######## design 1 ########
### Placement by cell class, design 1

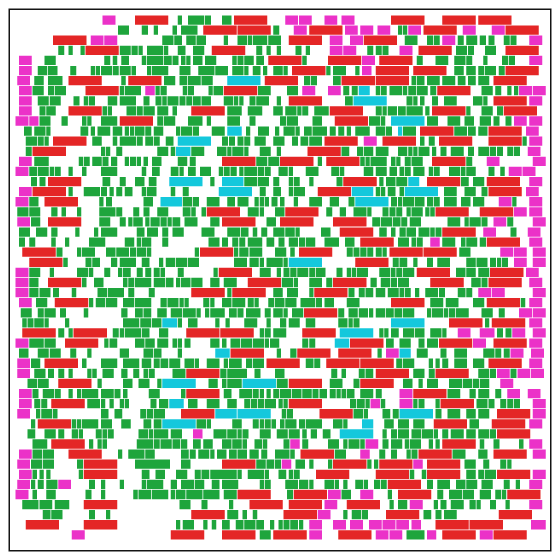

### src/rtl/x_div_seq_if.sv
// x_div_seq_if
//   Request/response bundle between the execute stage and the sequential
//   divider.
//
//   Handshake: the execute stage raises ctrl_div for one clock with
//   data_operandA/data_operandB valid in that same cycle; there is no ready
//   back-pressure, a start is always accepted and aborts any operation in
//   flight. The divider answers with data_resultRDY high for exactly one
//   cycle, and data_result/data_remainder/data_exception are valid in that
//   cycle and then hold until the next completion. busy is high while
//   quotient bits are being produced.
//
//   Signals:
//     ctrl_div        master->slave  start pulse
//     data_operandA   master->slave  dividend, two's complement
//     data_operandB   master->slave  divisor, two's complement
//     data_result     slave->master  signed quotient
//     data_remainder  slave->master  signed remainder (sign of dividend)
//     data_exception  slave->master  divide-by-zero flag
//     data_resultRDY  slave->master  one-cycle completion strobe
//     busy            slave->master  iteration sequence in progress
interface x_div_seq_if #(
    parameter int WIDTH = 32
);
    logic             ctrl_div;
    logic [WIDTH-1:0] data_operandA;
    logic [WIDTH-1:0] data_operandB;
    logic [WIDTH-1:0] data_result;
    logic [WIDTH-1:0] data_remainder;
    logic             data_exception;
    logic             data_resultRDY;
    logic             busy;

    modport master (
        output ctrl_div,
        output data_operandA,
        output data_operandB,
        input  data_result,
        input  data_remainder,
        input  data_exception,
        input  data_resultRDY,
        input  busy
    );

    modport slave (
        input  ctrl_div,
        input  data_operandA,
        input  data_operandB,
        output data_result,
        output data_remainder,
        output data_exception,
        output data_resultRDY,
        output busy
    );
endinterface

### src/rtl/x_div_seq.sv
// x_div_seq
//   Iterative signed restoring divider, one quotient bit per clock.
//   Division truncates toward zero; the remainder takes the sign of the
//   dividend. A zero divisor completes the cycle after the start with
//   data_exception set, result 0 and remainder equal to the dividend.
//
//   Ports:
//     clock        system clock, rising edge
//     reset_n      asynchronous active-low reset
//     bus          x_div_seq_if slave modport (start, operands, results)
//     dbg_state_o  current FSM state (IDLE=0, RUN=1, DONE=2)
module x_div_seq #(
    parameter int WIDTH = 32,
    parameter int CNT_W = 6
) (
    input  logic           clock,
    input  logic           reset_n,
    x_div_seq_if.slave     bus,
    output logic [1:0]     dbg_state_o
);

    typedef enum logic [1:0] {
        IDLE = 2'd0,
        RUN  = 2'd1,
        DONE = 2'd2
    } state_e;

    localparam logic [CNT_W-1:0] LAST_ITER = CNT_W'(WIDTH - 1);

    state_e           state_q;
    logic [CNT_W-1:0] cnt_q;
    logic             sign_q;     // quotient sign
    logic             a_neg_q;    // dividend sign, gives the remainder sign
    logic [WIDTH-1:0] dvd_q;      // |A| shifting out the top, quotient in at the bottom
    logic [WIDTH-1:0] dvs_q;      // |B|
    // The partial remainder is always below |B| <= 2^(WIDTH-1), so its
    // (WIDTH+1)-bit form has a zero top bit; only WIDTH bits are stored and
    // the extra bit exists only inside the trial subtraction.
    logic [WIDTH-1:0] rem_q;

    logic [WIDTH-1:0] result_q;
    logic [WIDTH-1:0] remainder_q;
    logic             exc_q;
    logic             rdy_q;
    logic             busy_q;

    // Operand magnitudes; negating the most negative value wraps to
    // 2^(WIDTH-1), which is the correct unsigned magnitude.
    logic [WIDTH-1:0] abs_a;
    logic [WIDTH-1:0] abs_b;

    // One restoring iteration.
    logic [WIDTH:0]   shifted;
    logic [WIDTH:0]   trial;
    logic             q_bit;
    logic [WIDTH-1:0] rem_d;
    logic [WIDTH-1:0] quo_d;
    logic [WIDTH-1:0] result_d;
    logic [WIDTH-1:0] remainder_d;

    always_comb begin
        abs_a = bus.data_operandA[WIDTH-1] ? (~bus.data_operandA + 1'b1) : bus.data_operandA;
        abs_b = bus.data_operandB[WIDTH-1] ? (~bus.data_operandB + 1'b1) : bus.data_operandB;

        shifted = {rem_q, dvd_q[WIDTH-1]};
        trial   = shifted - {1'b0, dvs_q};
        q_bit   = ~trial[WIDTH];
        rem_d   = q_bit ? trial[WIDTH-1:0] : shifted[WIDTH-1:0];
        quo_d   = {dvd_q[WIDTH-2:0], q_bit};

        // Final sign correction, used only on the last iteration.
        result_d    = sign_q  ? (~quo_d + 1'b1) : quo_d;
        remainder_d = a_neg_q ? (~rem_d + 1'b1) : rem_d;
    end

    always_ff @(posedge clock or negedge reset_n) begin
        if (!reset_n) begin
            state_q     <= IDLE;
            cnt_q       <= '0;
            sign_q      <= 1'b0;
            a_neg_q     <= 1'b0;
            dvd_q       <= '0;
            dvs_q       <= '0;
            rem_q       <= '0;
            result_q    <= '0;
            remainder_q <= '0;
            exc_q       <= 1'b0;
            rdy_q       <= 1'b0;
            busy_q      <= 1'b0;
        end else begin
            rdy_q <= 1'b0;
            if (bus.ctrl_div) begin
                // A start wins in every state and silently drops any
                // operation in flight.
                sign_q  <= bus.data_operandA[WIDTH-1] ^ bus.data_operandB[WIDTH-1];
                a_neg_q <= bus.data_operandA[WIDTH-1];
                dvd_q   <= abs_a;
                dvs_q   <= abs_b;
                rem_q   <= '0;
                cnt_q   <= '0;
                if (bus.data_operandB == '0) begin
                    state_q     <= DONE;
                    result_q    <= '0;
                    remainder_q <= bus.data_operandA;
                    exc_q       <= 1'b1;
                    rdy_q       <= 1'b1;
                    busy_q      <= 1'b0;
                end else begin
                    state_q <= RUN;
                    busy_q  <= 1'b1;
                end
            end else begin
                case (state_q)
                    IDLE: begin
                        state_q <= IDLE;
                    end
                    RUN: begin
                        rem_q <= rem_d;
                        dvd_q <= quo_d;
                        cnt_q <= cnt_q + 1'b1;
                        if (cnt_q == LAST_ITER) begin
                            state_q     <= DONE;
                            result_q    <= result_d;
                            remainder_q <= remainder_d;
                            exc_q       <= 1'b0;
                            rdy_q       <= 1'b1;
                            busy_q      <= 1'b0;
                        end
                    end
                    DONE: begin
                        state_q <= IDLE;
                    end
                    default: begin
                        state_q <= IDLE;
                        busy_q  <= 1'b0;
                    end
                endcase
            end
        end
    end

    assign bus.data_result    = result_q;
    assign bus.data_remainder = remainder_q;
    assign bus.data_exception = exc_q;
    assign bus.data_resultRDY = rdy_q;
    assign bus.busy           = busy_q;
    assign dbg_state_o        = state_q;

endmodule

### src/flat_wrapper.sv
// flat-port wrapper written by rule: the top's interface ports become plain ports
module x_div_seq_flat 
#(
    parameter int WIDTH = 32,
    parameter int CNT_W = 6
)
  (clock, reset_n, dbg_state_o, bus_ctrl_div, bus_data_operandA, bus_data_operandB, bus_data_result, bus_data_remainder, bus_data_exception, bus_data_resultRDY, bus_busy);
  x_div_seq_if #(.WIDTH(WIDTH)) bus_i ();
  input  logic clock;
  input  logic reset_n;
  output logic [1:0] dbg_state_o;
  input wire logic [$bits(bus_i.ctrl_div)-1:0] bus_ctrl_div;
  input wire logic [$bits(bus_i.data_operandA)-1:0] bus_data_operandA;
  input wire logic [$bits(bus_i.data_operandB)-1:0] bus_data_operandB;
  output wire logic [$bits(bus_i.data_result)-1:0] bus_data_result;
  output wire logic [$bits(bus_i.data_remainder)-1:0] bus_data_remainder;
  output wire logic [$bits(bus_i.data_exception)-1:0] bus_data_exception;
  output wire logic [$bits(bus_i.data_resultRDY)-1:0] bus_data_resultRDY;
  output wire logic [$bits(bus_i.busy)-1:0] bus_busy;
  assign bus_i.ctrl_div = bus_ctrl_div;
  assign bus_i.data_operandA = bus_data_operandA;
  assign bus_i.data_operandB = bus_data_operandB;
  assign bus_data_result = bus_i.data_result;
  assign bus_data_remainder = bus_i.data_remainder;
  assign bus_data_exception = bus_i.data_exception;
  assign bus_data_resultRDY = bus_i.data_resultRDY;
  assign bus_busy = bus_i.busy;
  x_div_seq #(.WIDTH(WIDTH), .CNT_W(CNT_W)) u_core (.clock(clock), .reset_n(reset_n), .bus(bus_i), .dbg_state_o(dbg_state_o));
endmodule
### config.mk
export PLATFORM = sky130hd
export DESIGN_NAME = x_div_seq_flat
export DESIGN_NICKNAME = d
export VERILOG_FILES = /design/src/rtl/x_div_seq_if.sv /design/src/rtl/x_div_seq.sv /design/src/flat_wrapper.sv
export SDC_FILE = /design/constraint.sdc
export NUM_CORES = 1
export LEC_CHECK = 0
export CAP_MARGIN = 20
export CORE_UTILIZATION = 60
export CTS_CLUSTER_SIZE = 40
export DETAILED_ROUTE_END_ITERATION = 10
export PLACE_DENSITY_LB_ADDON = 0.15
export SYNTH_ARGS = -nofsm -noshare
export SYNTH_HDL_FRONTEND = slang
export SYNTH_SLANG_ARGS = --single-unit
### constraint.sdc
create_clock -name clock -period 14.5 [get_ports clock]
set_input_delay 1.45 -clock clock [delete_from_list [all_inputs] [get_ports clock]]
set_output_delay 1.45 -clock clock [all_outputs]
set_load 0.005 [all_outputs]
######## design 2 ########
<file path="src/rtl/register_file.sv">
`default_nettype none
// ============================================================================
// Module   : register_file
// Purpose  : 16 x 32-bit register file with immediate write-back forms,
//            pending-load scoreboard and forwarding registered read ports.
// Revision : 1.0
// ============================================================================
module register_file (
  input  logic        clock,
  input  logic        reset,
  input  logic [3:0]  write_index,
  input  logic        write,
  input  logic [31:0] write_data,
  input  logic        write_immediate,
  input  logic [15:0] write_immediate_data,
  input  logic [1:0]  write_immediate_type,
  input  logic        claim,
  input  logic [3:0]  claim_index,
  input  logic [3:0]  read_left_index,
  input  logic [3:0]  read_right_index,
  output logic [31:0] read_left_data,
  output logic [31:0] read_right_data,
  output logic        left_pending,
  output logic        right_pending,
  output logic        stall
);

  localparam logic [1:0] c_IT_UNSIGNED   = 2'd0;
  localparam logic [1:0] c_IT_SIGNED     = 2'd1;
  localparam logic [1:0] c_IT_TOPHALF    = 2'd2;
  localparam logic [1:0] c_IT_BOTTOMHALF = 2'd3;

  logic [31:0] r_regs [0:15];
  logic [15:0] r_pending;
  logic [15:0] w_pending_next;
  logic [31:0] w_current;
  logic [31:0] w_next_value;
  logic        w_writeback;

  // Half-word immediates merge with the pre-write contents of the destination.
  always_comb begin
    w_current    = r_regs[write_index];
    w_writeback  = write | write_immediate;
    w_next_value = write_data;
    if (!write) begin
      case (write_immediate_type)
        c_IT_UNSIGNED:   w_next_value = {16'h0000, write_immediate_data};
        c_IT_SIGNED:     w_next_value = {{16{write_immediate_data[15]}}, write_immediate_data};
        c_IT_TOPHALF:    w_next_value = {write_immediate_data, w_current[15:0]};
        c_IT_BOTTOMHALF: w_next_value = {w_current[31:16], write_immediate_data};
      endcase
    end
  end

  // Claim is applied after the write-back clear so a same-cycle re-claim wins.
  always_comb begin
    w_pending_next = r_pending;
    if (w_writeback) w_pending_next[write_index] = 1'b0;
    if (claim)       w_pending_next[claim_index] = 1'b1;
  end

  always_ff @(posedge clock) begin
    if (reset) begin
      for (int i = 0; i < 16; i++) r_regs[i] <= '0;
      r_pending       <= '0;
      read_left_data  <= '0;
      read_right_data <= '0;
    end else begin
      if (w_writeback) r_regs[write_index] <= w_next_value;
      r_pending       <= w_pending_next;
      read_left_data  <= (w_writeback && (write_index == read_left_index))
                         ? w_next_value : r_regs[read_left_index];
      read_right_data <= (w_writeback && (write_index == read_right_index))
                         ? w_next_value : r_regs[read_right_index];
    end
  end

  assign left_pending  = r_pending[read_left_index];
  assign right_pending = r_pending[read_right_index];
  assign stall         = left_pending | right_pending;

endmodule
`default_nettype wire

</file>
<file path="config.mk">
export PLATFORM = sky130hd
export DESIGN_NAME = register_file
export DESIGN_NICKNAME = d
export VERILOG_FILES = /design/src/rtl/register_file.sv
export SDC_FILE = /design/constraint.sdc
export NUM_CORES = 1
export LEC_CHECK = 0
export CORE_MARGIN = 2
export CORE_UTILIZATION = 25
export DETAILED_ROUTE_END_ITERATION = 10
export SYNTH_ARGS = -nofsm -noshare
export SYNTH_HDL_FRONTEND = slang
export SYNTH_SLANG_ARGS = --single-unit
export TNS_END_PERCENT = 30
</file>
<file path="constraint.sdc">
create_clock -name clock -period 5.45 [get_ports clock]
set_input_delay 1.09 -clock clock [delete_from_list [all_inputs] [get_ports clock]]
set_output_delay 1.09 -clock clock [all_outputs]
set_load 0.02 [all_outputs]
</file>
######## design 3 ########
<file path="src/rtl/npu_pkg.sv">
// Shared types and sizing helpers for the NPU stream loader.
// Region counts below describe the default two-layer configuration.
package npu_pkg;

    typedef enum logic [2:0] {
        IDLE  = 3'd0,
        LD_W1 = 3'd1,
        LD_B1 = 3'd2,
        LD_W2 = 3'd3,
        LD_B2 = 3'd4,
        LD_IN = 3'd5,
        DONE  = 3'd6
    } loader_state_t;

    localparam int DEF_IN_N       = 2;
    localparam int DEF_HIDDEN_N   = 3;
    localparam int DEF_OUT_N      = 2;
    localparam int DEF_DATA_WIDTH = 8;

    localparam int DEF_W1_WORDS  = DEF_HIDDEN_N * DEF_IN_N;
    localparam int DEF_B1_WORDS  = DEF_HIDDEN_N;
    localparam int DEF_W2_WORDS  = DEF_OUT_N * DEF_HIDDEN_N;
    localparam int DEF_B2_WORDS  = DEF_OUT_N;
    localparam int DEF_IN_WORDS  = DEF_IN_N;
    localparam int DEF_ALL_WORDS = DEF_W1_WORDS + DEF_B1_WORDS + DEF_W2_WORDS
                                 + DEF_B2_WORDS + DEF_IN_WORDS;

    // Index width wide enough for the largest region, never below one bit.
    function automatic int idx_width(input int w1, input int b1, input int w2,
                                     input int b2, input int inw);
        int mx;
        mx = w1;
        if (b1 > mx)  mx = b1;
        if (w2 > mx)  mx = w2;
        if (b2 > mx)  mx = b2;
        if (inw > mx) mx = inw;
        return (mx < 2) ? 1 : $clog2(mx);
    endfunction

endpackage

</file>
<file path="src/rtl/npu_region_reg.sv">
// Word-addressed packed register; word 0 sits in the least significant bits.
module npu_region_reg #(
    parameter int WORDS      = 1,
    parameter int DATA_WIDTH = 8,
    parameter int IDX_W      = 1
) (
    input  logic                        clk,
    input  logic                        rst_n,
    input  logic                        we,
    input  logic [IDX_W-1:0]            idx,
    input  logic [DATA_WIDTH-1:0]       wdata,
    output logic [WORDS*DATA_WIDTH-1:0] data
);

    logic [DATA_WIDTH-1:0] mem [WORDS];

    always_ff @(posedge clk or negedge rst_n) begin
        if (!rst_n) begin
            for (int i = 0; i < WORDS; i++) mem[i] <= '0;
        end else if (we) begin
            for (int i = 0; i < WORDS; i++) begin
                if (idx == IDX_W'(i)) mem[i] <= wdata;
            end
        end
    end

    for (genvar g = 0; g < WORDS; g++) begin : g_pack
        assign data[g*DATA_WIDTH +: DATA_WIDTH] = mem[g];
    end

endmodule

</file>
<file path="src/rtl/npu_stream_loader.sv">
// Assembles NPU parameter and input buses from a word-serial stream.
//
// state | meaning
// IDLE  | waiting for a load command (cmd_ready=1)
// LD_W1 | receiving layer-1 weights
// LD_B1 | receiving layer-1 biases
// LD_W2 | receiving layer-2 weights
// LD_B2 | receiving layer-2 biases
// LD_IN | receiving the input vector; final word must carry s_last
// DONE  | set presented on out_valid until out_ready
module npu_stream_loader
    import npu_pkg::*;
#(
    parameter int IN_N       = DEF_IN_N,
    parameter int HIDDEN_N   = DEF_HIDDEN_N,
    parameter int OUT_N      = DEF_OUT_N,
    parameter int DATA_WIDTH = DEF_DATA_WIDTH
) (
    input  logic                                 clk,
    input  logic                                 rst_n,
    input  logic                                 cmd_valid,
    output logic                                 cmd_ready,
    input  logic                                 cmd_input_only,
    input  logic                                 s_valid,
    output logic                                 s_ready,
    input  logic [DATA_WIDTH-1:0]                s_data,
    input  logic                                 s_last,
    output logic                                 out_valid,
    input  logic                                 out_ready,
    output logic                                 params_loaded,
    output logic                                 err,
    output logic [IN_N*DATA_WIDTH-1:0]           in_vec,
    output logic [HIDDEN_N*IN_N*DATA_WIDTH-1:0]  weights1,
    output logic [HIDDEN_N*DATA_WIDTH-1:0]       biases1,
    output logic [OUT_N*HIDDEN_N*DATA_WIDTH-1:0] weights2,
    output logic [OUT_N*DATA_WIDTH-1:0]          biases2
);

    localparam int W1_WORDS = HIDDEN_N * IN_N;
    localparam int B1_WORDS = HIDDEN_N;
    localparam int W2_WORDS = OUT_N * HIDDEN_N;
    localparam int B2_WORDS = OUT_N;
    localparam int IN_WORDS = IN_N;
    localparam int IDX_W    = idx_width(W1_WORDS, B1_WORDS, W2_WORDS, B2_WORDS, IN_WORDS);

    loader_state_t    state, state_nx;
    logic [IDX_W-1:0] idx, idx_nx, last_idx;
    logic             params_loaded_nx;
    logic             full_load, full_load_nx;
    logic             err_nx;
    logic             armed;
    logic             s_take, region_end, final_word;

    // armed keeps cmd_ready low while reset is held and until the first clock after release.
    assign cmd_ready  = armed && (state == IDLE);
    assign s_ready    = (state == LD_W1) || (state == LD_B1) || (state == LD_W2)
                     || (state == LD_B2) || (state == LD_IN);
    assign out_valid  = (state == DONE);
    assign s_take     = s_valid && s_ready;

    always_comb begin
        last_idx = '0;
        case (state)
            LD_W1:   last_idx = IDX_W'(W1_WORDS - 1);
            LD_B1:   last_idx = IDX_W'(B1_WORDS - 1);
            LD_W2:   last_idx = IDX_W'(W2_WORDS - 1);
            LD_B2:   last_idx = IDX_W'(B2_WORDS - 1);
            LD_IN:   last_idx = IDX_W'(IN_WORDS - 1);
            default: last_idx = '0;
        endcase
    end

    assign region_end = (idx == last_idx);
    assign final_word = (state == LD_IN) && region_end;

    always_ff @(posedge clk or negedge rst_n) begin
        if (!rst_n) begin
            state         <= IDLE;
            idx           <= '0;
            params_loaded <= 1'b0;
            full_load     <= 1'b0;
            err           <= 1'b0;
            armed         <= 1'b0;
        end else begin
            state         <= state_nx;
            idx           <= idx_nx;
            params_loaded <= params_loaded_nx;
            full_load     <= full_load_nx;
            err           <= err_nx;
            armed         <= 1'b1;
        end
    end

    always_comb begin
        state_nx         = state;
        idx_nx           = idx;
        params_loaded_nx = params_loaded;
        full_load_nx     = full_load;
        err_nx           = 1'b0;
        case (state)
            IDLE: begin
                if (cmd_valid && cmd_ready) begin
                    idx_nx = '0;
                    if (!cmd_input_only) begin
                        state_nx         = LD_W1;
                        params_loaded_nx = 1'b0;
                        full_load_nx     = 1'b1;
                    end else if (params_loaded) begin
                        state_nx     = LD_IN;
                        full_load_nx = 1'b0;
                    end else begin
                        err_nx = 1'b1;
                    end
                end
            end
            LD_W1, LD_B1, LD_W2, LD_B2, LD_IN: begin
                if (s_take) begin
                    idx_nx = region_end ? '0 : idx + IDX_W'(1);
                    // A misplaced or missing s_last aborts; the word itself is already written.
                    if (s_last != final_word) begin
                        err_nx   = 1'b1;
                        state_nx = IDLE;
                        idx_nx   = '0;
                    end else if (region_end) begin
                        case (state)
                            LD_W1:   state_nx = LD_B1;
                            LD_B1:   state_nx = LD_W2;
                            LD_W2:   state_nx = LD_B2;
                            LD_B2:   state_nx = LD_IN;
                            default: begin
                                state_nx = DONE;
                                if (full_load) params_loaded_nx = 1'b1;
                            end
                        endcase
                    end
                end
            end
            DONE: begin
                if (out_ready) state_nx = IDLE;
            end
            default: state_nx = IDLE;
        endcase
    end

    npu_region_reg #(.WORDS(W1_WORDS), .DATA_WIDTH(DATA_WIDTH), .IDX_W(IDX_W)) u_w1 (
        .clk(clk), .rst_n(rst_n), .we(s_take && (state == LD_W1)),
        .idx(idx), .wdata(s_data), .data(weights1));

    npu_region_reg #(.WORDS(B1_WORDS), .DATA_WIDTH(DATA_WIDTH), .IDX_W(IDX_W)) u_b1 (
        .clk(clk), .rst_n(rst_n), .we(s_take && (state == LD_B1)),
        .idx(idx), .wdata(s_data), .data(biases1));

    npu_region_reg #(.WORDS(W2_WORDS), .DATA_WIDTH(DATA_WIDTH), .IDX_W(IDX_W)) u_w2 (
        .clk(clk), .rst_n(rst_n), .we(s_take && (state == LD_W2)),
        .idx(idx), .wdata(s_data), .data(weights2));

    npu_region_reg #(.WORDS(B2_WORDS), .DATA_WIDTH(DATA_WIDTH), .IDX_W(IDX_W)) u_b2 (
        .clk(clk), .rst_n(rst_n), .we(s_take && (state == LD_B2)),
        .idx(idx), .wdata(s_data), .data(biases2));

    npu_region_reg #(.WORDS(IN_WORDS), .DATA_WIDTH(DATA_WIDTH), .IDX_W(IDX_W)) u_in (
        .clk(clk), .rst_n(rst_n), .we(s_take && (state == LD_IN)),
        .idx(idx), .wdata(s_data), .data(in_vec));

endmodule

</file>
<file path="config.mk">
export PLATFORM = sky130hd
export DESIGN_NAME = npu_stream_loader
export DESIGN_NICKNAME = d
export VERILOG_FILES = /design/src/rtl/npu_pkg.sv /design/src/rtl/npu_region_reg.sv /design/src/rtl/npu_stream_loader.sv
export SDC_FILE = /design/constraint.sdc
export NUM_CORES = 1
export LEC_CHECK = 0
export CAP_MARGIN = 20
export CORE_MARGIN = 2
export CORE_UTILIZATION = 49
export DETAILED_ROUTE_END_ITERATION = 10
export GPL_TIMING_DRIVEN = 0
export PLACE_DENSITY = 0.8
export SYNTH_ARGS = -nofsm -noshare
export SYNTH_HDL_FRONTEND = slang
export SYNTH_SLANG_ARGS = --single-unit
</file>
<file path="constraint.sdc">
create_clock -name clk -period 2.75 [get_ports clk]
set_input_delay 0.275 -clock clk [delete_from_list [all_inputs] [get_ports clk]]
set_output_delay 0.275 -clock clk [all_outputs]
set_load 0.05 [all_outputs]
</file>

==> notes/layouts.md <==
Pictures saved along the way, in no particular order.

Signal metal coverage by tile.
(a)
The bar under the picture is 20 um long. The die is cut into 24 by 24 equal tiles; dark blue is low, red is high, scaled to the fullest tile. Values are wire area over tile area, all layers added.
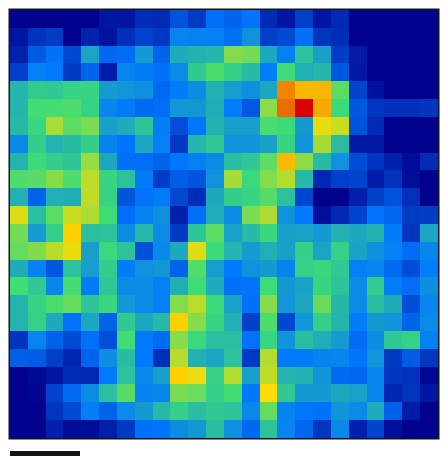
(b)
The bar under the picture is 50 um long. The die is cut into 29 by 29 equal tiles; dark blue is low, red is high, scaled to the fullest tile. Values are wire area over tile area, all layers added.
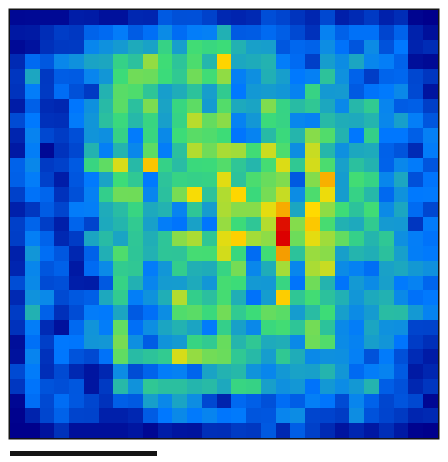
(c)
The bar under the picture is 100 um long. The die is cut into 37 by 37 equal tiles; dark blue is low, red is high, scaled to the fullest tile. Values are wire area over tile area, all layers added.
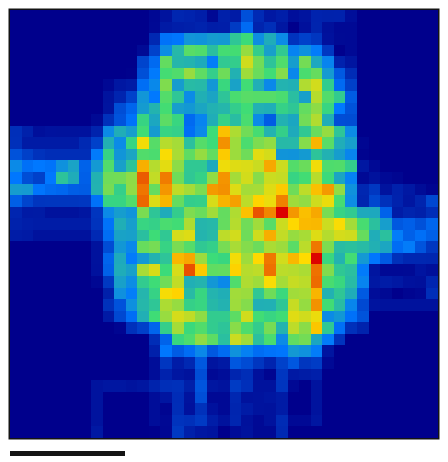
(b) is design 1.
(a) is design 3.
(c) is design 2.
The one with the largest die is (c).
The one with the smallest die is (a).

Key to (c):
tiles over half the peak: 21%
nearly empty tiles: 37%
emptiest ninth of the die: south-west
fullest tile: 0.74
mean over tiles: 0.17

### Register map, names as in the netlist, design 3

The bar under the picture is 20 um long.
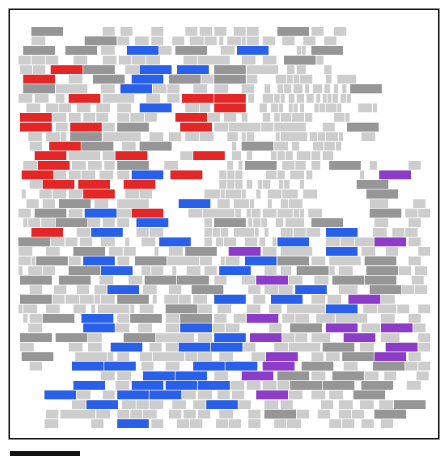
legend:
  red:
    signal: u_b1.data
    placed_flops: 24
  purple:
    signal: u_in.data
    placed_flops: 16
  blue:
    signal: u_w1.data
    placed_flops: 48
flop share of the area: 0.438
Flop area: 0.00405 mm2
Flop+latch power: 3.46 mW
fin util: 0.691

==> flow_summary.json, design 3 <==
{
  "holdWs_ns": 0.312,
  "design_area_mm2": 0.00926,
  "cp_data_required_time_ns": 2.48,
  "irDropWorstVdd_v": 0.000764,
  "enable_flop_cells": 0,
  "cap_violations": 0,
  "status": "completed",
  "ant_nets": 0,
  "final-instance-count-excl-fill": 840,
  "logic_family": "multiplexers",
  "period_used_share": 0.941,
  "min_path_cells": 3,
  "critPathMaxFanout": 9,
  "worst_pin_slew_ns": 0.688,
  "cts_hold_buf": 1,
  "final_nets": 671,
  "cts_tree": "done",
  "die_h_um": 122,
  "drive_gt1_frac": 0.331,
  "cts_buffers": 17,
  "comb_share": 0.273,
  "hp-start": "s_valid",
  "fmax_ghz": 0.386,
  "totalWireLength_um": 17000,
  "grt_pass1_wl_um": 26800,
  "fp-utilization": 0.506,
  "ys_seq_frac": 0.598
}
==> design 3: report_power, final <==
group	internal (mW)	switching (mW)	leakage, nW	total [mW]
Clock	1.44	0.986	0.295	2.42
Combinational	2.02	3.54	1.80	5.55
Sequential	3.06	0.399	2.16	3.46
Total	6.51	4.92	4.25	11.4
==> design 3: worst reg2reg max path, cell delays in order, from the launching register on <==
cell and delay (ns):
dfrtp_1 0.50, inv_1 0.17, ha_1 0.16, clkbuf_1 0.28, nand2_1 0.19, nor2_2 0.50, mux2_2 0.41
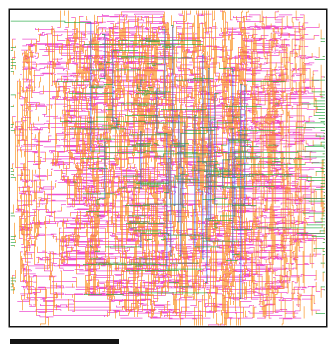
*Routed metal, one color a layer, design 1*
The bar under the picture is 50 um long.
legend:
  blue:
    layer: M4
    wire_length: 1240 um
  orange:
    layer: M2
    wire_length: 15800 um
  magenta:
    layer: M1
    wire_length: 14800 um
  green:
    layer: M3
    wire_length: 2070 um
final WL: 33900 um
vias post-DR: 11200
Total GRT Usage: 0.329
per-cell routed wire length: 18.6 um

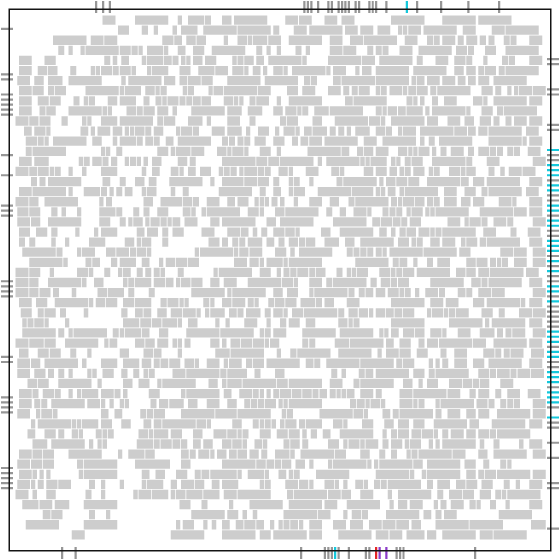
*Pin map, design 1*
Pins as bars across the die edge, other pins in gray.
legend:
  red:
    port: bus_busy
    pins: 1
    direction: output
    edge: south
  cyan:
    port: bus_data_operandA
    pins: 32
    direction: input
    edge: 30 east, 1 south, 1 north
  purple:
    port: dbg_state_o
    pins: 2
    direction: output
    edge: south
die height: 146 um
IO Port Bufs: 135
Die Width: 146 um

## Picture notes: 'Placement by cell class' of design 1
legend:
  cyan:
    class: clock drivers and dummy loads
    cells: 32
    share_of_their_area: 4.3%
  red:
    class: registers
    cells: 173
    share_of_their_area: 31%
  green:
    class: remaining logic cells
    cells: 1204
    share_of_their_area: 55%
  magenta:
    class: remaining buffers and delay cells
    cells: 147
    share_of_their_area: 10%
row count: 52
Core Region: 0.0202 mm2
flop share of the area: 0.301
fin area: 0.0144 mm2

==> flow_summary.json, design 1 <==
{
  "status": "completed",
  "r2r-end": "u_core.bus.data_result[28]",
  "clock_sinks": 173,
  "crit_family": "simple AND/OR/NAND/NOR gates",
  "ys_seq_frac": 0.350,
  "final_nets": 1648,
  "critPathMaxFanout": 29,
  "postSynthCellCount": 1467,
  "final_cell_mix": "dfrtp_1, o21ai_0, nand2_1, clkdlybuf4s50_1, nor2_1",
  "yosysMostFrequentCell": "dfrtp_1",
  "fmax_ghz": 0.156,
  "worst_pin_slew_ns": 0.989,
  "cp_data_required_time_ns": 14.81,
  "p_int_mw": 0.987,
  "syn_area_per_cell_um2": 8.42,
  "rsz0062_at_grt": "false",
  "cts_resized": 0,
  "synth_top_area_share": 0.350,
  "switching_share": 0.396,
  "crit_type": "flop to flop",
  "final-instance-count-excl-fill": 1826,
  "fp-utilization": 0.611,
  "grt-ovfl-total": 0,
  "cts_tree": "done",
  "total_power_mw": 1.64,
  "ys_warn_count": 0,
  "cts_hold_buf": 0
}
## design 1: final cells by class
type / instances / area (um2)
clock inverter: 14 / 168
clock buffer: 18 / 429
timing repair buffer: 147 / 1440
sequential: 173 / 4330
fill: 1647 / 5860
inverter: 57 / 214
tap: 270 / 338
multi-input combinational: 1147 / 7450
## design 1: layer usage
metal  global-route usage  wire length, um  up-vias
li1                     -                -     5465
met1                0.444            14800     5262
met4                0.135             1240        0
met5                    0                0        -
met3               0.0448             2070       74
met2                0.535            15800      427
## design 1: tightest hold or removal path: stages (launching register included)
cell	delay [ns]
dfrtp_1	0.35
nand2_1	0.05
nand2_1	0.05
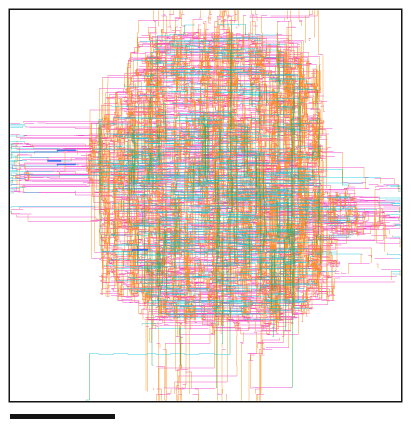
*Routed metal, one color a layer, design 2*
The bar under the picture is 100 um long.
legend:
  cyan:
    layer: M3
    wire_length: 19500 um
  blue:
    layer: M5
    wire_length: 58.9 um
  green:
    layer: M4
    wire_length: 5670 um
  orange:
    layer: M2
    wire_length: 58.8 mm
  magenta:
    layer: M1
    wire_length: 53.2 mm
vias post-DR: 26100
Total GRT Usage: 0.191

==> flow_summary.json, design 2 <==
{
  "status": "completed",
  "clock_power_share": 0.397,
  "yosys_cells": 2636,
  "wl_per_cell_um": 30.3,
  "fp_nets": 2707,
  "clk-power_mw": 4.80,
  "holdWs_ns": 0.493,
  "grt_pass1_wl_um": 191000,
  "synth_top_area_share": 0.450,
  "fin_tns_setup_ns": 0,
  "coreArea_mm2": 0.136,
  "critPathMaxFanout": 46,
  "fin_skew_ns": 0.0341,
  "routabilityCongestion": 0.846,
  "via_per_inst": 5.76,
  "yosysChipArea_mm2": 0.0342,
  "ant_nets": 0,
  "slew_viol_final": 0,
  "hold_class": "flop to flop"
}
==> design 2: final cells by class <==
type | count | area [um2]
Fill cell | 13600 | 95900
Sequential cell | 592 | 17000
Multi-Input combinational cell | 1767 | 15900
Timing Repair Buffer | 242 | 2300
Tap cell | 1781 | 2230
Clock buffer | 89 | 1860
Clock inverter | 36 | 417
Inverter | 17 | 63.8
Antenna cell | 1 | 2.50
==> design 2: sequential cells by signal, summed over array words and instances, names as in the netlist <==
signal           flops
read_left_data      32
r_regs             512
r_pending           16
read_right_data     32

######## design 4 ########
### Congestion heat map, design 4

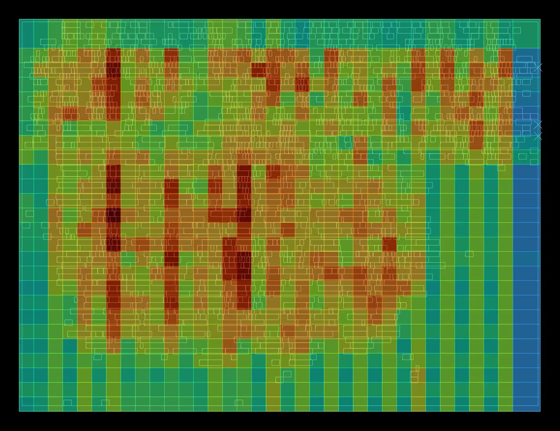

==> src/rtl/bsg_mesh_traffic_gen.sv <==
// Mesh traffic generator/checker: sends sequenced packets to a sweep, LFSR-random or fixed
// destination, and checks every received packet for destination, source range and seq order.
module bsg_mesh_traffic_gen #(
  parameter int num_x_p         = 4,
  parameter int num_y_p         = 4,
  parameter int x_cord_width_p  = (num_x_p > 1) ? $clog2(num_x_p) : 1,
  parameter int y_cord_width_p  = (num_y_p > 1) ? $clog2(num_y_p) : 1,
  parameter int seq_width_p     = 16,
  parameter int total_packets_p = 256,
  localparam int width_lp = seq_width_p + 2*(x_cord_width_p + y_cord_width_p)
) (
  input  logic                      clk_i,
  input  logic                      reset_i,
  input  logic [x_cord_width_p-1:0] my_x_i,
  input  logic [y_cord_width_p-1:0] my_y_i,
  input  logic                      en_i,
  input  logic [1:0]                mode_i,
  input  logic [x_cord_width_p-1:0] fixed_x_i,
  input  logic [y_cord_width_p-1:0] fixed_y_i,
  output logic [width_lp-1:0]       data_o,
  output logic                      v_o,
  input  logic                      ready_and_i,
  input  logic [width_lp-1:0]       data_i,
  input  logic                      v_i,
  output logic                      yumi_o,
  output logic [31:0]               sent_count_o,
  output logic [31:0]               recv_count_o,
  output logic                      done_o,
  output logic                      err_o,
  output logic [x_cord_width_p-1:0] err_x_o,
  output logic [y_cord_width_p-1:0] err_y_o
);

  localparam int tiles_lp = num_x_p * num_y_p;
  localparam int idx_w_lp = (tiles_lp > 1) ? $clog2(tiles_lp) : 1;
  localparam logic [31:0] num_x_lp = 32'(num_x_p);
  localparam logic [31:0] num_y_lp = 32'(num_y_p);
  localparam logic [seq_width_p-1:0]    last_seq_lp = seq_width_p'(total_packets_p - 1);
  localparam logic [x_cord_width_p-1:0] max_x_lp    = x_cord_width_p'(num_x_p - 1);
  localparam logic [y_cord_width_p-1:0] max_y_lp    = y_cord_width_p'(num_y_p - 1);
  localparam logic [1:0] mode_sweep_lp = 2'd0;
  localparam logic [1:0] mode_rand_lp  = 2'd1;
  localparam logic [1:0] mode_fixed_lp = 2'd2;
  localparam logic [1:0] mode_rsvd_lp  = 2'd3;

  typedef enum logic [1:0] {S_IDLE, S_SEND, S_DONE} state_e;

  function automatic logic [31:0] sat_inc(input logic [31:0] v);
    return (v == 32'hFFFF_FFFF) ? v : v + 32'd1;
  endfunction

  // Galois form of x^16 + x^14 + x^13 + x^11 + 1 (maximal length)
  function automatic logic [15:0] lfsr_step(input logic [15:0] v);
    return {1'b0, v[15:1]} ^ (v[0] ? 16'hB400 : 16'h0000);
  endfunction

  state_e                      state_q, state_d;
  logic [1:0]                  mode_q, mode_d;
  logic                        mode_err;
  logic [seq_width_p-1:0]      seq_q;
  logic [x_cord_width_p-1:0]   sweep_x_q, dest_x;
  logic [y_cord_width_p-1:0]   sweep_y_q, dest_y;
  logic [15:0]                 lfsr_q, lfsr_seed;
  logic [31:0]                 sent_q, recv_q;
  logic                        send;

  logic [x_cord_width_p-1:0]   chk_dest_x, chk_src_x;
  logic [y_cord_width_p-1:0]   chk_dest_y, chk_src_y;
  logic [seq_width_p-1:0]      chk_seq;
  logic [idx_w_lp-1:0]         src_idx;
  logic                        src_ok, seq_bad, pkt_bad;
  logic [tiles_lp-1:0]         seen_q;
  logic [seq_width_p-1:0]      last_seq_q [tiles_lp];
  logic                        err_q;
  logic [x_cord_width_p-1:0]   err_x_q;
  logic [y_cord_width_p-1:0]   err_y_q;

  assign v_o       = (state_q == S_SEND) && en_i && !reset_i;
  assign send      = v_o && ready_and_i;
  assign yumi_o    = v_i && !reset_i;
  assign done_o    = (state_q == S_DONE) && !reset_i;
  assign err_o     = err_q && !reset_i;
  assign err_x_o   = err_x_q;
  assign err_y_o   = err_y_q;
  assign sent_count_o = sent_q;
  assign recv_count_o = recv_q;
  assign lfsr_seed = 16'({my_y_i, my_x_i}) | 16'd1;

  always_comb begin
    dest_x = sweep_x_q;
    dest_y = sweep_y_q;
    case (mode_q)
      mode_rand_lp: begin
        dest_x = lfsr_q[x_cord_width_p-1:0];
        dest_y = lfsr_q[x_cord_width_p +: y_cord_width_p];
      end
      mode_fixed_lp: begin
        dest_x = fixed_x_i;
        dest_y = fixed_y_i;
      end
      default: ;
    endcase
  end

  assign data_o = {seq_q, my_y_i, my_x_i, dest_y, dest_x};

  always_comb begin
    state_d  = state_q;
    mode_d   = mode_q;
    mode_err = 1'b0;
    case (state_q)
      S_IDLE: if (en_i) begin
        mode_d = mode_i;
        if (mode_i == mode_rsvd_lp) begin
          state_d  = S_DONE;
          mode_err = 1'b1;
        end else begin
          state_d = S_SEND;
        end
      end
      S_SEND: if (send && (seq_q == last_seq_lp)) state_d = S_DONE;
      S_DONE: ;
      default: state_d = S_IDLE;
    endcase
  end

  always_ff @(posedge clk_i) begin
    if (reset_i) begin
      state_q <= S_IDLE;
      mode_q  <= mode_sweep_lp;
    end else begin
      state_q <= state_d;
      mode_q  <= mode_d;
    end
  end

  always_ff @(posedge clk_i) begin
    if (reset_i) begin
      seq_q     <= '0;
      sweep_x_q <= '0;
      sweep_y_q <= '0;
      lfsr_q    <= lfsr_seed;
      sent_q    <= '0;
    end else if (send) begin
      seq_q  <= seq_q + seq_width_p'(1);
      lfsr_q <= lfsr_step(lfsr_q);
      sent_q <= sat_inc(sent_q);
      if (mode_q == mode_sweep_lp) begin
        if (sweep_x_q == max_x_lp) begin
          sweep_x_q <= '0;
          sweep_y_q <= (sweep_y_q == max_y_lp) ? '0 : sweep_y_q + y_cord_width_p'(1);
        end else begin
          sweep_x_q <= sweep_x_q + x_cord_width_p'(1);
        end
      end
    end
  end

  assign chk_dest_x = data_i[x_cord_width_p-1:0];
  assign chk_dest_y = data_i[x_cord_width_p +: y_cord_width_p];
  assign chk_src_x  = data_i[x_cord_width_p + y_cord_width_p +: x_cord_width_p];
  assign chk_src_y  = data_i[2*x_cord_width_p + y_cord_width_p +: y_cord_width_p];
  assign chk_seq    = data_i[width_lp-1 -: seq_width_p];

  // Per-source history is only indexed when the source lies inside the mesh
  assign src_ok  = (32'(chk_src_x) < num_x_lp) && (32'(chk_src_y) < num_y_lp);
  assign src_idx = idx_w_lp'(32'(chk_src_y) * num_x_lp + 32'(chk_src_x));
  assign seq_bad = src_ok && seen_q[src_idx] && (chk_seq <= last_seq_q[src_idx]);
  assign pkt_bad = (chk_dest_x != my_x_i) || (chk_dest_y != my_y_i) || !src_ok || seq_bad;

  always_ff @(posedge clk_i) begin
    if (reset_i) begin
      recv_q  <= '0;
      seen_q  <= '0;
      err_q   <= 1'b0;
      err_x_q <= '0;
      err_y_q <= '0;
    end else begin
      if (yumi_o) begin
        recv_q <= sat_inc(recv_q);
        if (src_ok) seen_q[src_idx] <= 1'b1;
      end
      if (!err_q) begin
        if (yumi_o && pkt_bad) begin
          err_q   <= 1'b1;
          err_x_q <= chk_src_x;
          err_y_q <= chk_src_y;
        end else if (mode_err) begin
          err_q <= 1'b1;
        end
      end
    end
  end

  always_ff @(posedge clk_i) begin
    if (yumi_o && src_ok && !seq_bad) last_seq_q[src_idx] <= chk_seq;
  end

endmodule

==> config.mk <==
export PLATFORM = sky130hd
export DESIGN_NAME = bsg_mesh_traffic_gen
export DESIGN_NICKNAME = d
export VERILOG_FILES = /design/src/rtl/bsg_mesh_traffic_gen.sv
export SDC_FILE = /design/constraint.sdc
export NUM_CORES = 1
export LEC_CHECK = 0
export ABC_AREA = 1
export CORE_ASPECT_RATIO = 0.75
export CORE_UTILIZATION = 36
export DETAILED_ROUTE_END_ITERATION = 16
export RECOVER_POWER = 50
export SETUP_SLACK_MARGIN = 0.4
export SKIP_CTS_REPAIR_TIMING = 1
export SLEW_MARGIN = 5
export SYNTH_ARGS = -nofsm -noshare
export SYNTH_HDL_FRONTEND = slang
export SYNTH_SLANG_ARGS = --single-unit
==> constraint.sdc <==
create_clock -name clk_i -period 4 [get_ports clk_i]
set_input_delay 0.6 -clock clk_i [delete_from_list [all_inputs] [get_ports clk_i]]
set_output_delay 0.6 -clock clk_i [all_outputs]
set_load 0.05 [all_outputs]
######## design 5 ########
<file path="config.mk">
export PLATFORM = sky130hd
export DESIGN_NAME = product_accumulator
export DESIGN_NICKNAME = d
export VERILOG_FILES = /design/src/rtl/product_accumulator.sv
export SDC_FILE = /design/constraint.sdc
export NUM_CORES = 1
export LEC_CHECK = 0
export CAP_MARGIN = 20
export CORE_MARGIN = 4
export CORE_UTILIZATION = 40
export DETAILED_ROUTE_END_ITERATION = 8
export HOLD_SLACK_MARGIN = 0.02
export SLEW_MARGIN = 20
export SYNTH_ARGS = -nofsm -noshare
export SYNTH_HDL_FRONTEND = slang
export SYNTH_SLANG_ARGS = --single-unit
</file>
<file path="constraint.sdc">
create_clock -name clk -period 2 [get_ports clk]
set_input_delay 0.4 -clock clk [delete_from_list [all_inputs] [get_ports clk]]
set_output_delay 0.4 -clock clk [all_outputs]
set_load 0.02 [all_outputs]
</file>
<file path="src/rtl/product_accumulator.sv">
// -----------------------------------------------------------------------------
// product_accumulator
//   Sums frames of COUNT unsigned products that arrive from the 3x3 multiplier
//   over a valid/ready stream. Each frame sum is presented on a registered
//   valid/ready output, together with a flag that reports overflow of the
//   accumulator.
//
//   Optional feature: define ACC_SATURATE_EN to clamp the accumulator at
//   2^ACC_W-1 on overflow. When the macro is undefined (the default build),
//   the accumulator wraps modulo 2^ACC_W. out_ovf reports the sticky carry
//   in both builds.
//
// Parameters
//   PW     product width (bits)
//   ACC_W  accumulator / result width (bits)
//   COUNT  products per frame (2..256)
//
// Ports
//   clk        rising-edge clock
//   rst        synchronous reset, active-high
//   clr        synchronous frame abort, active-high (discards any result)
//   in_valid   in_p holds a valid product
//   in_ready   block accepts in_p this cycle (registered)
//   in_p       unsigned product
//   out_valid  out_sum/out_ovf hold a completed frame result (registered)
//   out_ready  consumer accepts the result this cycle
//   out_sum    unsigned frame sum
//   out_ovf    frame sum exceeded 2^ACC_W-1, qualified by out_valid
// -----------------------------------------------------------------------------
module product_accumulator #(
  parameter int PW    = 6,
  parameter int ACC_W = 8,
  parameter int COUNT = 8
) (
  input  logic             clk,
  input  logic             rst,
  input  logic             clr,
  input  logic             in_valid,
  output logic             in_ready,
  input  logic [PW-1:0]    in_p,
  output logic             out_valid,
  input  logic             out_ready,
  output logic [ACC_W-1:0] out_sum,
  output logic             out_ovf
);

  localparam int CW = (COUNT > 1) ? $clog2(COUNT) : 1;
  localparam logic [CW-1:0] LAST = CW'(COUNT - 1);

  typedef enum logic {ACC, DONE} state_t;

  state_t           state_reg;
  logic [ACC_W-1:0] acc_reg;
  logic             ovf_reg;
  logic [CW-1:0]    cnt_reg;

  logic [ACC_W:0]   sum;
  logic [ACC_W-1:0] acc_next;
  logic             ovf_next;
  logic             accept;

  // One extra bit on the adder captures the carry out of the accumulator.
  always_comb begin
    sum      = {1'b0, acc_reg} + {{(ACC_W + 1 - PW){1'b0}}, in_p};
    ovf_next = ovf_reg | sum[ACC_W];
`ifdef ACC_SATURATE_EN
    // Once any carry has happened in this frame the accumulator stays pinned
    // at full scale, so the sticky flag doubles as the clamp condition.
    acc_next = ovf_next ? {ACC_W{1'b1}} : sum[ACC_W-1:0];
`else
    acc_next = sum[ACC_W-1:0];
`endif
    accept   = in_valid && in_ready;
  end

  always_ff @(posedge clk) begin
    if (rst) begin
      state_reg <= ACC;
      acc_reg   <= '0;
      ovf_reg   <= 1'b0;
      cnt_reg   <= '0;
      in_ready  <= 1'b1;
      out_valid <= 1'b0;
      out_sum   <= '0;
      out_ovf   <= 1'b0;
    end else if (clr) begin
      // Abort: partial frame and any pending result are dropped; out_sum and
      // out_ovf keep their old contents but are no longer qualified.
      state_reg <= ACC;
      acc_reg   <= '0;
      ovf_reg   <= 1'b0;
      cnt_reg   <= '0;
      in_ready  <= 1'b1;
      out_valid <= 1'b0;
    end else begin
      case (state_reg)
        ACC: begin
          if (accept) begin
            if (cnt_reg == LAST) begin
              out_sum   <= acc_next;
              out_ovf   <= ovf_next;
              acc_reg   <= '0;
              ovf_reg   <= 1'b0;
              cnt_reg   <= '0;
              state_reg <= DONE;
              in_ready  <= 1'b0;
              out_valid <= 1'b1;
            end else begin
              acc_reg <= acc_next;
              ovf_reg <= ovf_next;
              cnt_reg <= cnt_reg + CW'(1);
            end
          end
        end
        DONE: begin
          // No bypass: in_ready only rises the cycle after the result is taken.
          if (out_ready) begin
            state_reg <= ACC;
            in_ready  <= 1'b1;
            out_valid <= 1'b0;
          end
        end
        default: begin
          state_reg <= ACC;
          in_ready  <= 1'b1;
          out_valid <= 1'b0;
        end
      endcase
    end
  end

endmodule

</file>
######## design 6 ########
## src/rtl/tx_filt_pkg.sv

```systemverilog
// rtl/tx_filt_pkg.sv - shared constants, coefficient table and phase-state type for the tx/rx filters
package tx_filt_pkg;

    localparam int UPSAMPLE = 4;
    localparam int NUM_TAPS = 31;
    localparam int NUM_UNIQ = 16;
    localparam int CENTRE   = 15;

    localparam logic signed [17:0] LVL_OUTER = 18'sd98304;
    localparam logic signed [17:0] LVL_INNER = 18'sd32768;

    // Symmetric clamp: the most negative code is never produced.
    localparam logic signed [21:0] SAT_MAX = 22'sd131071;
    localparam logic signed [21:0] SAT_MIN = -22'sd131071;

    localparam logic [1:0] SYM_NEG_OUTER = 2'b00;
    localparam logic [1:0] SYM_NEG_INNER = 2'b01;
    localparam logic [1:0] SYM_POS_INNER = 2'b10;
    localparam logic [1:0] SYM_POS_OUTER = 2'b11;

    // Unique half of the symmetric impulse response, 1s17; index 15 is the centre tap.
    typedef logic [0:NUM_UNIQ-1][17:0] coef_t;

    localparam coef_t COEF = '{
        -18'sd3566,  18'sd0, -18'sd4114,  18'sd0,
         18'sd4863,  18'sd0,  18'sd5943,  18'sd0,
        -18'sd7641,  18'sd0, -18'sd10698, 18'sd0,
         18'sd17829, 18'sd0,  18'sd0,     18'sd59411
    };

    typedef enum logic {
        PH_UNLOCKED = 1'b0,
        PH_LOCKED   = 1'b1
    } phase_state_e;

    function automatic logic signed [17:0] sym_level(input logic [1:0] sym);
        case (sym)
            SYM_NEG_OUTER: sym_level = -LVL_OUTER;
            SYM_NEG_INNER: sym_level = -LVL_INNER;
            SYM_POS_INNER: sym_level = LVL_INNER;
            default:       sym_level = LVL_OUTER;
        endcase
    endfunction

endpackage

```

## src/rtl/tx_pulse_shape_filt_if.sv

```systemverilog
// rtl/tx_pulse_shape_filt_if.sv - symbol/sample strobe and shaped-sample bundle
interface tx_pulse_shape_filt_if;

    logic               sam_clk_en;
    logic               sym_clk_en;
    logic [1:0]         sym_in;
    logic signed [17:0] y;
    logic               sym_phase_err;

    modport master (
        output sam_clk_en,
        output sym_clk_en,
        output sym_in,
        input  y,
        input  sym_phase_err
    );

    modport slave (
        input  sam_clk_en,
        input  sym_clk_en,
        input  sym_in,
        output y,
        output sym_phase_err
    );

endinterface

```

## src/rtl/tx_pulse_shape_filt_phase.sv

```systemverilog
// rtl/tx_pulse_shape_filt_phase.sv - symbol-phase counter, lock FSM and sticky misalignment flag
module tx_sym_phase_ctl
    import tx_filt_pkg::*;
(
    input  logic clk,
    input  logic reset,
    input  logic sam_clk_en_i,
    input  logic sym_clk_en_i,
    output logic sym_phase_err_o
);

    phase_state_e state_q, state_d;
    logic [1:0]   phase_q, phase_d;
    logic         err_q, err_d;

    // State register; everything holds between sample strobes.
    always_ff @(posedge clk) begin
        if (reset) begin
            state_q <= PH_UNLOCKED;
            phase_q <= 2'd0;
            err_q   <= 1'b0;
        end else if (sam_clk_en_i) begin
            state_q <= state_d;
            phase_q <= phase_d;
            err_q   <= err_d;
        end
    end

    // Lock on the first symbol, then expect symbols only at phase 0 and realign on a stray one.
    always_comb begin
        state_d = state_q;
        phase_d = phase_q;
        err_d   = err_q;
        case (state_q)
            PH_UNLOCKED: begin
                if (sym_clk_en_i) begin
                    state_d = PH_LOCKED;
                    phase_d = 2'd1;
                end else begin
                    phase_d = 2'd0;
                end
            end
            PH_LOCKED: begin
                phase_d = (phase_q == 2'd3) ? 2'd0 : phase_q + 2'd1;
                if (sym_clk_en_i) begin
                    if (phase_q != 2'd0) begin
                        err_d = 1'b1;
                    end
                    phase_d = 2'd1;
                end else if (phase_q == 2'd0) begin
                    err_d = 1'b1;
                end
            end
            default: state_d = PH_UNLOCKED;
        endcase
    end

    assign sym_phase_err_o = err_q;

endmodule

```

## src/rtl/tx_pulse_shape_filt.sv

```systemverilog
// rtl/tx_pulse_shape_filt.sv - 4-ASK mapper, x4 zero-stuffing upsampler and folded 31-tap FIR
module tx_pulse_shape_filt
    import tx_filt_pkg::*;
#(
    parameter coef_t COEF_P = COEF
)
(
    input  logic                  clk,
    input  logic                  reset,
    tx_pulse_shape_filt_if.slave  bus
);

    logic signed [17:0] x_q [NUM_TAPS];
    logic signed [17:0] y_q, y_d;
    logic signed [17:0] level;
    logic signed [18:0] fold;
    logic signed [36:0] prod;
    logic signed [21:0] acc;

    assign level = sym_level(bus.sym_in);

    // Delay line and output register; a non-symbol sample pushes a stuffed zero.
    always_ff @(posedge clk) begin
        if (reset) begin
            for (int i = 0; i < NUM_TAPS; i++) begin
                x_q[i] <= '0;
            end
            y_q <= '0;
        end else if (bus.sam_clk_en) begin
            x_q[0] <= bus.sym_clk_en ? level : 18'sd0;
            for (int i = 1; i < NUM_TAPS; i++) begin
                x_q[i] <= x_q[i-1];
            end
            y_q <= y_d;
        end
    end

    // Folded FIR: pair mirrored taps, truncate each product to 1s17, accumulate, then clamp.
    always_comb begin
        acc  = '0;
        fold = '0;
        prod = '0;
        for (int i = 0; i < CENTRE; i++) begin
            fold = {x_q[i][17], x_q[i]} + {x_q[NUM_TAPS-1-i][17], x_q[NUM_TAPS-1-i]};
            prod = 37'(fold) * 37'($signed(COEF_P[i]));
            acc  = acc + 22'(prod >>> 17);
        end
        fold = {x_q[CENTRE][17], x_q[CENTRE]};
        prod = 37'(fold) * 37'($signed(COEF_P[CENTRE]));
        acc  = acc + 22'(prod >>> 17);
        if (acc > SAT_MAX) begin
            y_d = SAT_MAX[17:0];
        end else if (acc < SAT_MIN) begin
            y_d = SAT_MIN[17:0];
        end else begin
            y_d = acc[17:0];
        end
    end

    assign bus.y = y_q;

    tx_sym_phase_ctl u_phase (
        .clk             (clk),
        .reset           (reset),
        .sam_clk_en_i    (bus.sam_clk_en),
        .sym_clk_en_i    (bus.sym_clk_en),
        .sym_phase_err_o (bus.sym_phase_err)
    );

endmodule

```

## src/flat_wrapper.sv

```systemverilog
// flat-port wrapper written by rule: the top's interface ports become plain ports
module tx_pulse_shape_filt_flat import tx_filt_pkg::*;
#(
    parameter coef_t COEF_P = COEF
)
  (clk, reset, bus_sam_clk_en, bus_sym_clk_en, bus_sym_in, bus_y, bus_sym_phase_err);
  tx_pulse_shape_filt_if bus_i ();
  input  logic clk;
  input  logic reset;
  input wire logic [$bits(bus_i.sam_clk_en)-1:0] bus_sam_clk_en;
  input wire logic [$bits(bus_i.sym_clk_en)-1:0] bus_sym_clk_en;
  input wire logic [$bits(bus_i.sym_in)-1:0] bus_sym_in;
  output wire logic [$bits(bus_i.y)-1:0] bus_y;
  output wire logic [$bits(bus_i.sym_phase_err)-1:0] bus_sym_phase_err;
  assign bus_i.sam_clk_en = bus_sam_clk_en;
  assign bus_i.sym_clk_en = bus_sym_clk_en;
  assign bus_i.sym_in = bus_sym_in;
  assign bus_y = bus_i.y;
  assign bus_sym_phase_err = bus_i.sym_phase_err;
  tx_pulse_shape_filt #(.COEF_P(COEF_P)) u_core (.clk(clk), .reset(reset), .bus(bus_i));
endmodule
```

## config.mk

```make
export PLATFORM = sky130hd
export DESIGN_NAME = tx_pulse_shape_filt_flat
export DESIGN_NICKNAME = d
export VERILOG_FILES = /design/src/rtl/tx_filt_pkg.sv /design/src/rtl/tx_pulse_shape_filt_if.sv /design/src/rtl/tx_pulse_shape_filt_phase.sv /design/src/rtl/tx_pulse_shape_filt.sv /design/src/flat_wrapper.sv
export SDC_FILE = /design/constraint.sdc
export NUM_CORES = 1
export LEC_CHECK = 0
export CAP_MARGIN = 40
export CORE_ASPECT_RATIO = 0.75
export CORE_MARGIN = 4
export CORE_UTILIZATION = 25
export DETAILED_ROUTE_END_ITERATION = 10
export PLACE_DENSITY_LB_ADDON = 0.15
export SETUP_SLACK_MARGIN = 0.05
export SLEW_MARGIN = 30
export SYNTH_ARGS = -nofsm -noshare
export SYNTH_HDL_FRONTEND = slang
export SYNTH_SLANG_ARGS = --single-unit
```

## constraint.sdc

```tcl
create_clock -name clk -period 14.5 [get_ports clk]
set_input_delay 2.9 -clock clk [delete_from_list [all_inputs] [get_ports clk]]
set_output_delay 2.9 -clock clk [all_outputs]
set_load 0.1 [all_outputs]
```

######## design 7 ########
<file path="config.mk">
export PLATFORM = sky130hd
export DESIGN_NAME = mult_rr_arbiter
export DESIGN_NICKNAME = d
export VERILOG_FILES = /design/src/rtl/mult_rr_arbiter.sv
export SDC_FILE = /design/constraint.sdc
export NUM_CORES = 1
export LEC_CHECK = 0
export ABC_AREA = 1
export CAP_MARGIN = 5
export CORE_AREA = 2 2 176 178
export DETAILED_ROUTE_END_ITERATION = 8
export DIE_AREA = 0 0 178 180
export PLACE_DENSITY = 0.85
export SYNTH_ARGS = -nofsm -noshare
export SYNTH_HDL_FRONTEND = slang
export SYNTH_SLANG_ARGS = --single-unit
</file>
<file path="constraint.sdc">
create_clock -name i_clk -period 6.1 [get_ports i_clk]
set_input_delay 1.22 -clock i_clk [delete_from_list [all_inputs] [get_ports i_clk]]
set_output_delay 1.22 -clock i_clk [all_outputs]
set_load 0.01 [all_outputs]
</file>
<file path="src/rtl/mult_rr_arbiter.sv">
// mult_rr_arbiter: round-robin sharing of one 2-stage multiplier among NUM_REQ requesters
module pipelined_multiplier_2stage #(
  parameter int INPUT_WIDTH = 18
) (
  input  logic                       i_clk,
  input  logic                       i_reset,
  input  logic                       i_valid,
  input  logic [INPUT_WIDTH-1:0]     i_A,
  input  logic [INPUT_WIDTH-1:0]     i_B,
  output logic [2*INPUT_WIDTH-1:0]   o_P,
  output logic                       o_valid
);
  logic [INPUT_WIDTH-1:0]   a_q, b_q;
  logic [2*INPUT_WIDTH-1:0] p_q;
  logic                     v1_q, v2_q;
  // operand register then product register; the valid bit travels alongside
  always_ff @(posedge i_clk) begin
    if (i_reset) begin
      a_q  <= '0;
      b_q  <= '0;
      p_q  <= '0;
      v1_q <= 1'b0;
      v2_q <= 1'b0;
    end else begin
      a_q  <= i_A;
      b_q  <= i_B;
      v1_q <= i_valid;
      p_q  <= {{INPUT_WIDTH{1'b0}}, a_q} * {{INPUT_WIDTH{1'b0}}, b_q};
      v2_q <= v1_q;
    end
  end
  assign o_P     = p_q;
  assign o_valid = v2_q;
endmodule

module mult_rr_arbiter #(
  parameter int INPUT_WIDTH = 18,
  parameter int NUM_REQ     = 4,
  parameter int ID_WIDTH    = 2
) (
  input  logic                           i_clk,
  input  logic                           i_reset,
  input  logic [NUM_REQ-1:0]             i_req,
  input  logic [NUM_REQ*INPUT_WIDTH-1:0] i_A,
  input  logic [NUM_REQ*INPUT_WIDTH-1:0] i_B,
  output logic [NUM_REQ-1:0]             o_gnt,
  output logic [2*INPUT_WIDTH-1:0]       o_res,
  output logic [NUM_REQ-1:0]             o_res_valid,
  output logic [ID_WIDTH-1:0]            o_res_id,
  output logic                           o_busy
);
  logic [ID_WIDTH-1:0]      ptr_q, ptr_d, gid, idx;
  logic                     found, busy_d;
  logic [NUM_REQ-1:0]       gnt;
  logic [INPUT_WIDTH-1:0]   a_mux, b_mux;
  logic                     t1_v_q, t2_v_q, m_valid;
  logic [ID_WIDTH-1:0]      t1_id_q, t2_id_q, rid_q;
  logic [2*INPUT_WIDTH-1:0] m_p, res_q;
  logic [NUM_REQ-1:0]       rv_q;
  logic                     busy_q;
  // first active request at or after the pointer, wrapping; index arithmetic wraps naturally
  always_comb begin
    gnt   = '0;
    gid   = ptr_q;
    idx   = '0;
    found = 1'b0;
    for (int i = 0; i < NUM_REQ; i++) begin
      idx = ptr_q + ID_WIDTH'(i);
      if (!found && i_req[idx]) begin
        gnt[idx] = 1'b1;
        gid      = idx;
        found    = 1'b1;
      end
    end
  end
  assign ptr_d  = found ? gid + 1'b1 : ptr_q;
  assign busy_d = found | t1_v_q | t2_v_q;
  assign a_mux  = found ? i_A[int'(gid)*INPUT_WIDTH +: INPUT_WIDTH] : '0;
  assign b_mux  = found ? i_B[int'(gid)*INPUT_WIDTH +: INPUT_WIDTH] : '0;
  pipelined_multiplier_2stage #(.INPUT_WIDTH(INPUT_WIDTH)) u_mult (
    .i_clk   (i_clk),
    .i_reset (i_reset),
    .i_valid (found),
    .i_A     (a_mux),
    .i_B     (b_mux),
    .o_P     (m_p),
    .o_valid (m_valid)
  );
  // pointer, tag pipe matched to multiplier latency, and result register
  always_ff @(posedge i_clk) begin
    if (i_reset) begin
      ptr_q   <= '0;
      t1_v_q  <= 1'b0;
      t1_id_q <= '0;
      t2_v_q  <= 1'b0;
      t2_id_q <= '0;
      res_q   <= '0;
      rv_q    <= '0;
      rid_q   <= '0;
      busy_q  <= 1'b0;
    end else begin
      ptr_q   <= ptr_d;
      t1_v_q  <= found;
      t1_id_q <= gid;
      t2_v_q  <= t1_v_q;
      t2_id_q <= t1_id_q;
      busy_q  <= busy_d;
      rv_q    <= '0;
      if (m_valid && t2_v_q) begin
        res_q <= m_p;
        rid_q <= t2_id_q;
        rv_q  <= NUM_REQ'(1) << t2_id_q;
      end
    end
  end
  assign o_gnt       = gnt;
  assign o_res       = res_q;
  assign o_res_valid = rv_q;
  assign o_res_id    = rid_q;
  assign o_busy      = busy_q;
endmodule

</file>
### Register map, names as in the netlist, design 7

The bar under the picture is 50 um long.
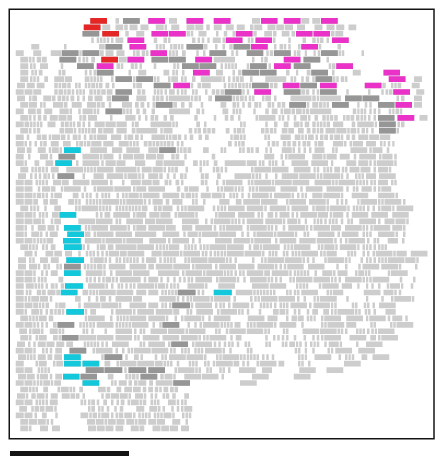
legend:
  cyan:
    signal: u_mult.a_q
    placed_flops: 18
  red:
    signal: o_res_valid
    placed_flops: 4
    where: north-west
  magenta:
    signal: o_res
    placed_flops: 36
not colored: 65
flop share of the area: 0.129
fin util: 0.636
Flop area: 0.00248 mm2

==> flow_summary.json, design 7 <==
{
  "worst_pin_slew_ns": 1.17,
  "crit_start": "u_mult.b_q[14]",
  "synthSimpleGateAreaFrac": 0.225,
  "top_cells_by_count": "nand2_1, inv_1, fa_1",
  "coreArea_mm2": 0.0302,
  "status": "completed",
  "comb_share": 0.593,
  "final-instance-count-excl-fill": 2783,
  "yosys_most_used_dff": "dfxtp_1",
  "dr.pass1.iters": 7,
  "nonClkBufAreaFrac": 0.118,
  "syn-cell-area_mm2": 0.0164,
  "final-comb-area_mm2": 0.0114,
  "die_area_mm2": 0.0320,
  "crit_arrival_ns": 6.15,
  "critPathMaxStageDelay_ns": 0.76,
  "r2r-end": "u_mult.o_P[31]",
  "period_used_share": 0.956,
  "io_pins": 197,
  "ys_sh_adder": 0.399,
  "clk_latency_ns": 0.43,
  "clkCellAreaFrac": 0.0300,
  "setup.worst_path.end_class": "flop",
  "grtUsageTotal": 0.294,
  "cp_data_required_time_ns": 6.42,
  "clockBufferDepth": 2,
  "async_reset_ff_frac": 0,
  "hp-start": "t1_id_q[1]"
}
-- design 7: registers in the layout, summed over array words and instances (netlist names) --
signal / flops
o_res_id: 2
o_res: 36
u_mult.a_q: 18
u_mult.o_P: 36
t1_v_q: 1
t1_id_q: 2
o_res_valid: 4
o_busy: 1
t2_id_q: 2
u_mult.b_q: 18
t2_v_q: 1
ptr_q: 2
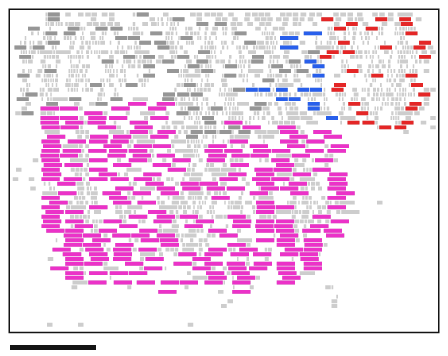
*Register map, names as in the netlist, design 4*
The bar under the picture is 50 um long.
legend:
  blue:
    signal: lfsr_q
    placed_flops: 16
  magenta:
    signal: last_seq_q
    placed_flops: 256
  red:
    signal: sent_count_o
    placed_flops: 32
    where: north-east
not colored: 77
fin util: 0.454
Flop area: 0.0102 mm2
flop share of the area: 0.504

## Picture notes: 'Congestion heat map' of design 4
grt met3 use: 0.0291
layer with the highest usage: met2
global-route track usage on met2: 0.279
met1 global-route usage: 0.260
per-cell routed wire length: 18.2 um

==> flow_summary.json, design 4 <==
{
  "final_cell_mix": "nand2_1, edfxtp_1, a21oi_1, a22oi_1, dfxtp_1",
  "fp_nets": 1598,
  "coreArea_mm2": 0.0447,
  "dr.pass1.iters": 13,
  "fmax_ghz": 0.281,
  "logic_family": "simple AND/OR/NAND/NOR gates",
  "comb_share": 0.265,
  "design_area_mm2": 0.0203,
  "ys_seq_frac": 0.627,
  "n_antenna_cell": 0,
  "area_growth_pct": 24.4,
  "worst_slack_ns": 0.437,
  "slew_viol_final": 52,
  "vias": 12200,
  "cap_violations": 1,
  "drc_errors": 3,
  "ant_nets": 0,
  "clock_buffers": 48,
  "status": "finished, violations left",
  "largest-register": "last_seq_q",
  "violations": "design-rule violations, max-capacitance violations, max-slew violations",
  "place_area_mm2": 0.0189,
  "crit_type": "input pin to output port"
}
design 4: metrics by stage:
| stage | util | instances |
|---|---|---|
| 2_1_floorplan | - | 1535 |
| 3_3_place_gp | 0.423 | 2267 |
| 5_1_grt | 0.454 | 2344 |
| 3_5_place_dp | 0.423 | 2267 |
| 6_report | 0.454 | 2344 |
| 4_1_cts | 0.453 | 2337 |
design 4: critical path, stage by stage:
cell and delay (ns):
clkbuf_1 0.52, nor3_1 0.88, clkdlybuf4s50_1 0.94
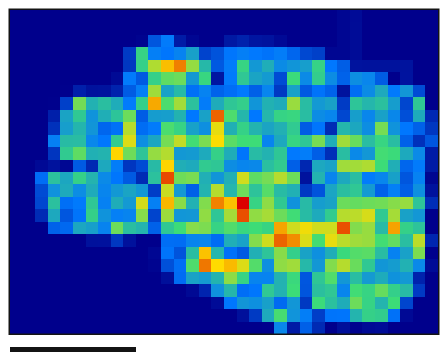
*Signal metal coverage by tile, design 6*
The bar under the picture is 100 um long. The die is cut into 34 by 26 equal tiles; dark blue is low, red is high, scaled to the fullest tile. Values are wire area over tile area, all layers added.
mean over tiles: 0.093
emptiest ninth of the die: south-west
fullest tile: 0.38
densest ninth of the die: center
vias post-DR: 14400
per-cell routed wire length: 16.4 um
final WL: 53500 um
Total GRT Usage: 0.124

==> flow_summary.json, design 6 <==
{
  "status": "completed",
  "yosys_cells": 2139,
  "ys_types": 73,
  "hold_class": "flop to flop",
  "synth_top_area_share": 0.228,
  "syn-cell-area_mm2": 0.0205,
  "top_cells_by_count": "inv_1, ha_1, fa_1",
  "clkCellAreaFrac": 0.0273,
  "top_layer": "met4",
  "final_common_cell": "inv_1",
  "topCellsByArea": "ha_1, fa_1, edfxtp_1, inv_1, xnor2_1",
  "fp-utilization": 0.253,
  "critPathSlowestCell": "mux2_2",
  "finalSetupViolCount": 0,
  "routabilityCongestion": 0.835,
  "cts_max_level": 4,
  "r2r_setup_slack_ns": 2.05,
  "met2_usage": 0.176,
  "finalHoldViolCount": 0,
  "critPathMaxStageDelay_ns": 0.70,
  "final_nets": 2791,
  "async_reset_ff_frac": 0,
  "drc_errors": 0,
  "clockBufferDepth": 2,
  "die_h_um": 256,
  "largestClassByArea": "multi-input combinational cells",
  "slew_viol_final": 0
}
==> design 6: through the flow <==
| stage | std cells | setup slack, ns |
|---|---|---|
| global route | 3261 | 0.933 |
| finish | 3261 | 2.05 |
| detailed placement | 3226 | 1.60 |
| floorplan | 2139 | 3.07 |
| global placement | 3205 | 1.96 |
| CTS | 3258 | 1.56 |
==> design 6: registers in the layout (all words and copies together) (netlist names) <==
signal,cells
u_core.x_q,93
u_core.bus.y,18
u_core.u_phase.phase_q,2
u_core.u_phase.state_q,1
u_core.u_phase.sym_phase_err_o,1
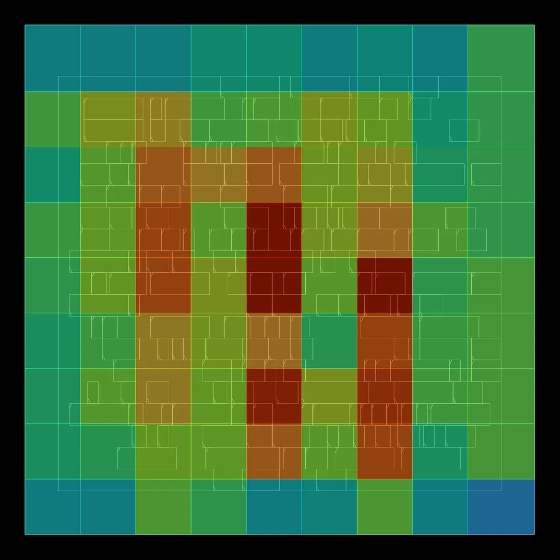
*Congestion heat map, design 5*
layer with the highest usage: met2
per-cell routed wire length: 13.6 um
Total GRT Usage: 0.145
global-route track usage on met2: 0.228

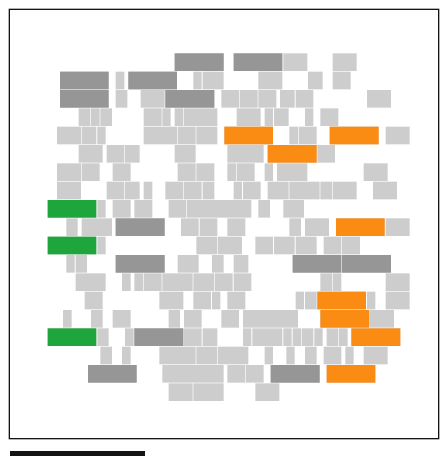
*Register map, names as in the netlist, design 5*
The bar under the picture is 20 um long.
legend:
  orange:
    signal: out_sum
    placed_flops: 8
  green:
    signal: cnt_reg
    placed_flops: 3
not colored: 13
flop share of the area: 0.287

==> flow_summary.json, design 5 <==
{
  "min_path_cells": 2,
  "clock_sinks": 24,
  "hold_class": "flop to flop",
  "endpoint": "acc_reg[6]",
  "status": "completed",
  "comb_cells": 106,
  "start_kind": "input pin",
  "yosysChipArea_mm2": 0.00123,
  "clockBufferDepth": 2,
  "cp_data_required_time_ns": 2.21,
  "clk_latency_ns": 0.31,
  "synth.largest_area_cell": "dfxtp_1",
  "ys.flops": 24,
  "die_x_um": 63.5,
  "cts_tree": "done",
  "yosys_most_used_dff": "dfxtp_1"
}
==> design 5: worst max-delay path, cell delays in order <==
cell             delay [ns]
clkdlybuf4s50_1        0.50
ha_4                   0.22
nor2b_2                0.16
o31a_1                 0.30
nand2b_4               0.17
buf_4                  0.13
a22oi_1                0.18
nor2_1                 0.07

==> gallery <==
Routed metal, one color a layer.
Plate I
The bar under the picture is 50 um long.
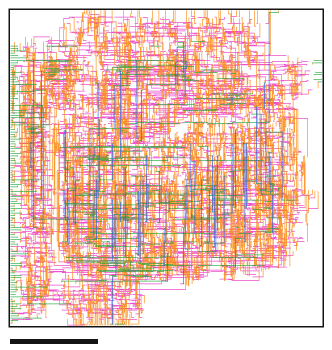
Plate II
The bar under the picture is 100 um long.
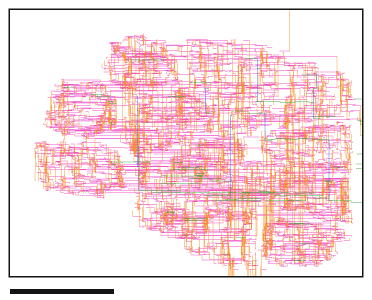
Plate III
The bar under the picture is 20 um long.
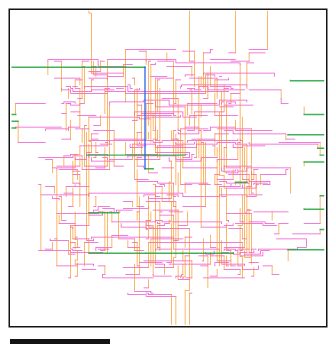
Plate IV
The bar under the picture is 50 um long.
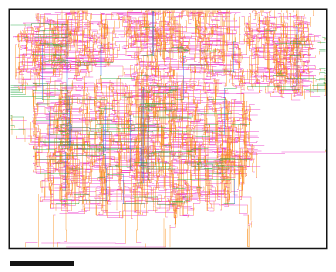
| from | picture |
|---|---|
| design 7 | Plate I |
| design 5 | Plate III |
| design 4 | Plate IV |
| design 6 | Plate II |
- most wire: Plate II
- least wire: Plate III


######## design 8 ########
### Congestion heat map, design 8

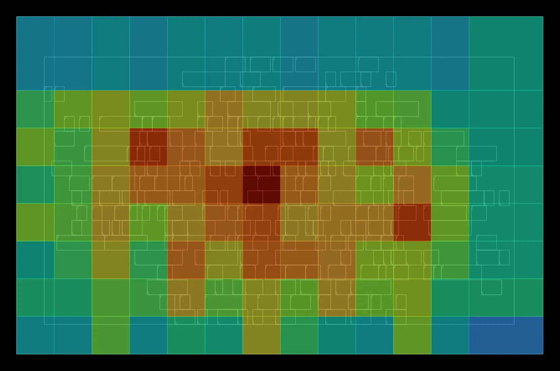

<file path="config.mk">
export PLATFORM = sky130hd
export DESIGN_NAME = tick_delay_timer
export DESIGN_NICKNAME = d
export VERILOG_FILES = /design/src/rtl/tick_delay_timer.sv
export SDC_FILE = /design/constraint.sdc
export NUM_CORES = 1
export LEC_CHECK = 0
export ABC_CLOCK_PERIOD_IN_PS = 1950
export CAP_MARGIN = 25
export CORE_ASPECT_RATIO = 0.6
export CORE_MARGIN = 5
export CORE_UTILIZATION = 30
export CTS_CLUSTER_SIZE = 20
export DETAILED_ROUTE_END_ITERATION = 10
export HOLD_SLACK_MARGIN = 0.03
export PLACE_DENSITY = 0.64
export RECOVER_POWER = 50
export SLEW_MARGIN = 40
export SYNTH_ARGS = -nofsm -noshare
export SYNTH_HDL_FRONTEND = slang
export SYNTH_SLANG_ARGS = --single-unit
</file>
<file path="constraint.sdc">
create_clock -name clk -period 1.95 [get_ports clk]
set_input_delay 0.2925 -clock clk [delete_from_list [all_inputs] [get_ports clk]]
set_output_delay 0.2925 -clock clk [all_outputs]
set_load 0.1 [all_outputs]
</file>
<file path="src/rtl/tick_delay_timer.sv">
// Tick-driven delay timer: counts load_val selected ticks, then pulses done.
// Define TICK_WDOG_EN to build in the tick-loss watchdog (tick_fault).
module tick_delay_timer #(
    parameter int CNT_W    = 16,
    parameter int WDOG_LIM = 60000000
) (
    input  logic             clk,
    input  logic             reset,
    input  logic             tick_1us,
    input  logic             tick_1ms,
    input  logic             tick_1s,
    input  logic [1:0]       sel,
    input  logic [CNT_W-1:0] load_val,
    input  logic             start,
    input  logic             abort,
    output logic             busy,
    output logic             done,
    output logic [CNT_W-1:0] remaining,
    output logic             tick_fault,
    output logic [1:0]       state_dbg
);

    // Handshake: start is a level request, accepted only in IDLE with abort low;
    // there is no ready output, so a start seen in RUN or DONE is dropped.
    typedef enum logic [1:0] {
        S_IDLE = 2'd0,
        S_RUN  = 2'd1,
        S_DONE = 2'd2
    } state_t;

    state_t           state_q, state_d;
    logic [1:0]       sel_q, sel_d;
    logic [CNT_W-1:0] rem_q, rem_d;
    logic             busy_q, done_q;
    logic             tick_sel;

    if (WDOG_LIM < 1) begin : g_bad_lim
        $error("WDOG_LIM must be at least 1");
    end

    always_comb begin
        case (sel_q)
            2'd0:    tick_sel = tick_1us;
            2'd1:    tick_sel = tick_1ms;
            2'd2:    tick_sel = tick_1s;
            default: tick_sel = 1'b1;
        endcase
    end

`ifdef TICK_WDOG_EN
    logic [31:0] wdog_q, wdog_d;
    logic        fault_q, fault_d;
    logic        wdog_expire;

    // Fires on the WDOG_LIM-th consecutive tickless cycle in RUN.
    assign wdog_expire = (wdog_q == 32'(WDOG_LIM - 1));
`endif

    always_comb begin
        state_d = state_q;
        sel_d   = sel_q;
        rem_d   = rem_q;
`ifdef TICK_WDOG_EN
        wdog_d  = wdog_q;
        fault_d = fault_q;
`endif
        case (state_q)
            S_IDLE: begin
                if (start && !abort) begin
                    sel_d = sel;
`ifdef TICK_WDOG_EN
                    wdog_d  = '0;
                    fault_d = 1'b0;
`endif
                    if (load_val == '0) begin
                        state_d = S_DONE;
                        rem_d   = '0;
                    end else begin
                        state_d = S_RUN;
                        rem_d   = load_val;
                    end
                end
            end
            S_RUN: begin
                if (abort) begin
                    state_d = S_IDLE;
                    rem_d   = '0;
                end else if (tick_sel) begin
                    rem_d = rem_q - 1'b1;
`ifdef TICK_WDOG_EN
                    wdog_d = '0;
`endif
                    if (rem_q == CNT_W'(1)) begin
                        state_d = S_DONE;
                    end
                end
`ifdef TICK_WDOG_EN
                else if (sel_q != 2'd3) begin
                    if (wdog_expire) begin
                        state_d = S_IDLE;
                        rem_d   = '0;
                        wdog_d  = '0;
                        fault_d = 1'b1;
                    end else begin
                        wdog_d = wdog_q + 32'd1;
                    end
                end
`endif
            end
            S_DONE: begin
                state_d = S_IDLE;
                rem_d   = '0;
            end
            default: begin
                state_d = S_IDLE;
                rem_d   = '0;
            end
        endcase
    end

    always_ff @(posedge clk) begin
        if (reset) begin
            state_q <= S_IDLE;
            sel_q   <= 2'd0;
            rem_q   <= '0;
            busy_q  <= 1'b0;
            done_q  <= 1'b0;
`ifdef TICK_WDOG_EN
            wdog_q  <= '0;
            fault_q <= 1'b0;
`endif
        end else begin
            state_q <= state_d;
            sel_q   <= sel_d;
            rem_q   <= rem_d;
            busy_q  <= (state_d != S_IDLE);
            done_q  <= (state_d == S_DONE);
`ifdef TICK_WDOG_EN
            wdog_q  <= wdog_d;
            fault_q <= fault_d;
`endif
        end
    end

    assign busy      = busy_q;
    assign done      = done_q;
    assign remaining = rem_q;
    assign state_dbg = state_q;
`ifdef TICK_WDOG_EN
    assign tick_fault = fault_q;
`else
    assign tick_fault = 1'b0;
`endif

endmodule

</file>
######## design 9 ########
===== src/rtl/w5300_pkg.sv =====
// Shared W5300 bus definitions: widths, FSM encoding, grant type.
// Round-robin pick helper used by the bus controller arbiter.
package w5300_pkg;

   localparam int ADDR_W = 10;
   localparam int DATA_W = 8;

   typedef enum logic [1:0] {
      ST_IDLE,
      ST_SETUP,
      ST_PULSE,
      ST_HOLD
   } state_t;

   typedef enum logic {
      GNT_CPU = 1'b0,
      GNT_DMA = 1'b1
   } gnt_t;

   // On a tie the requester not granted last wins.
   function automatic gnt_t rr_pick(
      input logic cpu_req,
      input logic dma_req,
      input gnt_t last
   );
      if (cpu_req && dma_req)
         return (last == GNT_DMA) ? GNT_CPU : GNT_DMA;
      return cpu_req ? GNT_CPU : GNT_DMA;
   endfunction

endpackage


===== src/rtl/sync2.sv =====
// Two-flop synchronizer for a single asynchronous level.
// Both flops reset to RST_VAL so the output is quiet out of reset.
module sync2 #(
   parameter logic RST_VAL = 1'b1
) (
   input  logic clk,
   input  logic rst_n,
   input  logic d,
   output logic q
);

   logic meta;

   always_ff @(posedge clk) begin
      if (!rst_n) begin
         meta <= RST_VAL;
         q    <= RST_VAL;
      end else begin
         meta <= d;
         q    <= meta;
      end
   end

endmodule


===== src/rtl/w5300_bus_ctrl.sv =====
// Two-requester W5300 parallel bus controller with round-robin arbiter,
// programmable setup/pulse/hold timing and synchronized interrupt.
module w5300_bus_ctrl
   import w5300_pkg::*;
#(
   parameter int SETUP_CYC = 1,
   parameter int PULSE_CYC = 2,
   parameter int HOLD_CYC  = 1
) (
   input  logic              clk,
   input  logic              rst_n,
   input  logic              cpu_req,
   input  logic              cpu_rnw,
   input  logic [ADDR_W-1:0] cpu_addr,
   input  logic [DATA_W-1:0] cpu_wdata,
   input  logic              dma_req,
   input  logic              dma_rnw,
   input  logic [ADDR_W-1:0] dma_addr,
   input  logic [DATA_W-1:0] dma_wdata,
   output logic              cpu_ack,
   output logic              dma_ack,
   output logic [DATA_W-1:0] rdata,
   output logic [ADDR_W-1:0] w_addr,
   output logic              w_cs_n,
   output logic              w_rd_n,
   output logic              w_wr_n,
   output logic [DATA_W-1:0] w_dout,
   output logic              w_doe,
   input  logic [DATA_W-1:0] w_din,
   input  logic              w_int_n,
   output logic              irq
);

   localparam logic [3:0] SETUP_LD = 4'(SETUP_CYC - 1);
   localparam logic [3:0] PULSE_LD = 4'(PULSE_CYC - 1);
   localparam logic [3:0] HOLD_LD  = 4'(HOLD_CYC - 1);

   state_t     st;
   logic [3:0] cnt;
   logic       rnw_q;
   gnt_t       last_gnt;
   gnt_t       win;
   logic       int_s;

   assign win = rr_pick(cpu_req, dma_req, last_gnt);

   always_ff @(posedge clk) begin
      if (!rst_n) begin
         st       <= ST_IDLE;
         cnt      <= '0;
         rnw_q    <= 1'b1;
         last_gnt <= GNT_DMA;
         w_cs_n   <= 1'b1;
         w_rd_n   <= 1'b1;
         w_wr_n   <= 1'b1;
         w_doe    <= 1'b0;
         w_dout   <= '0;
         w_addr   <= '0;
         rdata    <= '0;
         cpu_ack  <= 1'b0;
         dma_ack  <= 1'b0;
      end else begin
         cpu_ack <= 1'b0;
         dma_ack <= 1'b0;
         unique case (st)
            ST_IDLE: begin
               if (cpu_req || dma_req) begin
                  st       <= ST_SETUP;
                  cnt      <= SETUP_LD;
                  last_gnt <= win;
                  w_cs_n   <= 1'b0;
                  if (win == GNT_CPU) begin
                     rnw_q  <= cpu_rnw;
                     w_addr <= cpu_addr;
                     w_dout <= cpu_wdata;
                     w_doe  <= ~cpu_rnw;
                  end else begin
                     rnw_q  <= dma_rnw;
                     w_addr <= dma_addr;
                     w_dout <= dma_wdata;
                     w_doe  <= ~dma_rnw;
                  end
               end
            end
            ST_SETUP: begin
               if (cnt == 4'd0) begin
                  st     <= ST_PULSE;
                  cnt    <= PULSE_LD;
                  w_rd_n <= ~rnw_q;
                  w_wr_n <= rnw_q;
               end else begin
                  cnt <= cnt - 4'd1;
               end
            end
            ST_PULSE: begin
               if (cnt == 4'd0) begin
                  st     <= ST_HOLD;
                  cnt    <= HOLD_LD;
                  w_rd_n <= 1'b1;
                  w_wr_n <= 1'b1;
                  if (rnw_q)
                     rdata <= w_din;
                  if (HOLD_LD == 4'd0) begin
                     cpu_ack <= (last_gnt == GNT_CPU);
                     dma_ack <= (last_gnt == GNT_DMA);
                  end
               end else begin
                  cnt <= cnt - 4'd1;
               end
            end
            ST_HOLD: begin
               if (cnt == 4'd0) begin
                  st     <= ST_IDLE;
                  w_cs_n <= 1'b1;
                  w_doe  <= 1'b0;
               end else begin
                  cnt <= cnt - 4'd1;
                  // ack lands in the cycle where cnt reaches zero
                  if (cnt == 4'd1) begin
                     cpu_ack <= (last_gnt == GNT_CPU);
                     dma_ack <= (last_gnt == GNT_DMA);
                  end
               end
            end
            default: st <= ST_IDLE;
         endcase
      end
   end

   sync2 #(.RST_VAL(1'b1)) u_int_sync (
      .clk   (clk),
      .rst_n (rst_n),
      .d     (w_int_n),
      .q     (int_s)
   );

   assign irq = ~int_s;

endmodule


===== config.mk =====
export PLATFORM = sky130hd
export DESIGN_NAME = w5300_bus_ctrl
export DESIGN_NICKNAME = d
export VERILOG_FILES = /design/src/rtl/w5300_pkg.sv /design/src/rtl/sync2.sv /design/src/rtl/w5300_bus_ctrl.sv
export SDC_FILE = /design/constraint.sdc
export NUM_CORES = 1
export LEC_CHECK = 0
export CORE_ASPECT_RATIO = 0.5
export CORE_UTILIZATION = 45
export CTS_CLUSTER_DIAMETER = 40
export CTS_CLUSTER_SIZE = 20
export DETAILED_ROUTE_END_ITERATION = 10
export GPL_ROUTABILITY_DRIVEN = 0
export GPL_TIMING_DRIVEN = 1
export PLACE_DENSITY = 0.95
export SLEW_MARGIN = 20
export SYNTH_ARGS = -nofsm -noshare
export SYNTH_HDL_FRONTEND = slang
export SYNTH_SLANG_ARGS = --single-unit

===== constraint.sdc =====
create_clock -name clk -period 4.35 [get_ports clk]
set_clock_uncertainty 0.2 [all_clocks]
set_input_delay 0.6525 -clock clk [delete_from_list [all_inputs] [get_ports clk]]
set_output_delay 0.6525 -clock clk [all_outputs]
set_load 0.01 [all_outputs]

######## design 10 ########
[src/rtl/lsu_mem_sequencer_if.sv]
// Data-memory bus between the load/store sequencer and the memory port.
// Request side (req/we/addr/be/wdata) plus grant and read-response return.
interface lsu_mem_sequencer_if;
    logic        dmem_req;
    logic        dmem_we;
    logic [31:0] dmem_addr;
    logic [3:0]  dmem_be;
    logic [31:0] dmem_wdata;
    logic        dmem_gnt;
    logic        dmem_rvalid;
    logic [31:0] dmem_rdata;

    modport master (
        output dmem_req,
        output dmem_we,
        output dmem_addr,
        output dmem_be,
        output dmem_wdata,
        input  dmem_gnt,
        input  dmem_rvalid,
        input  dmem_rdata
    );

    modport slave (
        input  dmem_req,
        input  dmem_we,
        input  dmem_addr,
        input  dmem_be,
        input  dmem_wdata,
        output dmem_gnt,
        output dmem_rvalid,
        output dmem_rdata
    );
endinterface

[src/rtl/lsu_mem_sequencer.sv]
// Load/store sequencer: accepts one memory op from execute, checks alignment,
// runs a req/gnt + rvalid transaction on the data bus, stalls the pipeline while
// the op is outstanding, and returns extended load data or an exception pulse.
module lsu_mem_sequencer #(
    parameter int TIMEOUT = 64
) (
    input  logic        clk,
    input  logic        rst_n,
    input  logic        ex_valid,
    input  logic        ex_mem_read,
    input  logic        ex_mem_write,
    input  logic [2:0]  ex_funct3,
    input  logic [31:0] ex_addr,
    input  logic [31:0] ex_wdata,
    input  logic [4:0]  ex_rd,
    output logic        stall,
    lsu_mem_sequencer_if.master dmem,
    output logic        wb_valid,
    output logic [4:0]  wb_rd,
    output logic [31:0] wb_data,
    output logic        exc_valid,
    output logic [1:0]  exc_cause,
    output logic [31:0] exc_addr
);

    localparam logic [1:0] S_IDLE     = 2'd0;
    localparam logic [1:0] S_REQ      = 2'd1;
    localparam logic [1:0] S_WAIT_RSP = 2'd2;
    localparam logic [1:0] S_RESP     = 2'd3;

    localparam logic [1:0] SZ_BYTE = 2'd0;
    localparam logic [1:0] SZ_HALF = 2'd1;
    localparam logic [1:0] SZ_WORD = 2'd2;

    localparam logic [1:0] CAUSE_LOAD_MIS  = 2'b01;
    localparam logic [1:0] CAUSE_STORE_MIS = 2'b10;
    localparam logic [1:0] CAUSE_TIMEOUT   = 2'b11;

    localparam int CW = (TIMEOUT > 2) ? $clog2(TIMEOUT) : 1;
    localparam logic [CW-1:0] CNT_LAST = CW'(TIMEOUT - 1);

    logic [1:0]    state;
    logic [CW-1:0] cnt;
    logic [31:0]   addr_latched;
    logic [1:0]    size_latched;
    logic          unsigned_latched;
    logic [4:0]    rd_latched;

    logic          accept;
    logic          is_load;
    logic [1:0]    size_dec;
    logic          misaligned;
    logic [3:0]    be_dec;
    logic [31:0]   wdata_dec;

    logic [7:0]    byte_lane;
    logic [15:0]   half_lane;
    logic [31:0]   load_ext;
    logic [CW-1:0] cnt_inc;

    // Decode the incoming op: size (illegal encodings fall back to word), alignment, lanes
    always_comb begin
        is_load = ex_mem_read;
        accept  = (state == S_IDLE) && ex_valid && (ex_mem_read || ex_mem_write);

        size_dec = SZ_WORD;
        if (ex_funct3 == 3'b000 || (is_load && ex_funct3 == 3'b100)) begin
            size_dec = SZ_BYTE;
        end else if (ex_funct3 == 3'b001 || (is_load && ex_funct3 == 3'b101)) begin
            size_dec = SZ_HALF;
        end

        misaligned = ((size_dec == SZ_HALF) && ex_addr[0]) ||
                     ((size_dec == SZ_WORD) && (ex_addr[1:0] != 2'b00));

        be_dec    = 4'b1111;
        wdata_dec = ex_wdata;
        case (size_dec)
            SZ_BYTE: begin
                be_dec    = 4'b0001 << ex_addr[1:0];
                wdata_dec = {4{ex_wdata[7:0]}};
            end
            SZ_HALF: begin
                be_dec    = ex_addr[1] ? 4'b1100 : 4'b0011;
                wdata_dec = {2{ex_wdata[15:0]}};
            end
            default: begin
                be_dec    = 4'b1111;
                wdata_dec = ex_wdata;
            end
        endcase
    end

    // Hold upstream while a legal op is being accepted or is on the bus
    always_comb begin
        stall = (accept && !misaligned) || (state == S_REQ) || (state == S_WAIT_RSP);
    end

    // Pick the addressed lane from read data and sign/zero extend it
    always_comb begin
        byte_lane = 8'h00;
        case (addr_latched[1:0])
            2'd0:    byte_lane = dmem.dmem_rdata[7:0];
            2'd1:    byte_lane = dmem.dmem_rdata[15:8];
            2'd2:    byte_lane = dmem.dmem_rdata[23:16];
            default: byte_lane = dmem.dmem_rdata[31:24];
        endcase
        half_lane = addr_latched[1] ? dmem.dmem_rdata[31:16] : dmem.dmem_rdata[15:0];

        load_ext = dmem.dmem_rdata;
        case (size_latched)
            SZ_BYTE: load_ext = unsigned_latched ? {24'h0, byte_lane}
                                                 : {{24{byte_lane[7]}}, byte_lane};
            SZ_HALF: load_ext = unsigned_latched ? {16'h0, half_lane}
                                                 : {{16{half_lane[15]}}, half_lane};
            default: load_ext = dmem.dmem_rdata;
        endcase
    end

    // Saturating timeout count so a grant on the last cycle cannot wrap past the limit
    always_comb begin
        cnt_inc = (cnt == CNT_LAST) ? cnt : cnt + CW'(1);
    end

    // Sequencer FSM with registered bus, writeback and exception outputs
    always_ff @(posedge clk or negedge rst_n) begin
        if (!rst_n) begin
            state            <= S_IDLE;
            cnt              <= '0;
            addr_latched     <= '0;
            size_latched     <= SZ_BYTE;
            unsigned_latched <= 1'b0;
            rd_latched       <= '0;
            dmem.dmem_req    <= 1'b0;
            dmem.dmem_we     <= 1'b0;
            dmem.dmem_addr   <= '0;
            dmem.dmem_be     <= '0;
            dmem.dmem_wdata  <= '0;
            wb_valid         <= 1'b0;
            wb_rd            <= '0;
            wb_data          <= '0;
            exc_valid        <= 1'b0;
            exc_cause        <= '0;
            exc_addr         <= '0;
        end else begin
            wb_valid  <= 1'b0;
            exc_valid <= 1'b0;
            case (state)
                S_IDLE: begin
                    if (accept) begin
                        if (misaligned) begin
                            exc_valid <= 1'b1;
                            exc_cause <= is_load ? CAUSE_LOAD_MIS : CAUSE_STORE_MIS;
                            exc_addr  <= ex_addr;
                        end else begin
                            state            <= S_REQ;
                            cnt              <= '0;
                            addr_latched     <= ex_addr;
                            size_latched     <= size_dec;
                            unsigned_latched <= ex_funct3[2];
                            rd_latched       <= ex_rd;
                            dmem.dmem_req    <= 1'b1;
                            dmem.dmem_we     <= !is_load;
                            dmem.dmem_addr   <= {ex_addr[31:2], 2'b00};
                            dmem.dmem_be     <= be_dec;
                            dmem.dmem_wdata  <= wdata_dec;
                        end
                    end
                end
                S_REQ: begin
                    if (dmem.dmem_gnt) begin
                        dmem.dmem_req <= 1'b0;
                        cnt           <= cnt_inc;
                        state         <= dmem.dmem_we ? S_IDLE : S_WAIT_RSP;
                    end else if (cnt == CNT_LAST) begin
                        dmem.dmem_req <= 1'b0;
                        state         <= S_IDLE;
                        exc_valid     <= 1'b1;
                        exc_cause     <= CAUSE_TIMEOUT;
                        exc_addr      <= addr_latched;
                    end else begin
                        cnt <= cnt_inc;
                    end
                end
                S_WAIT_RSP: begin
                    if (dmem.dmem_rvalid) begin
                        wb_valid <= 1'b1;
                        wb_rd    <= rd_latched;
                        wb_data  <= load_ext;
                        state    <= S_RESP;
                    end else if (cnt == CNT_LAST) begin
                        state     <= S_IDLE;
                        exc_valid <= 1'b1;
                        exc_cause <= CAUSE_TIMEOUT;
                        exc_addr  <= addr_latched;
                    end else begin
                        cnt <= cnt_inc;
                    end
                end
                default: begin
                    state <= S_IDLE;
                end
            endcase
        end
    end

endmodule

[src/flat_wrapper.sv]
// flat-port wrapper written by rule: the top's interface ports become plain ports
module lsu_mem_sequencer_flat 
#(
    parameter int TIMEOUT = 64
)
  (clk, rst_n, ex_valid, ex_mem_read, ex_mem_write, ex_funct3, ex_addr, ex_wdata, ex_rd, stall, wb_valid, wb_rd, wb_data, exc_valid, exc_cause, exc_addr, dmem_dmem_req, dmem_dmem_we, dmem_dmem_addr, dmem_dmem_be, dmem_dmem_wdata, dmem_dmem_gnt, dmem_dmem_rvalid, dmem_dmem_rdata);
  lsu_mem_sequencer_if dmem_i ();
  input  logic clk;
  input  logic rst_n;
  input  logic ex_valid;
  input  logic ex_mem_read;
  input  logic ex_mem_write;
  input  logic [2:0] ex_funct3;
  input  logic [31:0] ex_addr;
  input  logic [31:0] ex_wdata;
  input  logic [4:0] ex_rd;
  output logic stall;
  output logic wb_valid;
  output logic [4:0] wb_rd;
  output logic [31:0] wb_data;
  output logic exc_valid;
  output logic [1:0] exc_cause;
  output logic [31:0] exc_addr;
  output wire logic [$bits(dmem_i.dmem_req)-1:0] dmem_dmem_req;
  output wire logic [$bits(dmem_i.dmem_we)-1:0] dmem_dmem_we;
  output wire logic [$bits(dmem_i.dmem_addr)-1:0] dmem_dmem_addr;
  output wire logic [$bits(dmem_i.dmem_be)-1:0] dmem_dmem_be;
  output wire logic [$bits(dmem_i.dmem_wdata)-1:0] dmem_dmem_wdata;
  input wire logic [$bits(dmem_i.dmem_gnt)-1:0] dmem_dmem_gnt;
  input wire logic [$bits(dmem_i.dmem_rvalid)-1:0] dmem_dmem_rvalid;
  input wire logic [$bits(dmem_i.dmem_rdata)-1:0] dmem_dmem_rdata;
  assign dmem_dmem_req = dmem_i.dmem_req;
  assign dmem_dmem_we = dmem_i.dmem_we;
  assign dmem_dmem_addr = dmem_i.dmem_addr;
  assign dmem_dmem_be = dmem_i.dmem_be;
  assign dmem_dmem_wdata = dmem_i.dmem_wdata;
  assign dmem_i.dmem_gnt = dmem_dmem_gnt;
  assign dmem_i.dmem_rvalid = dmem_dmem_rvalid;
  assign dmem_i.dmem_rdata = dmem_dmem_rdata;
  lsu_mem_sequencer #(.TIMEOUT(TIMEOUT)) u_core (.clk(clk), .rst_n(rst_n), .ex_valid(ex_valid), .ex_mem_read(ex_mem_read), .ex_mem_write(ex_mem_write), .ex_funct3(ex_funct3), .ex_addr(ex_addr), .ex_wdata(ex_wdata), .ex_rd(ex_rd), .stall(stall), .dmem(dmem_i), .wb_valid(wb_valid), .wb_rd(wb_rd), .wb_data(wb_data), .exc_valid(exc_valid), .exc_cause(exc_cause), .exc_addr(exc_addr));
endmodule
[config.mk]
export PLATFORM = sky130hd
export DESIGN_NAME = lsu_mem_sequencer_flat
export DESIGN_NICKNAME = d
export VERILOG_FILES = /design/src/rtl/lsu_mem_sequencer_if.sv /design/src/rtl/lsu_mem_sequencer.sv /design/src/flat_wrapper.sv
export SDC_FILE = /design/constraint.sdc
export NUM_CORES = 1
export LEC_CHECK = 0
export ABC_CLOCK_PERIOD_IN_PS = 1980
export CAP_MARGIN = 20
export CORE_ASPECT_RATIO = 2
export CORE_MARGIN = 2
export CORE_UTILIZATION = 42
export CTS_CLUSTER_SIZE = 20
export DETAILED_ROUTE_END_ITERATION = 6
export PLACE_DENSITY_LB_ADDON = 0.25
export REMOVE_ABC_BUFFERS = 1
export SLEW_MARGIN = 10
export SYNTH_ARGS = -nofsm -noshare
export SYNTH_HDL_FRONTEND = slang
export SYNTH_SLANG_ARGS = --single-unit
[constraint.sdc]
create_clock -name clk -period 1.98 [get_ports clk]
set_clock_uncertainty 0.05 [all_clocks]
set_input_delay 0.297 -clock clk [delete_from_list [all_inputs] [get_ports clk]]
set_output_delay 0.297 -clock clk [all_outputs]
set_load 0.02 [all_outputs]
### Routed metal, one color a layer, design 8

The bar under the picture is 20 um long.
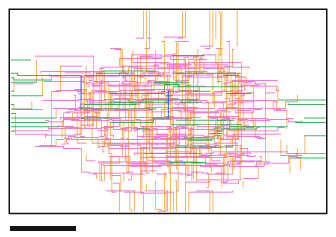
legend:
  blue:
    layer: M4
    wire_length: 18.4 um
  orange:
    layer: M2
    wire_length: 1920 um
  magenta:
    layer: M1
    wire_length: 2380 um
  green:
    layer: M3
    wire_length: 585 um
vias post-DR: 1626
final WL: 4900 um
Total GRT Usage: 0.179
per-cell routed wire length: 16.5 um

## Picture notes: 'Congestion heat map' of design 8
global-route track usage on met2: 0.256
grt met3 use: 0.0505

==> flow_summary.json, design 8 <==
{
  "status": "completed",
  "cap_violations": 0,
  "ys_types": 48,
  "coreArea_mm2": 0.00421,
  "largestClassByArea": "multi-input combinational cells",
  "worst_pin_slew_ns": 0.548,
  "antenna_found_initial": 0,
  "critPathMaxStageDelay_ns": 0.48,
  "comb_cells": 136,
  "n_antenna_cell": 0,
  "fp_nets": 194,
  "crit_arrival_ns": 2.09,
  "final-instance-count-excl-fill": 297,
  "top_cells_by_count": "dfxtp_1, o21ai_0, nand2_1, nor2_1, nand3_1",
  "topCellsByArea": "dfxtp_1, o21ai_0, nand2_1, nor2_1, nand3_1",
  "p_int_mw": 0.835,
  "final_nets": 265
}
==> design 8: power groups by stage <==
stage               logic (mW)  clock network [mW]  registers (mW)
global placement         0.615                   0           0.527
detailed placement       0.616                   0           0.527
global route             0.655               0.332           0.524
finish                   0.614               0.307           0.517
CTS                      0.619               0.315           0.517
floorplan                0.197                   0           0.712
==> design 8: through the flow <==
stage / setup WS [ns] / util
2_1_floorplan: 0.0280 / -
5_1_grt: 0.00859 / 0.483
3_5_place_dp: -0.152 / 0.480
4_1_cts: 0.00128 / 0.492
6_report: 0.0734 / 0.483
3_3_place_gp: -0.104 / 0.480
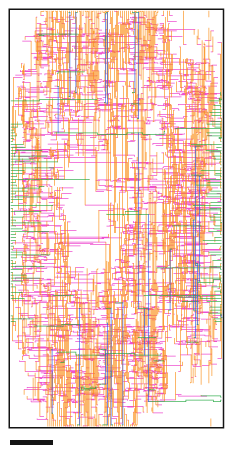
*Routed metal, one color a layer, design 10*
The bar under the picture is 20 um long.
legend:
  green:
    layer: M3
    wire_length: 1230 um
  magenta:
    layer: M1
    wire_length: 8630 um
  blue:
    layer: M4
    wire_length: 954 um
  orange:
    layer: M2
    wire_length: 13900 um
final WL: 24700 um
Total GRT Usage: 0.253
per-cell routed wire length: 18.6 um
vias post-DR: 6990

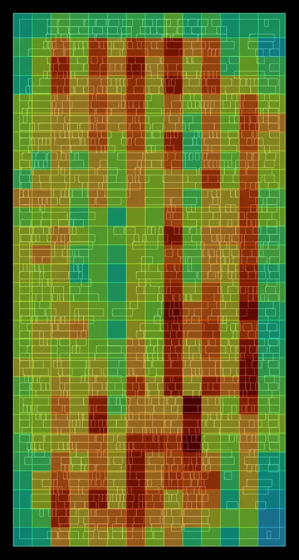
*Congestion heat map, design 10*
grt met3 use: 0.0472
global-route track usage on met2: 0.472
met1 global-route usage: 0.262

==> flow_summary.json, design 10 <==
{
  "synth.cellmix.compoundShare": 0.138,
  "synth.largest_area_cell": "dfrtp_1",
  "nNonClkBuffers": 334,
  "worst_slack_ns": -0.0596,
  "period_used_share": 1.03,
  "finalSetupViolCount": 35,
  "fin_tns_setup_ns": -1.31,
  "r2r-end": "u_core.exc_addr[18]",
  "p_leak_nw": 5.24,
  "design_area_mm2": 0.0116,
  "crit_arrival_ns": 2.34,
  "grt_pass1_wl_um": 38000,
  "violations": "negative setup slack",
  "status": "finished, violations left",
  "routed-wl-met3_um": 1230,
  "seq_power_share": 0.290,
  "critPathMaxFanout": 7,
  "rsz0062_at_grt": "true",
  "postSynthCellCount": 825,
  "antenna_found_initial": 3,
  "top_layer": "met4"
}
-- design 10: worst min path at each step --
stage,from,endpoint,slack [ns]
5_1_grt,ex_rd[0],u_core.rd_latched[0],0.34
4_1_cts,ex_rd[4],u_core.rd_latched[4],0.33
3_5_place_dp,rst_n,u_core.cnt[5],0.23
3_3_place_gp,rst_n,u_core.cnt[4],0.23
6_report,rst_n,u_core.cnt[5],0.33
2_1_floorplan,rst_n,u_core.addr_latched[0],-0.05
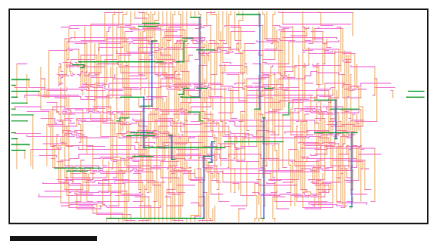
*Routed metal, one color a layer, design 9*
The bar under the picture is 20 um long.
legend:
  orange:
    layer: M2
    wire_length: 3320 um
  magenta:
    layer: M1
    wire_length: 2640 um
  blue:
    layer: M4
    wire_length: 140 um
  green:
    layer: M3
    wire_length: 239 um
per-cell routed wire length: 17.4 um
final WL: 6340 um
Total GRT Usage: 0.276
vias post-DR: 2123

==> flow_summary.json, design 9 <==
{
  "status": "completed",
  "comb_share": 0.356,
  "coreArea_mm2": 0.00406,
  "die_h_um": 49.0,
  "cp_data_required_time_ns": 4.33,
  "crit_arrival_ns": 2.39,
  "post_cts_buffers": 0,
  "endpoint": "rnw_q",
  "clk-power_mw": 0.305,
  "routed-wl-met3_um": 238,
  "die_area_mm2": 0.00470,
  "antenna_found_initial": 0,
  "drc_errors": 0,
  "hold_class": "flop to flop",
  "p_int_mw": 1.03,
  "met2WireLength_um": 3320,
  "cp_cell_sequence": "clkdlybuf4s50_1 > nand2b_1 > a21boi_0 > o32a_1",
  "ys_seq_frac": 0.423,
  "grt_pass1_vias": 2055,
  "switching_share": 0.368,
  "powerComb_mw": 0.757,
  "critPathMaxFanout": 20,
  "place_area_mm2": 0.00283,
  "fmax_ghz": 0.416,
  "cts_resized": 0,
  "yosys_cells": 235,
  "slew_viol_final": 0,
  "n_sequential_cell": 42,
  "r2r-end": "rdata[1]",
  "largestClassByArea": "multi-input combinational cells"
}
design 9: synthesized netlist by cell type (3+ instances only):
library cell  instances  area [um2]
buf_2                 5        25.0
dfxtp_1              42         841
a21oi_1               5        25.0
nand3_1              19        95.1
a21boi_1              3        22.5
nand2_1              25        93.8
o21ai_0              28         140
inv_1                 5        18.8
o31ai_1               3        22.5
ha_1                  6        75.1
o21ai_1              14        70.1
mux2i_1               9        90.1
clkbuf_1             14        52.6
a31oi_1              18         113
nand2b_1              4        25.0

==> screenshots <==
Register map, names as in the netlist.
The bar under the picture is 20 um long.
picture 1
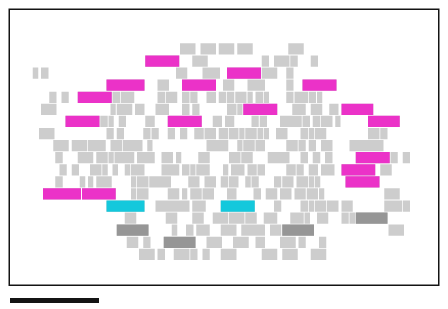
picture 2
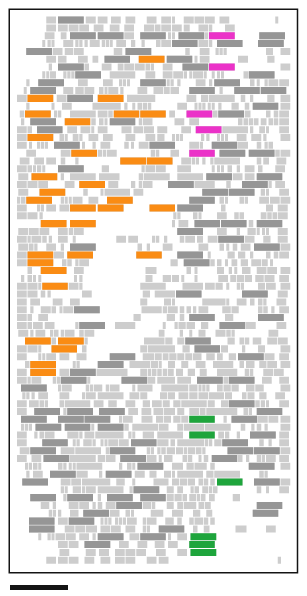
picture 3
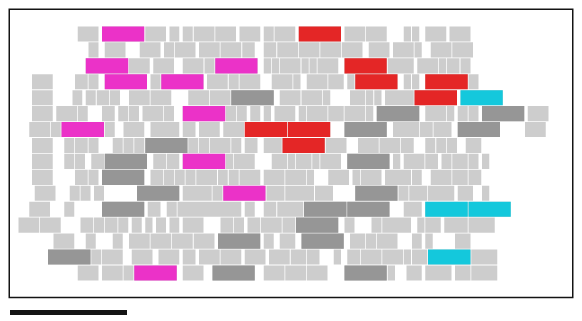
Picture 3 comes from design 9.
Picture 1 comes from design 8.
Picture 2 comes from design 10.

Key to picture 3:
legend:
  magenta:
    signal: w_addr
    placed_flops: 10
  red:
    signal: rdata
    placed_flops: 8
  cyan:
    signal: cnt
    placed_flops: 4


######## design 11 ########
==> src/rtl/conv_row_sched_if.sv <==
// Scheduler <-> environment bundle: layer config, feature-ready and
// pass-done handshakes in; address-controller drive and accumulator /
// writeback markers out. master = scheduler side, slave = environment.
interface conv_row_sched_if #(
    parameter int AXIWIDTH   = 32,
    parameter int DEPTHWIDTH = 9,
    parameter int KWIDTH     = 4
);
    logic                  I_ap_start;
    logic [AXIWIDTH-1:0]   I_ky_num;
    logic [AXIWIDTH-1:0]   I_oheight_num;
    logic [AXIWIDTH-1:0]   I_iheight_num;
    logic [AXIWIDTH-1:0]   I_stride;
    logic [AXIWIDTH-1:0]   I_pad;
    logic                  I_f_rdy;
    logic                  I_pass_done;
    logic                  O_ap_start;
    logic                  O_compute_en;
    logic [KWIDTH-1:0]     O_ky;
    logic [DEPTHWIDTH:0]   O_hindex;
    logic                  O_acc_first;
    logic                  O_acc_last;
    logic                  O_row_done;
    logic                  O_ap_done;
    logic                  O_busy;
    logic                  O_err;

    modport master (
        input  I_ap_start, I_ky_num, I_oheight_num, I_iheight_num, I_stride, I_pad,
               I_f_rdy, I_pass_done,
        output O_ap_start, O_compute_en, O_ky, O_hindex, O_acc_first, O_acc_last,
               O_row_done, O_ap_done, O_busy, O_err
    );

    modport slave (
        output I_ap_start, I_ky_num, I_oheight_num, I_iheight_num, I_stride, I_pad,
               I_f_rdy, I_pass_done,
        input  O_ap_start, O_compute_en, O_ky, O_hindex, O_acc_first, O_acc_last,
               O_row_done, O_ap_done, O_busy, O_err
    );
endinterface

==> src/rtl/conv_row_sched.sv <==
// conv_row_sched: walks (output row, kernel row) pairs, skips passes that
// fall into top/bottom padding, waits for the feature row, then opens one
// address-controller pass and waits for its done pulse.
// Optional watchdog on the RUN state: define SCHED_TIMEOUT_EN.
module conv_row_sched #(
    parameter int AXIWIDTH   = 32,
    parameter int DEPTHWIDTH = 9,
    parameter int KWIDTH     = 4,
    parameter int TIMEOUT    = 65535
) (
    input logic              I_clk,
    input logic              I_rst,
    conv_row_sched_if.master bus
);
    // one extra bit for sign, one for headroom above IH
    localparam int RW = DEPTHWIDTH + 2;

    typedef enum logic [2:0] {IDLE, CALC, WAIT_RDY, START, RUN, NEXT, DONE} state_t;

    state_t                 state, state_nxt;
    logic                   start_d1, start_d2, start_edge;
    logic [KWIDTH-1:0]      kh_m1, ky;
    logic [DEPTHWIDTH-1:0]  oh_m1, oh;
    logic signed [RW-1:0]   ih_s, ih_m1_s, stride_s, row_base, row;
    logic                   first_pend, last_r;
    logic                   row_skip, row_last, timeout;
    logic                   unused_cfg;

    assign start_edge = start_d1 & ~start_d2;
    assign row        = row_base + $signed({{(RW-KWIDTH){1'b0}}, ky});
    assign row_skip   = row[RW-1] || (row >= ih_s);
    // rows only grow with ky, so once row reaches IH-1 every later ky is padding
    assign row_last   = (ky == kh_m1) || (row >= ih_m1_s);

    assign unused_cfg = ^{bus.I_ky_num[AXIWIDTH-1:KWIDTH],
                          bus.I_oheight_num[AXIWIDTH-1:DEPTHWIDTH],
                          bus.I_iheight_num[AXIWIDTH-1:DEPTHWIDTH+1],
                          bus.I_stride[AXIWIDTH-1:DEPTHWIDTH+1],
                          bus.I_pad[AXIWIDTH-1:DEPTHWIDTH]};

`ifdef SCHED_TIMEOUT_EN
    logic [15:0] wd_cnt;

    // watchdog: cleared outside RUN, counts RUN cycles
    always_ff @(posedge I_clk) begin
        if (I_rst || state != RUN) wd_cnt <= '0;
        else                       wd_cnt <= wd_cnt + 16'd1;
    end

    assign timeout = (state == RUN) && !bus.I_pass_done && (wd_cnt == 16'(TIMEOUT - 1));
`else
    localparam int unused_timeout = TIMEOUT;
    assign timeout = 1'b0;
`endif

    // state register
    always_ff @(posedge I_clk) begin
        if (I_rst) state <= IDLE;
        else       state <= state_nxt;
    end

    // next-state decode
    always_comb begin
        state_nxt = state;
        case (state)
            IDLE:     if (start_edge) state_nxt = CALC;
            CALC:     state_nxt = row_skip ? NEXT : WAIT_RDY;
            WAIT_RDY: if (bus.I_f_rdy) state_nxt = START;
            START:    state_nxt = RUN;
            RUN: begin
                if (bus.I_pass_done) state_nxt = NEXT;
                else if (timeout)    state_nxt = IDLE;
            end
            NEXT: begin
                if (ky != kh_m1)      state_nxt = CALC;
                else if (oh == oh_m1) state_nxt = DONE;
                else                  state_nxt = CALC;
            end
            DONE:     state_nxt = IDLE;
            default:  state_nxt = IDLE;
        endcase
    end

    // counters, latched config and registered outputs
    always_ff @(posedge I_clk) begin
        if (I_rst) begin
            start_d1         <= 1'b0;
            start_d2         <= 1'b0;
            kh_m1            <= '0;
            oh_m1            <= '0;
            ky               <= '0;
            oh               <= '0;
            ih_s             <= '0;
            ih_m1_s          <= '0;
            stride_s         <= '0;
            row_base         <= '0;
            first_pend       <= 1'b0;
            last_r           <= 1'b0;
            bus.O_ap_start   <= 1'b0;
            bus.O_compute_en <= 1'b0;
            bus.O_ky         <= '0;
            bus.O_hindex     <= '0;
            bus.O_acc_first  <= 1'b0;
            bus.O_acc_last   <= 1'b0;
            bus.O_row_done   <= 1'b0;
            bus.O_ap_done    <= 1'b0;
            bus.O_busy       <= 1'b0;
            bus.O_err        <= 1'b0;
        end else begin
            start_d1 <= bus.I_ap_start;
            start_d2 <= start_d1;

            case (state)
                IDLE: if (start_edge) begin
                    kh_m1      <= bus.I_ky_num[KWIDTH-1:0] - 1'b1;
                    oh_m1      <= bus.I_oheight_num[DEPTHWIDTH-1:0] - 1'b1;
                    ih_s       <= $signed({1'b0, bus.I_iheight_num[DEPTHWIDTH:0]});
                    ih_m1_s    <= $signed({1'b0, bus.I_iheight_num[DEPTHWIDTH:0]} - 1'b1);
                    stride_s   <= $signed({1'b0, bus.I_stride[DEPTHWIDTH:0]});
                    row_base   <= $signed({RW{1'b0}} - {2'b00, bus.I_pad[DEPTHWIDTH-1:0]});
                    ky         <= '0;
                    oh         <= '0;
                    first_pend <= 1'b1;
                end
                CALC: if (!row_skip) begin
                    bus.O_hindex <= row[DEPTHWIDTH:0];
                    bus.O_ky     <= ky;
                    last_r       <= row_last;
                end
                RUN: if (bus.I_pass_done) first_pend <= 1'b0;
                NEXT: begin
                    if (ky != kh_m1) begin
                        ky <= ky + 1'b1;
                    end else begin
                        ky         <= '0;
                        oh         <= oh + 1'b1;
                        row_base   <= row_base + stride_s;
                        first_pend <= 1'b1;
                    end
                end
                default: ;
            endcase

            bus.O_ap_start   <= (state_nxt == START);
            bus.O_compute_en <= (state_nxt == START) || (state_nxt == RUN);
            bus.O_acc_first  <= ((state_nxt == START) || (state_nxt == RUN)) && first_pend;
            bus.O_acc_last   <= ((state_nxt == START) || (state_nxt == RUN)) && last_r;
            bus.O_row_done   <= (state == NEXT) && (ky == kh_m1);
            bus.O_ap_done    <= (state_nxt == DONE);
            bus.O_busy       <= (state_nxt != IDLE);
            bus.O_err        <= timeout;
        end
    end
endmodule

==> src/flat_wrapper.sv <==
// flat-port wrapper written by rule: the top's interface ports become plain ports
module conv_row_sched_flat 
#(
    parameter int AXIWIDTH   = 32,
    parameter int DEPTHWIDTH = 9,
    parameter int KWIDTH     = 4,
    parameter int TIMEOUT    = 65535
)
  (I_clk, I_rst, bus_I_ap_start, bus_I_ky_num, bus_I_oheight_num, bus_I_iheight_num, bus_I_stride, bus_I_pad, bus_I_f_rdy, bus_I_pass_done, bus_O_ap_start, bus_O_compute_en, bus_O_ky, bus_O_hindex, bus_O_acc_first, bus_O_acc_last, bus_O_row_done, bus_O_ap_done, bus_O_busy, bus_O_err);
  conv_row_sched_if #(.AXIWIDTH(AXIWIDTH), .DEPTHWIDTH(DEPTHWIDTH), .KWIDTH(KWIDTH)) bus_i ();
  input logic I_clk;
  input logic I_rst;
  input wire logic [$bits(bus_i.I_ap_start)-1:0] bus_I_ap_start;
  input wire logic [$bits(bus_i.I_ky_num)-1:0] bus_I_ky_num;
  input wire logic [$bits(bus_i.I_oheight_num)-1:0] bus_I_oheight_num;
  input wire logic [$bits(bus_i.I_iheight_num)-1:0] bus_I_iheight_num;
  input wire logic [$bits(bus_i.I_stride)-1:0] bus_I_stride;
  input wire logic [$bits(bus_i.I_pad)-1:0] bus_I_pad;
  input wire logic [$bits(bus_i.I_f_rdy)-1:0] bus_I_f_rdy;
  input wire logic [$bits(bus_i.I_pass_done)-1:0] bus_I_pass_done;
  output wire logic [$bits(bus_i.O_ap_start)-1:0] bus_O_ap_start;
  output wire logic [$bits(bus_i.O_compute_en)-1:0] bus_O_compute_en;
  output wire logic [$bits(bus_i.O_ky)-1:0] bus_O_ky;
  output wire logic [$bits(bus_i.O_hindex)-1:0] bus_O_hindex;
  output wire logic [$bits(bus_i.O_acc_first)-1:0] bus_O_acc_first;
  output wire logic [$bits(bus_i.O_acc_last)-1:0] bus_O_acc_last;
  output wire logic [$bits(bus_i.O_row_done)-1:0] bus_O_row_done;
  output wire logic [$bits(bus_i.O_ap_done)-1:0] bus_O_ap_done;
  output wire logic [$bits(bus_i.O_busy)-1:0] bus_O_busy;
  output wire logic [$bits(bus_i.O_err)-1:0] bus_O_err;
  assign bus_i.I_ap_start = bus_I_ap_start;
  assign bus_i.I_ky_num = bus_I_ky_num;
  assign bus_i.I_oheight_num = bus_I_oheight_num;
  assign bus_i.I_iheight_num = bus_I_iheight_num;
  assign bus_i.I_stride = bus_I_stride;
  assign bus_i.I_pad = bus_I_pad;
  assign bus_i.I_f_rdy = bus_I_f_rdy;
  assign bus_i.I_pass_done = bus_I_pass_done;
  assign bus_O_ap_start = bus_i.O_ap_start;
  assign bus_O_compute_en = bus_i.O_compute_en;
  assign bus_O_ky = bus_i.O_ky;
  assign bus_O_hindex = bus_i.O_hindex;
  assign bus_O_acc_first = bus_i.O_acc_first;
  assign bus_O_acc_last = bus_i.O_acc_last;
  assign bus_O_row_done = bus_i.O_row_done;
  assign bus_O_ap_done = bus_i.O_ap_done;
  assign bus_O_busy = bus_i.O_busy;
  assign bus_O_err = bus_i.O_err;
  conv_row_sched #(.AXIWIDTH(AXIWIDTH), .DEPTHWIDTH(DEPTHWIDTH), .KWIDTH(KWIDTH), .TIMEOUT(TIMEOUT)) u_core (.I_clk(I_clk), .I_rst(I_rst), .bus(bus_i));
endmodule
==> config.mk <==
export PLATFORM = sky130hd
export DESIGN_NAME = conv_row_sched_flat
export DESIGN_NICKNAME = d
export VERILOG_FILES = /design/src/rtl/conv_row_sched_if.sv /design/src/rtl/conv_row_sched.sv /design/src/flat_wrapper.sv
export SDC_FILE = /design/constraint.sdc
export NUM_CORES = 1
export LEC_CHECK = 0
export CELL_PAD_IN_SITES_DETAIL_PLACEMENT = 1
export CELL_PAD_IN_SITES_GLOBAL_PLACEMENT = 1
export CORE_MARGIN = 2
export CORE_UTILIZATION = 33
export CTS_CLUSTER_SIZE = 10
export DETAILED_ROUTE_END_ITERATION = 7
export PLACE_DENSITY_LB_ADDON = 0.1
export SKIP_LAST_GASP = 1
export SLEW_MARGIN = 20
export SYNTH_ARGS = -nofsm -noshare
export SYNTH_HDL_FRONTEND = slang
export SYNTH_SLANG_ARGS = --single-unit
==> constraint.sdc <==
create_clock -name I_clk -period 4.1 [get_ports I_clk]
set_input_delay 0.82 -clock I_clk [delete_from_list [all_inputs] [get_ports I_clk]]
set_output_delay 0.82 -clock I_clk [all_outputs]
set_load 0.1 [all_outputs]
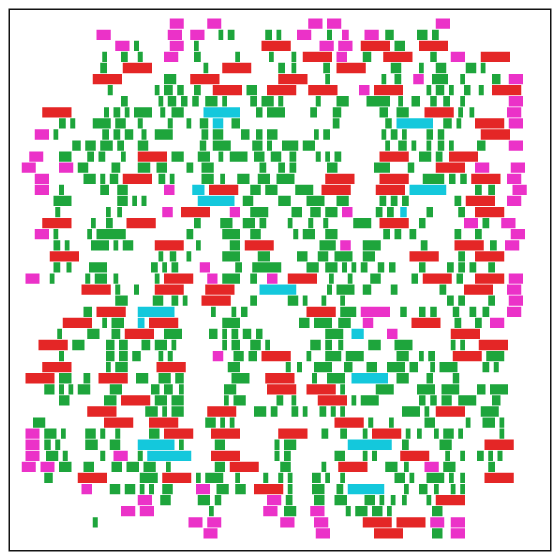
*Placement by cell class, design 11*
legend:
  green:
    class: remaining logic cells
    cells: 541
    share_of_their_area: 53%
  magenta:
    class: remaining buffers and delay cells
    cells: 83
    share_of_their_area: 12%
  cyan:
    class: clock drivers and dummy loads
    cells: 16
    share_of_their_area: 5.0%
  red:
    class: registers
    cells: 96
    share_of_their_area: 30%
fin area: 0.00669 mm2
row count: 47
Core Region: 0.0163 mm2
flop share of the area: 0.287

==> flow_summary.json <==
{
  "status": "completed",
  "r2r_start": "u_core.row_base[0]",
  "final-instance-count-excl-fill": 956,
  "enable_flop_cells": 0,
  "min_period_ns": 3.73,
  "clk_latency_ns": 0.36,
  "period_used_share": 0.909,
  "grt_max_degree": 48,
  "clkCellAreaFrac": 0.0479,
  "comb_share": 0.483,
  "clock_buffers": 9,
  "nonClkBufAreaFrac": 0.119,
  "n_sequential_cell": 96,
  "powerDensity_mw_per_mm2": 591,
  "clock_sinks": 96,
  "ys_sh_adder": 0.101,
  "setup.worst_path.end_class": "flop",
  "cpMostUsedCell": "ha_1",
  "worst-r2r-cell-count": 14,
  "syn-cell-area_mm2": 0.00545,
  "fp_nets": 880,
  "io_buffers": 67,
  "area.sequential_mm2": 0.00192,
  "hp-start": "u_core.ih_s[4]",
  "ys.flops": 96,
  "cts_max_level": 3,
  "finalHoldViolCount": 0,
  "yosys_cells": 672,
  "r2r-end": "u_core.last_r",
  "cts_tree": "done"
}
==> stage by stage <==
| step | hold WS, ns | total power [mW] | util | setup slack (ns) | instance area, um2 |
|---|---|---|---|---|---|
| finish | 0.458 | 3.96 | 0.409 | 0.375 | 6690 |
| global route | 0.480 | 4.24 | 0.409 | 0.166 | 6690 |
| CTS | 0.460 | 4.01 | 0.409 | 0.356 | 6690 |
| detailed placement | 0.454 | 3.06 | 0.390 | 0.364 | 6370 |
| global placement | 0.444 | 3.00 | 0.390 | 0.442 | 6370 |
| floorplan | 0.429 | 2.54 | - | 0.773 | 5450 |


==> notes/layouts.md <==
Pictures saved along the way, in no particular order.

Register map, names as in the netlist.
image #1
The bar under the picture is 50 um long.
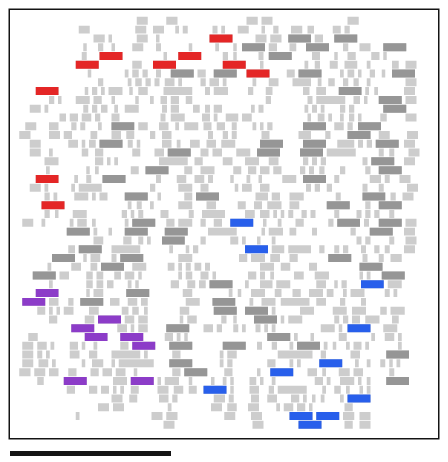
image #2
The bar under the picture is 100 um long.
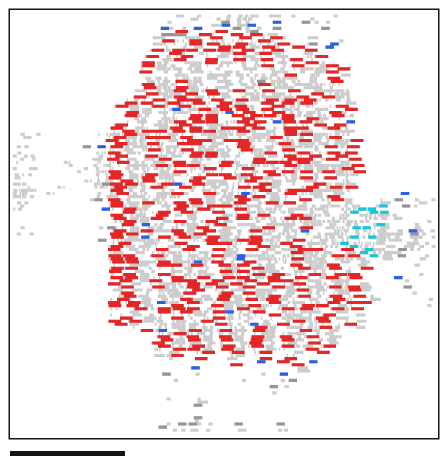
image #3
The bar under the picture is 100 um long.
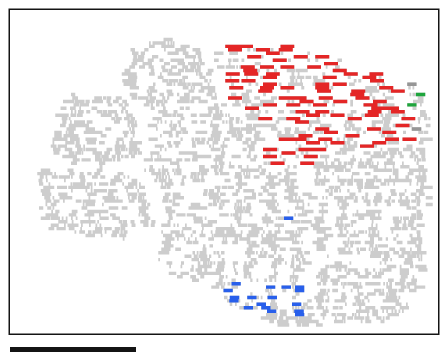
Of these, fewest cells: image #1
Of these, fewest sequential cells: image #1
| from | picture |
|---|---|
| design 2 | image #2 |
| design 6 | image #3 |
| design 11 | image #1 |


==> screenshots <==
Signal metal coverage by tile.
shot_01.png
The bar under the picture is 20 um long. The die is cut into 19 by 10 equal tiles; dark blue is low, red is high, scaled to the fullest tile. Values are wire area over tile area, all layers added.
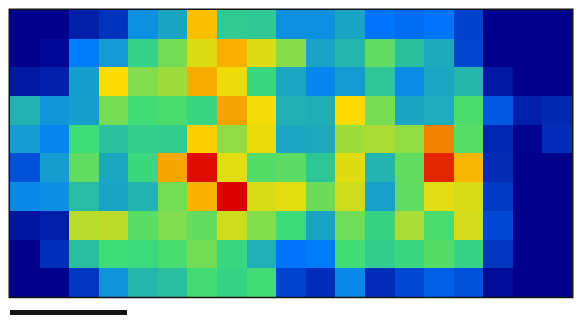
shot_02.png
The bar under the picture is 20 um long. The die is cut into 13 by 13 equal tiles; dark blue is low, red is high, scaled to the fullest tile. Values are wire area over tile area, all layers added.
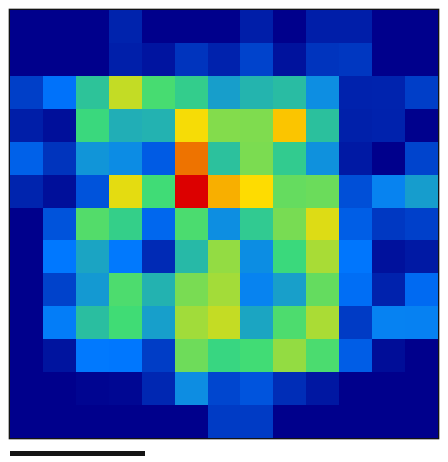
shot_03.png
The bar under the picture is 50 um long. The die is cut into 36 by 36 equal tiles; dark blue is low, red is high, scaled to the fullest tile. Values are wire area over tile area, all layers added.
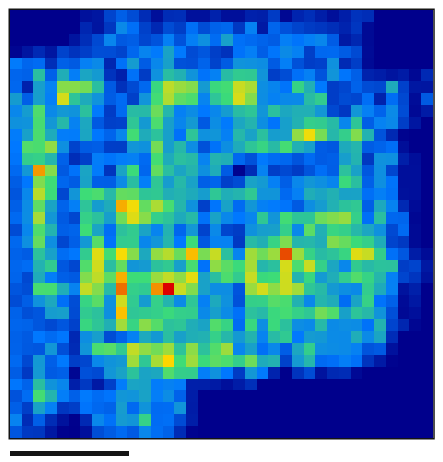
shot_04.png
The bar under the picture is 50 um long. The die is cut into 25 by 19 equal tiles; dark blue is low, red is high, scaled to the fullest tile. Values are wire area over tile area, all layers added.
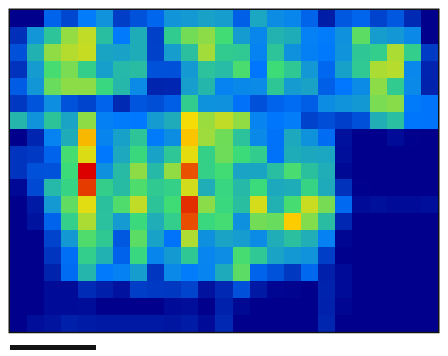
shot_05.png
The bar under the picture is 50 um long. The die is cut into 27 by 27 equal tiles; dark blue is low, red is high, scaled to the fullest tile. Values are wire area over tile area, all layers added.
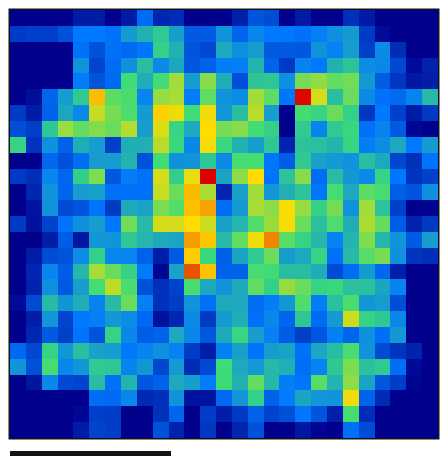
shot_06.png
The bar under the picture is 20 um long. The die is cut into 19 by 12 equal tiles; dark blue is low, red is high, scaled to the fullest tile. Values are wire area over tile area, all layers added.
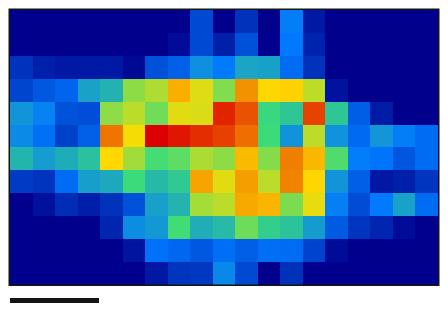
shot_01.png -> design 9
shot_05.png -> design 11
shot_06.png -> design 8
shot_04.png -> design 4
shot_02.png -> design 5
shot_03.png -> design 7
Of these, smallest die: shot_02.png
Of these, largest die: shot_04.png

Key to shot_03.png:
emptiest ninth of the die: south-east
fullest tile: 0.88
nearly empty tiles: 15%

Power is estimated from default activity; no workload was simulated.
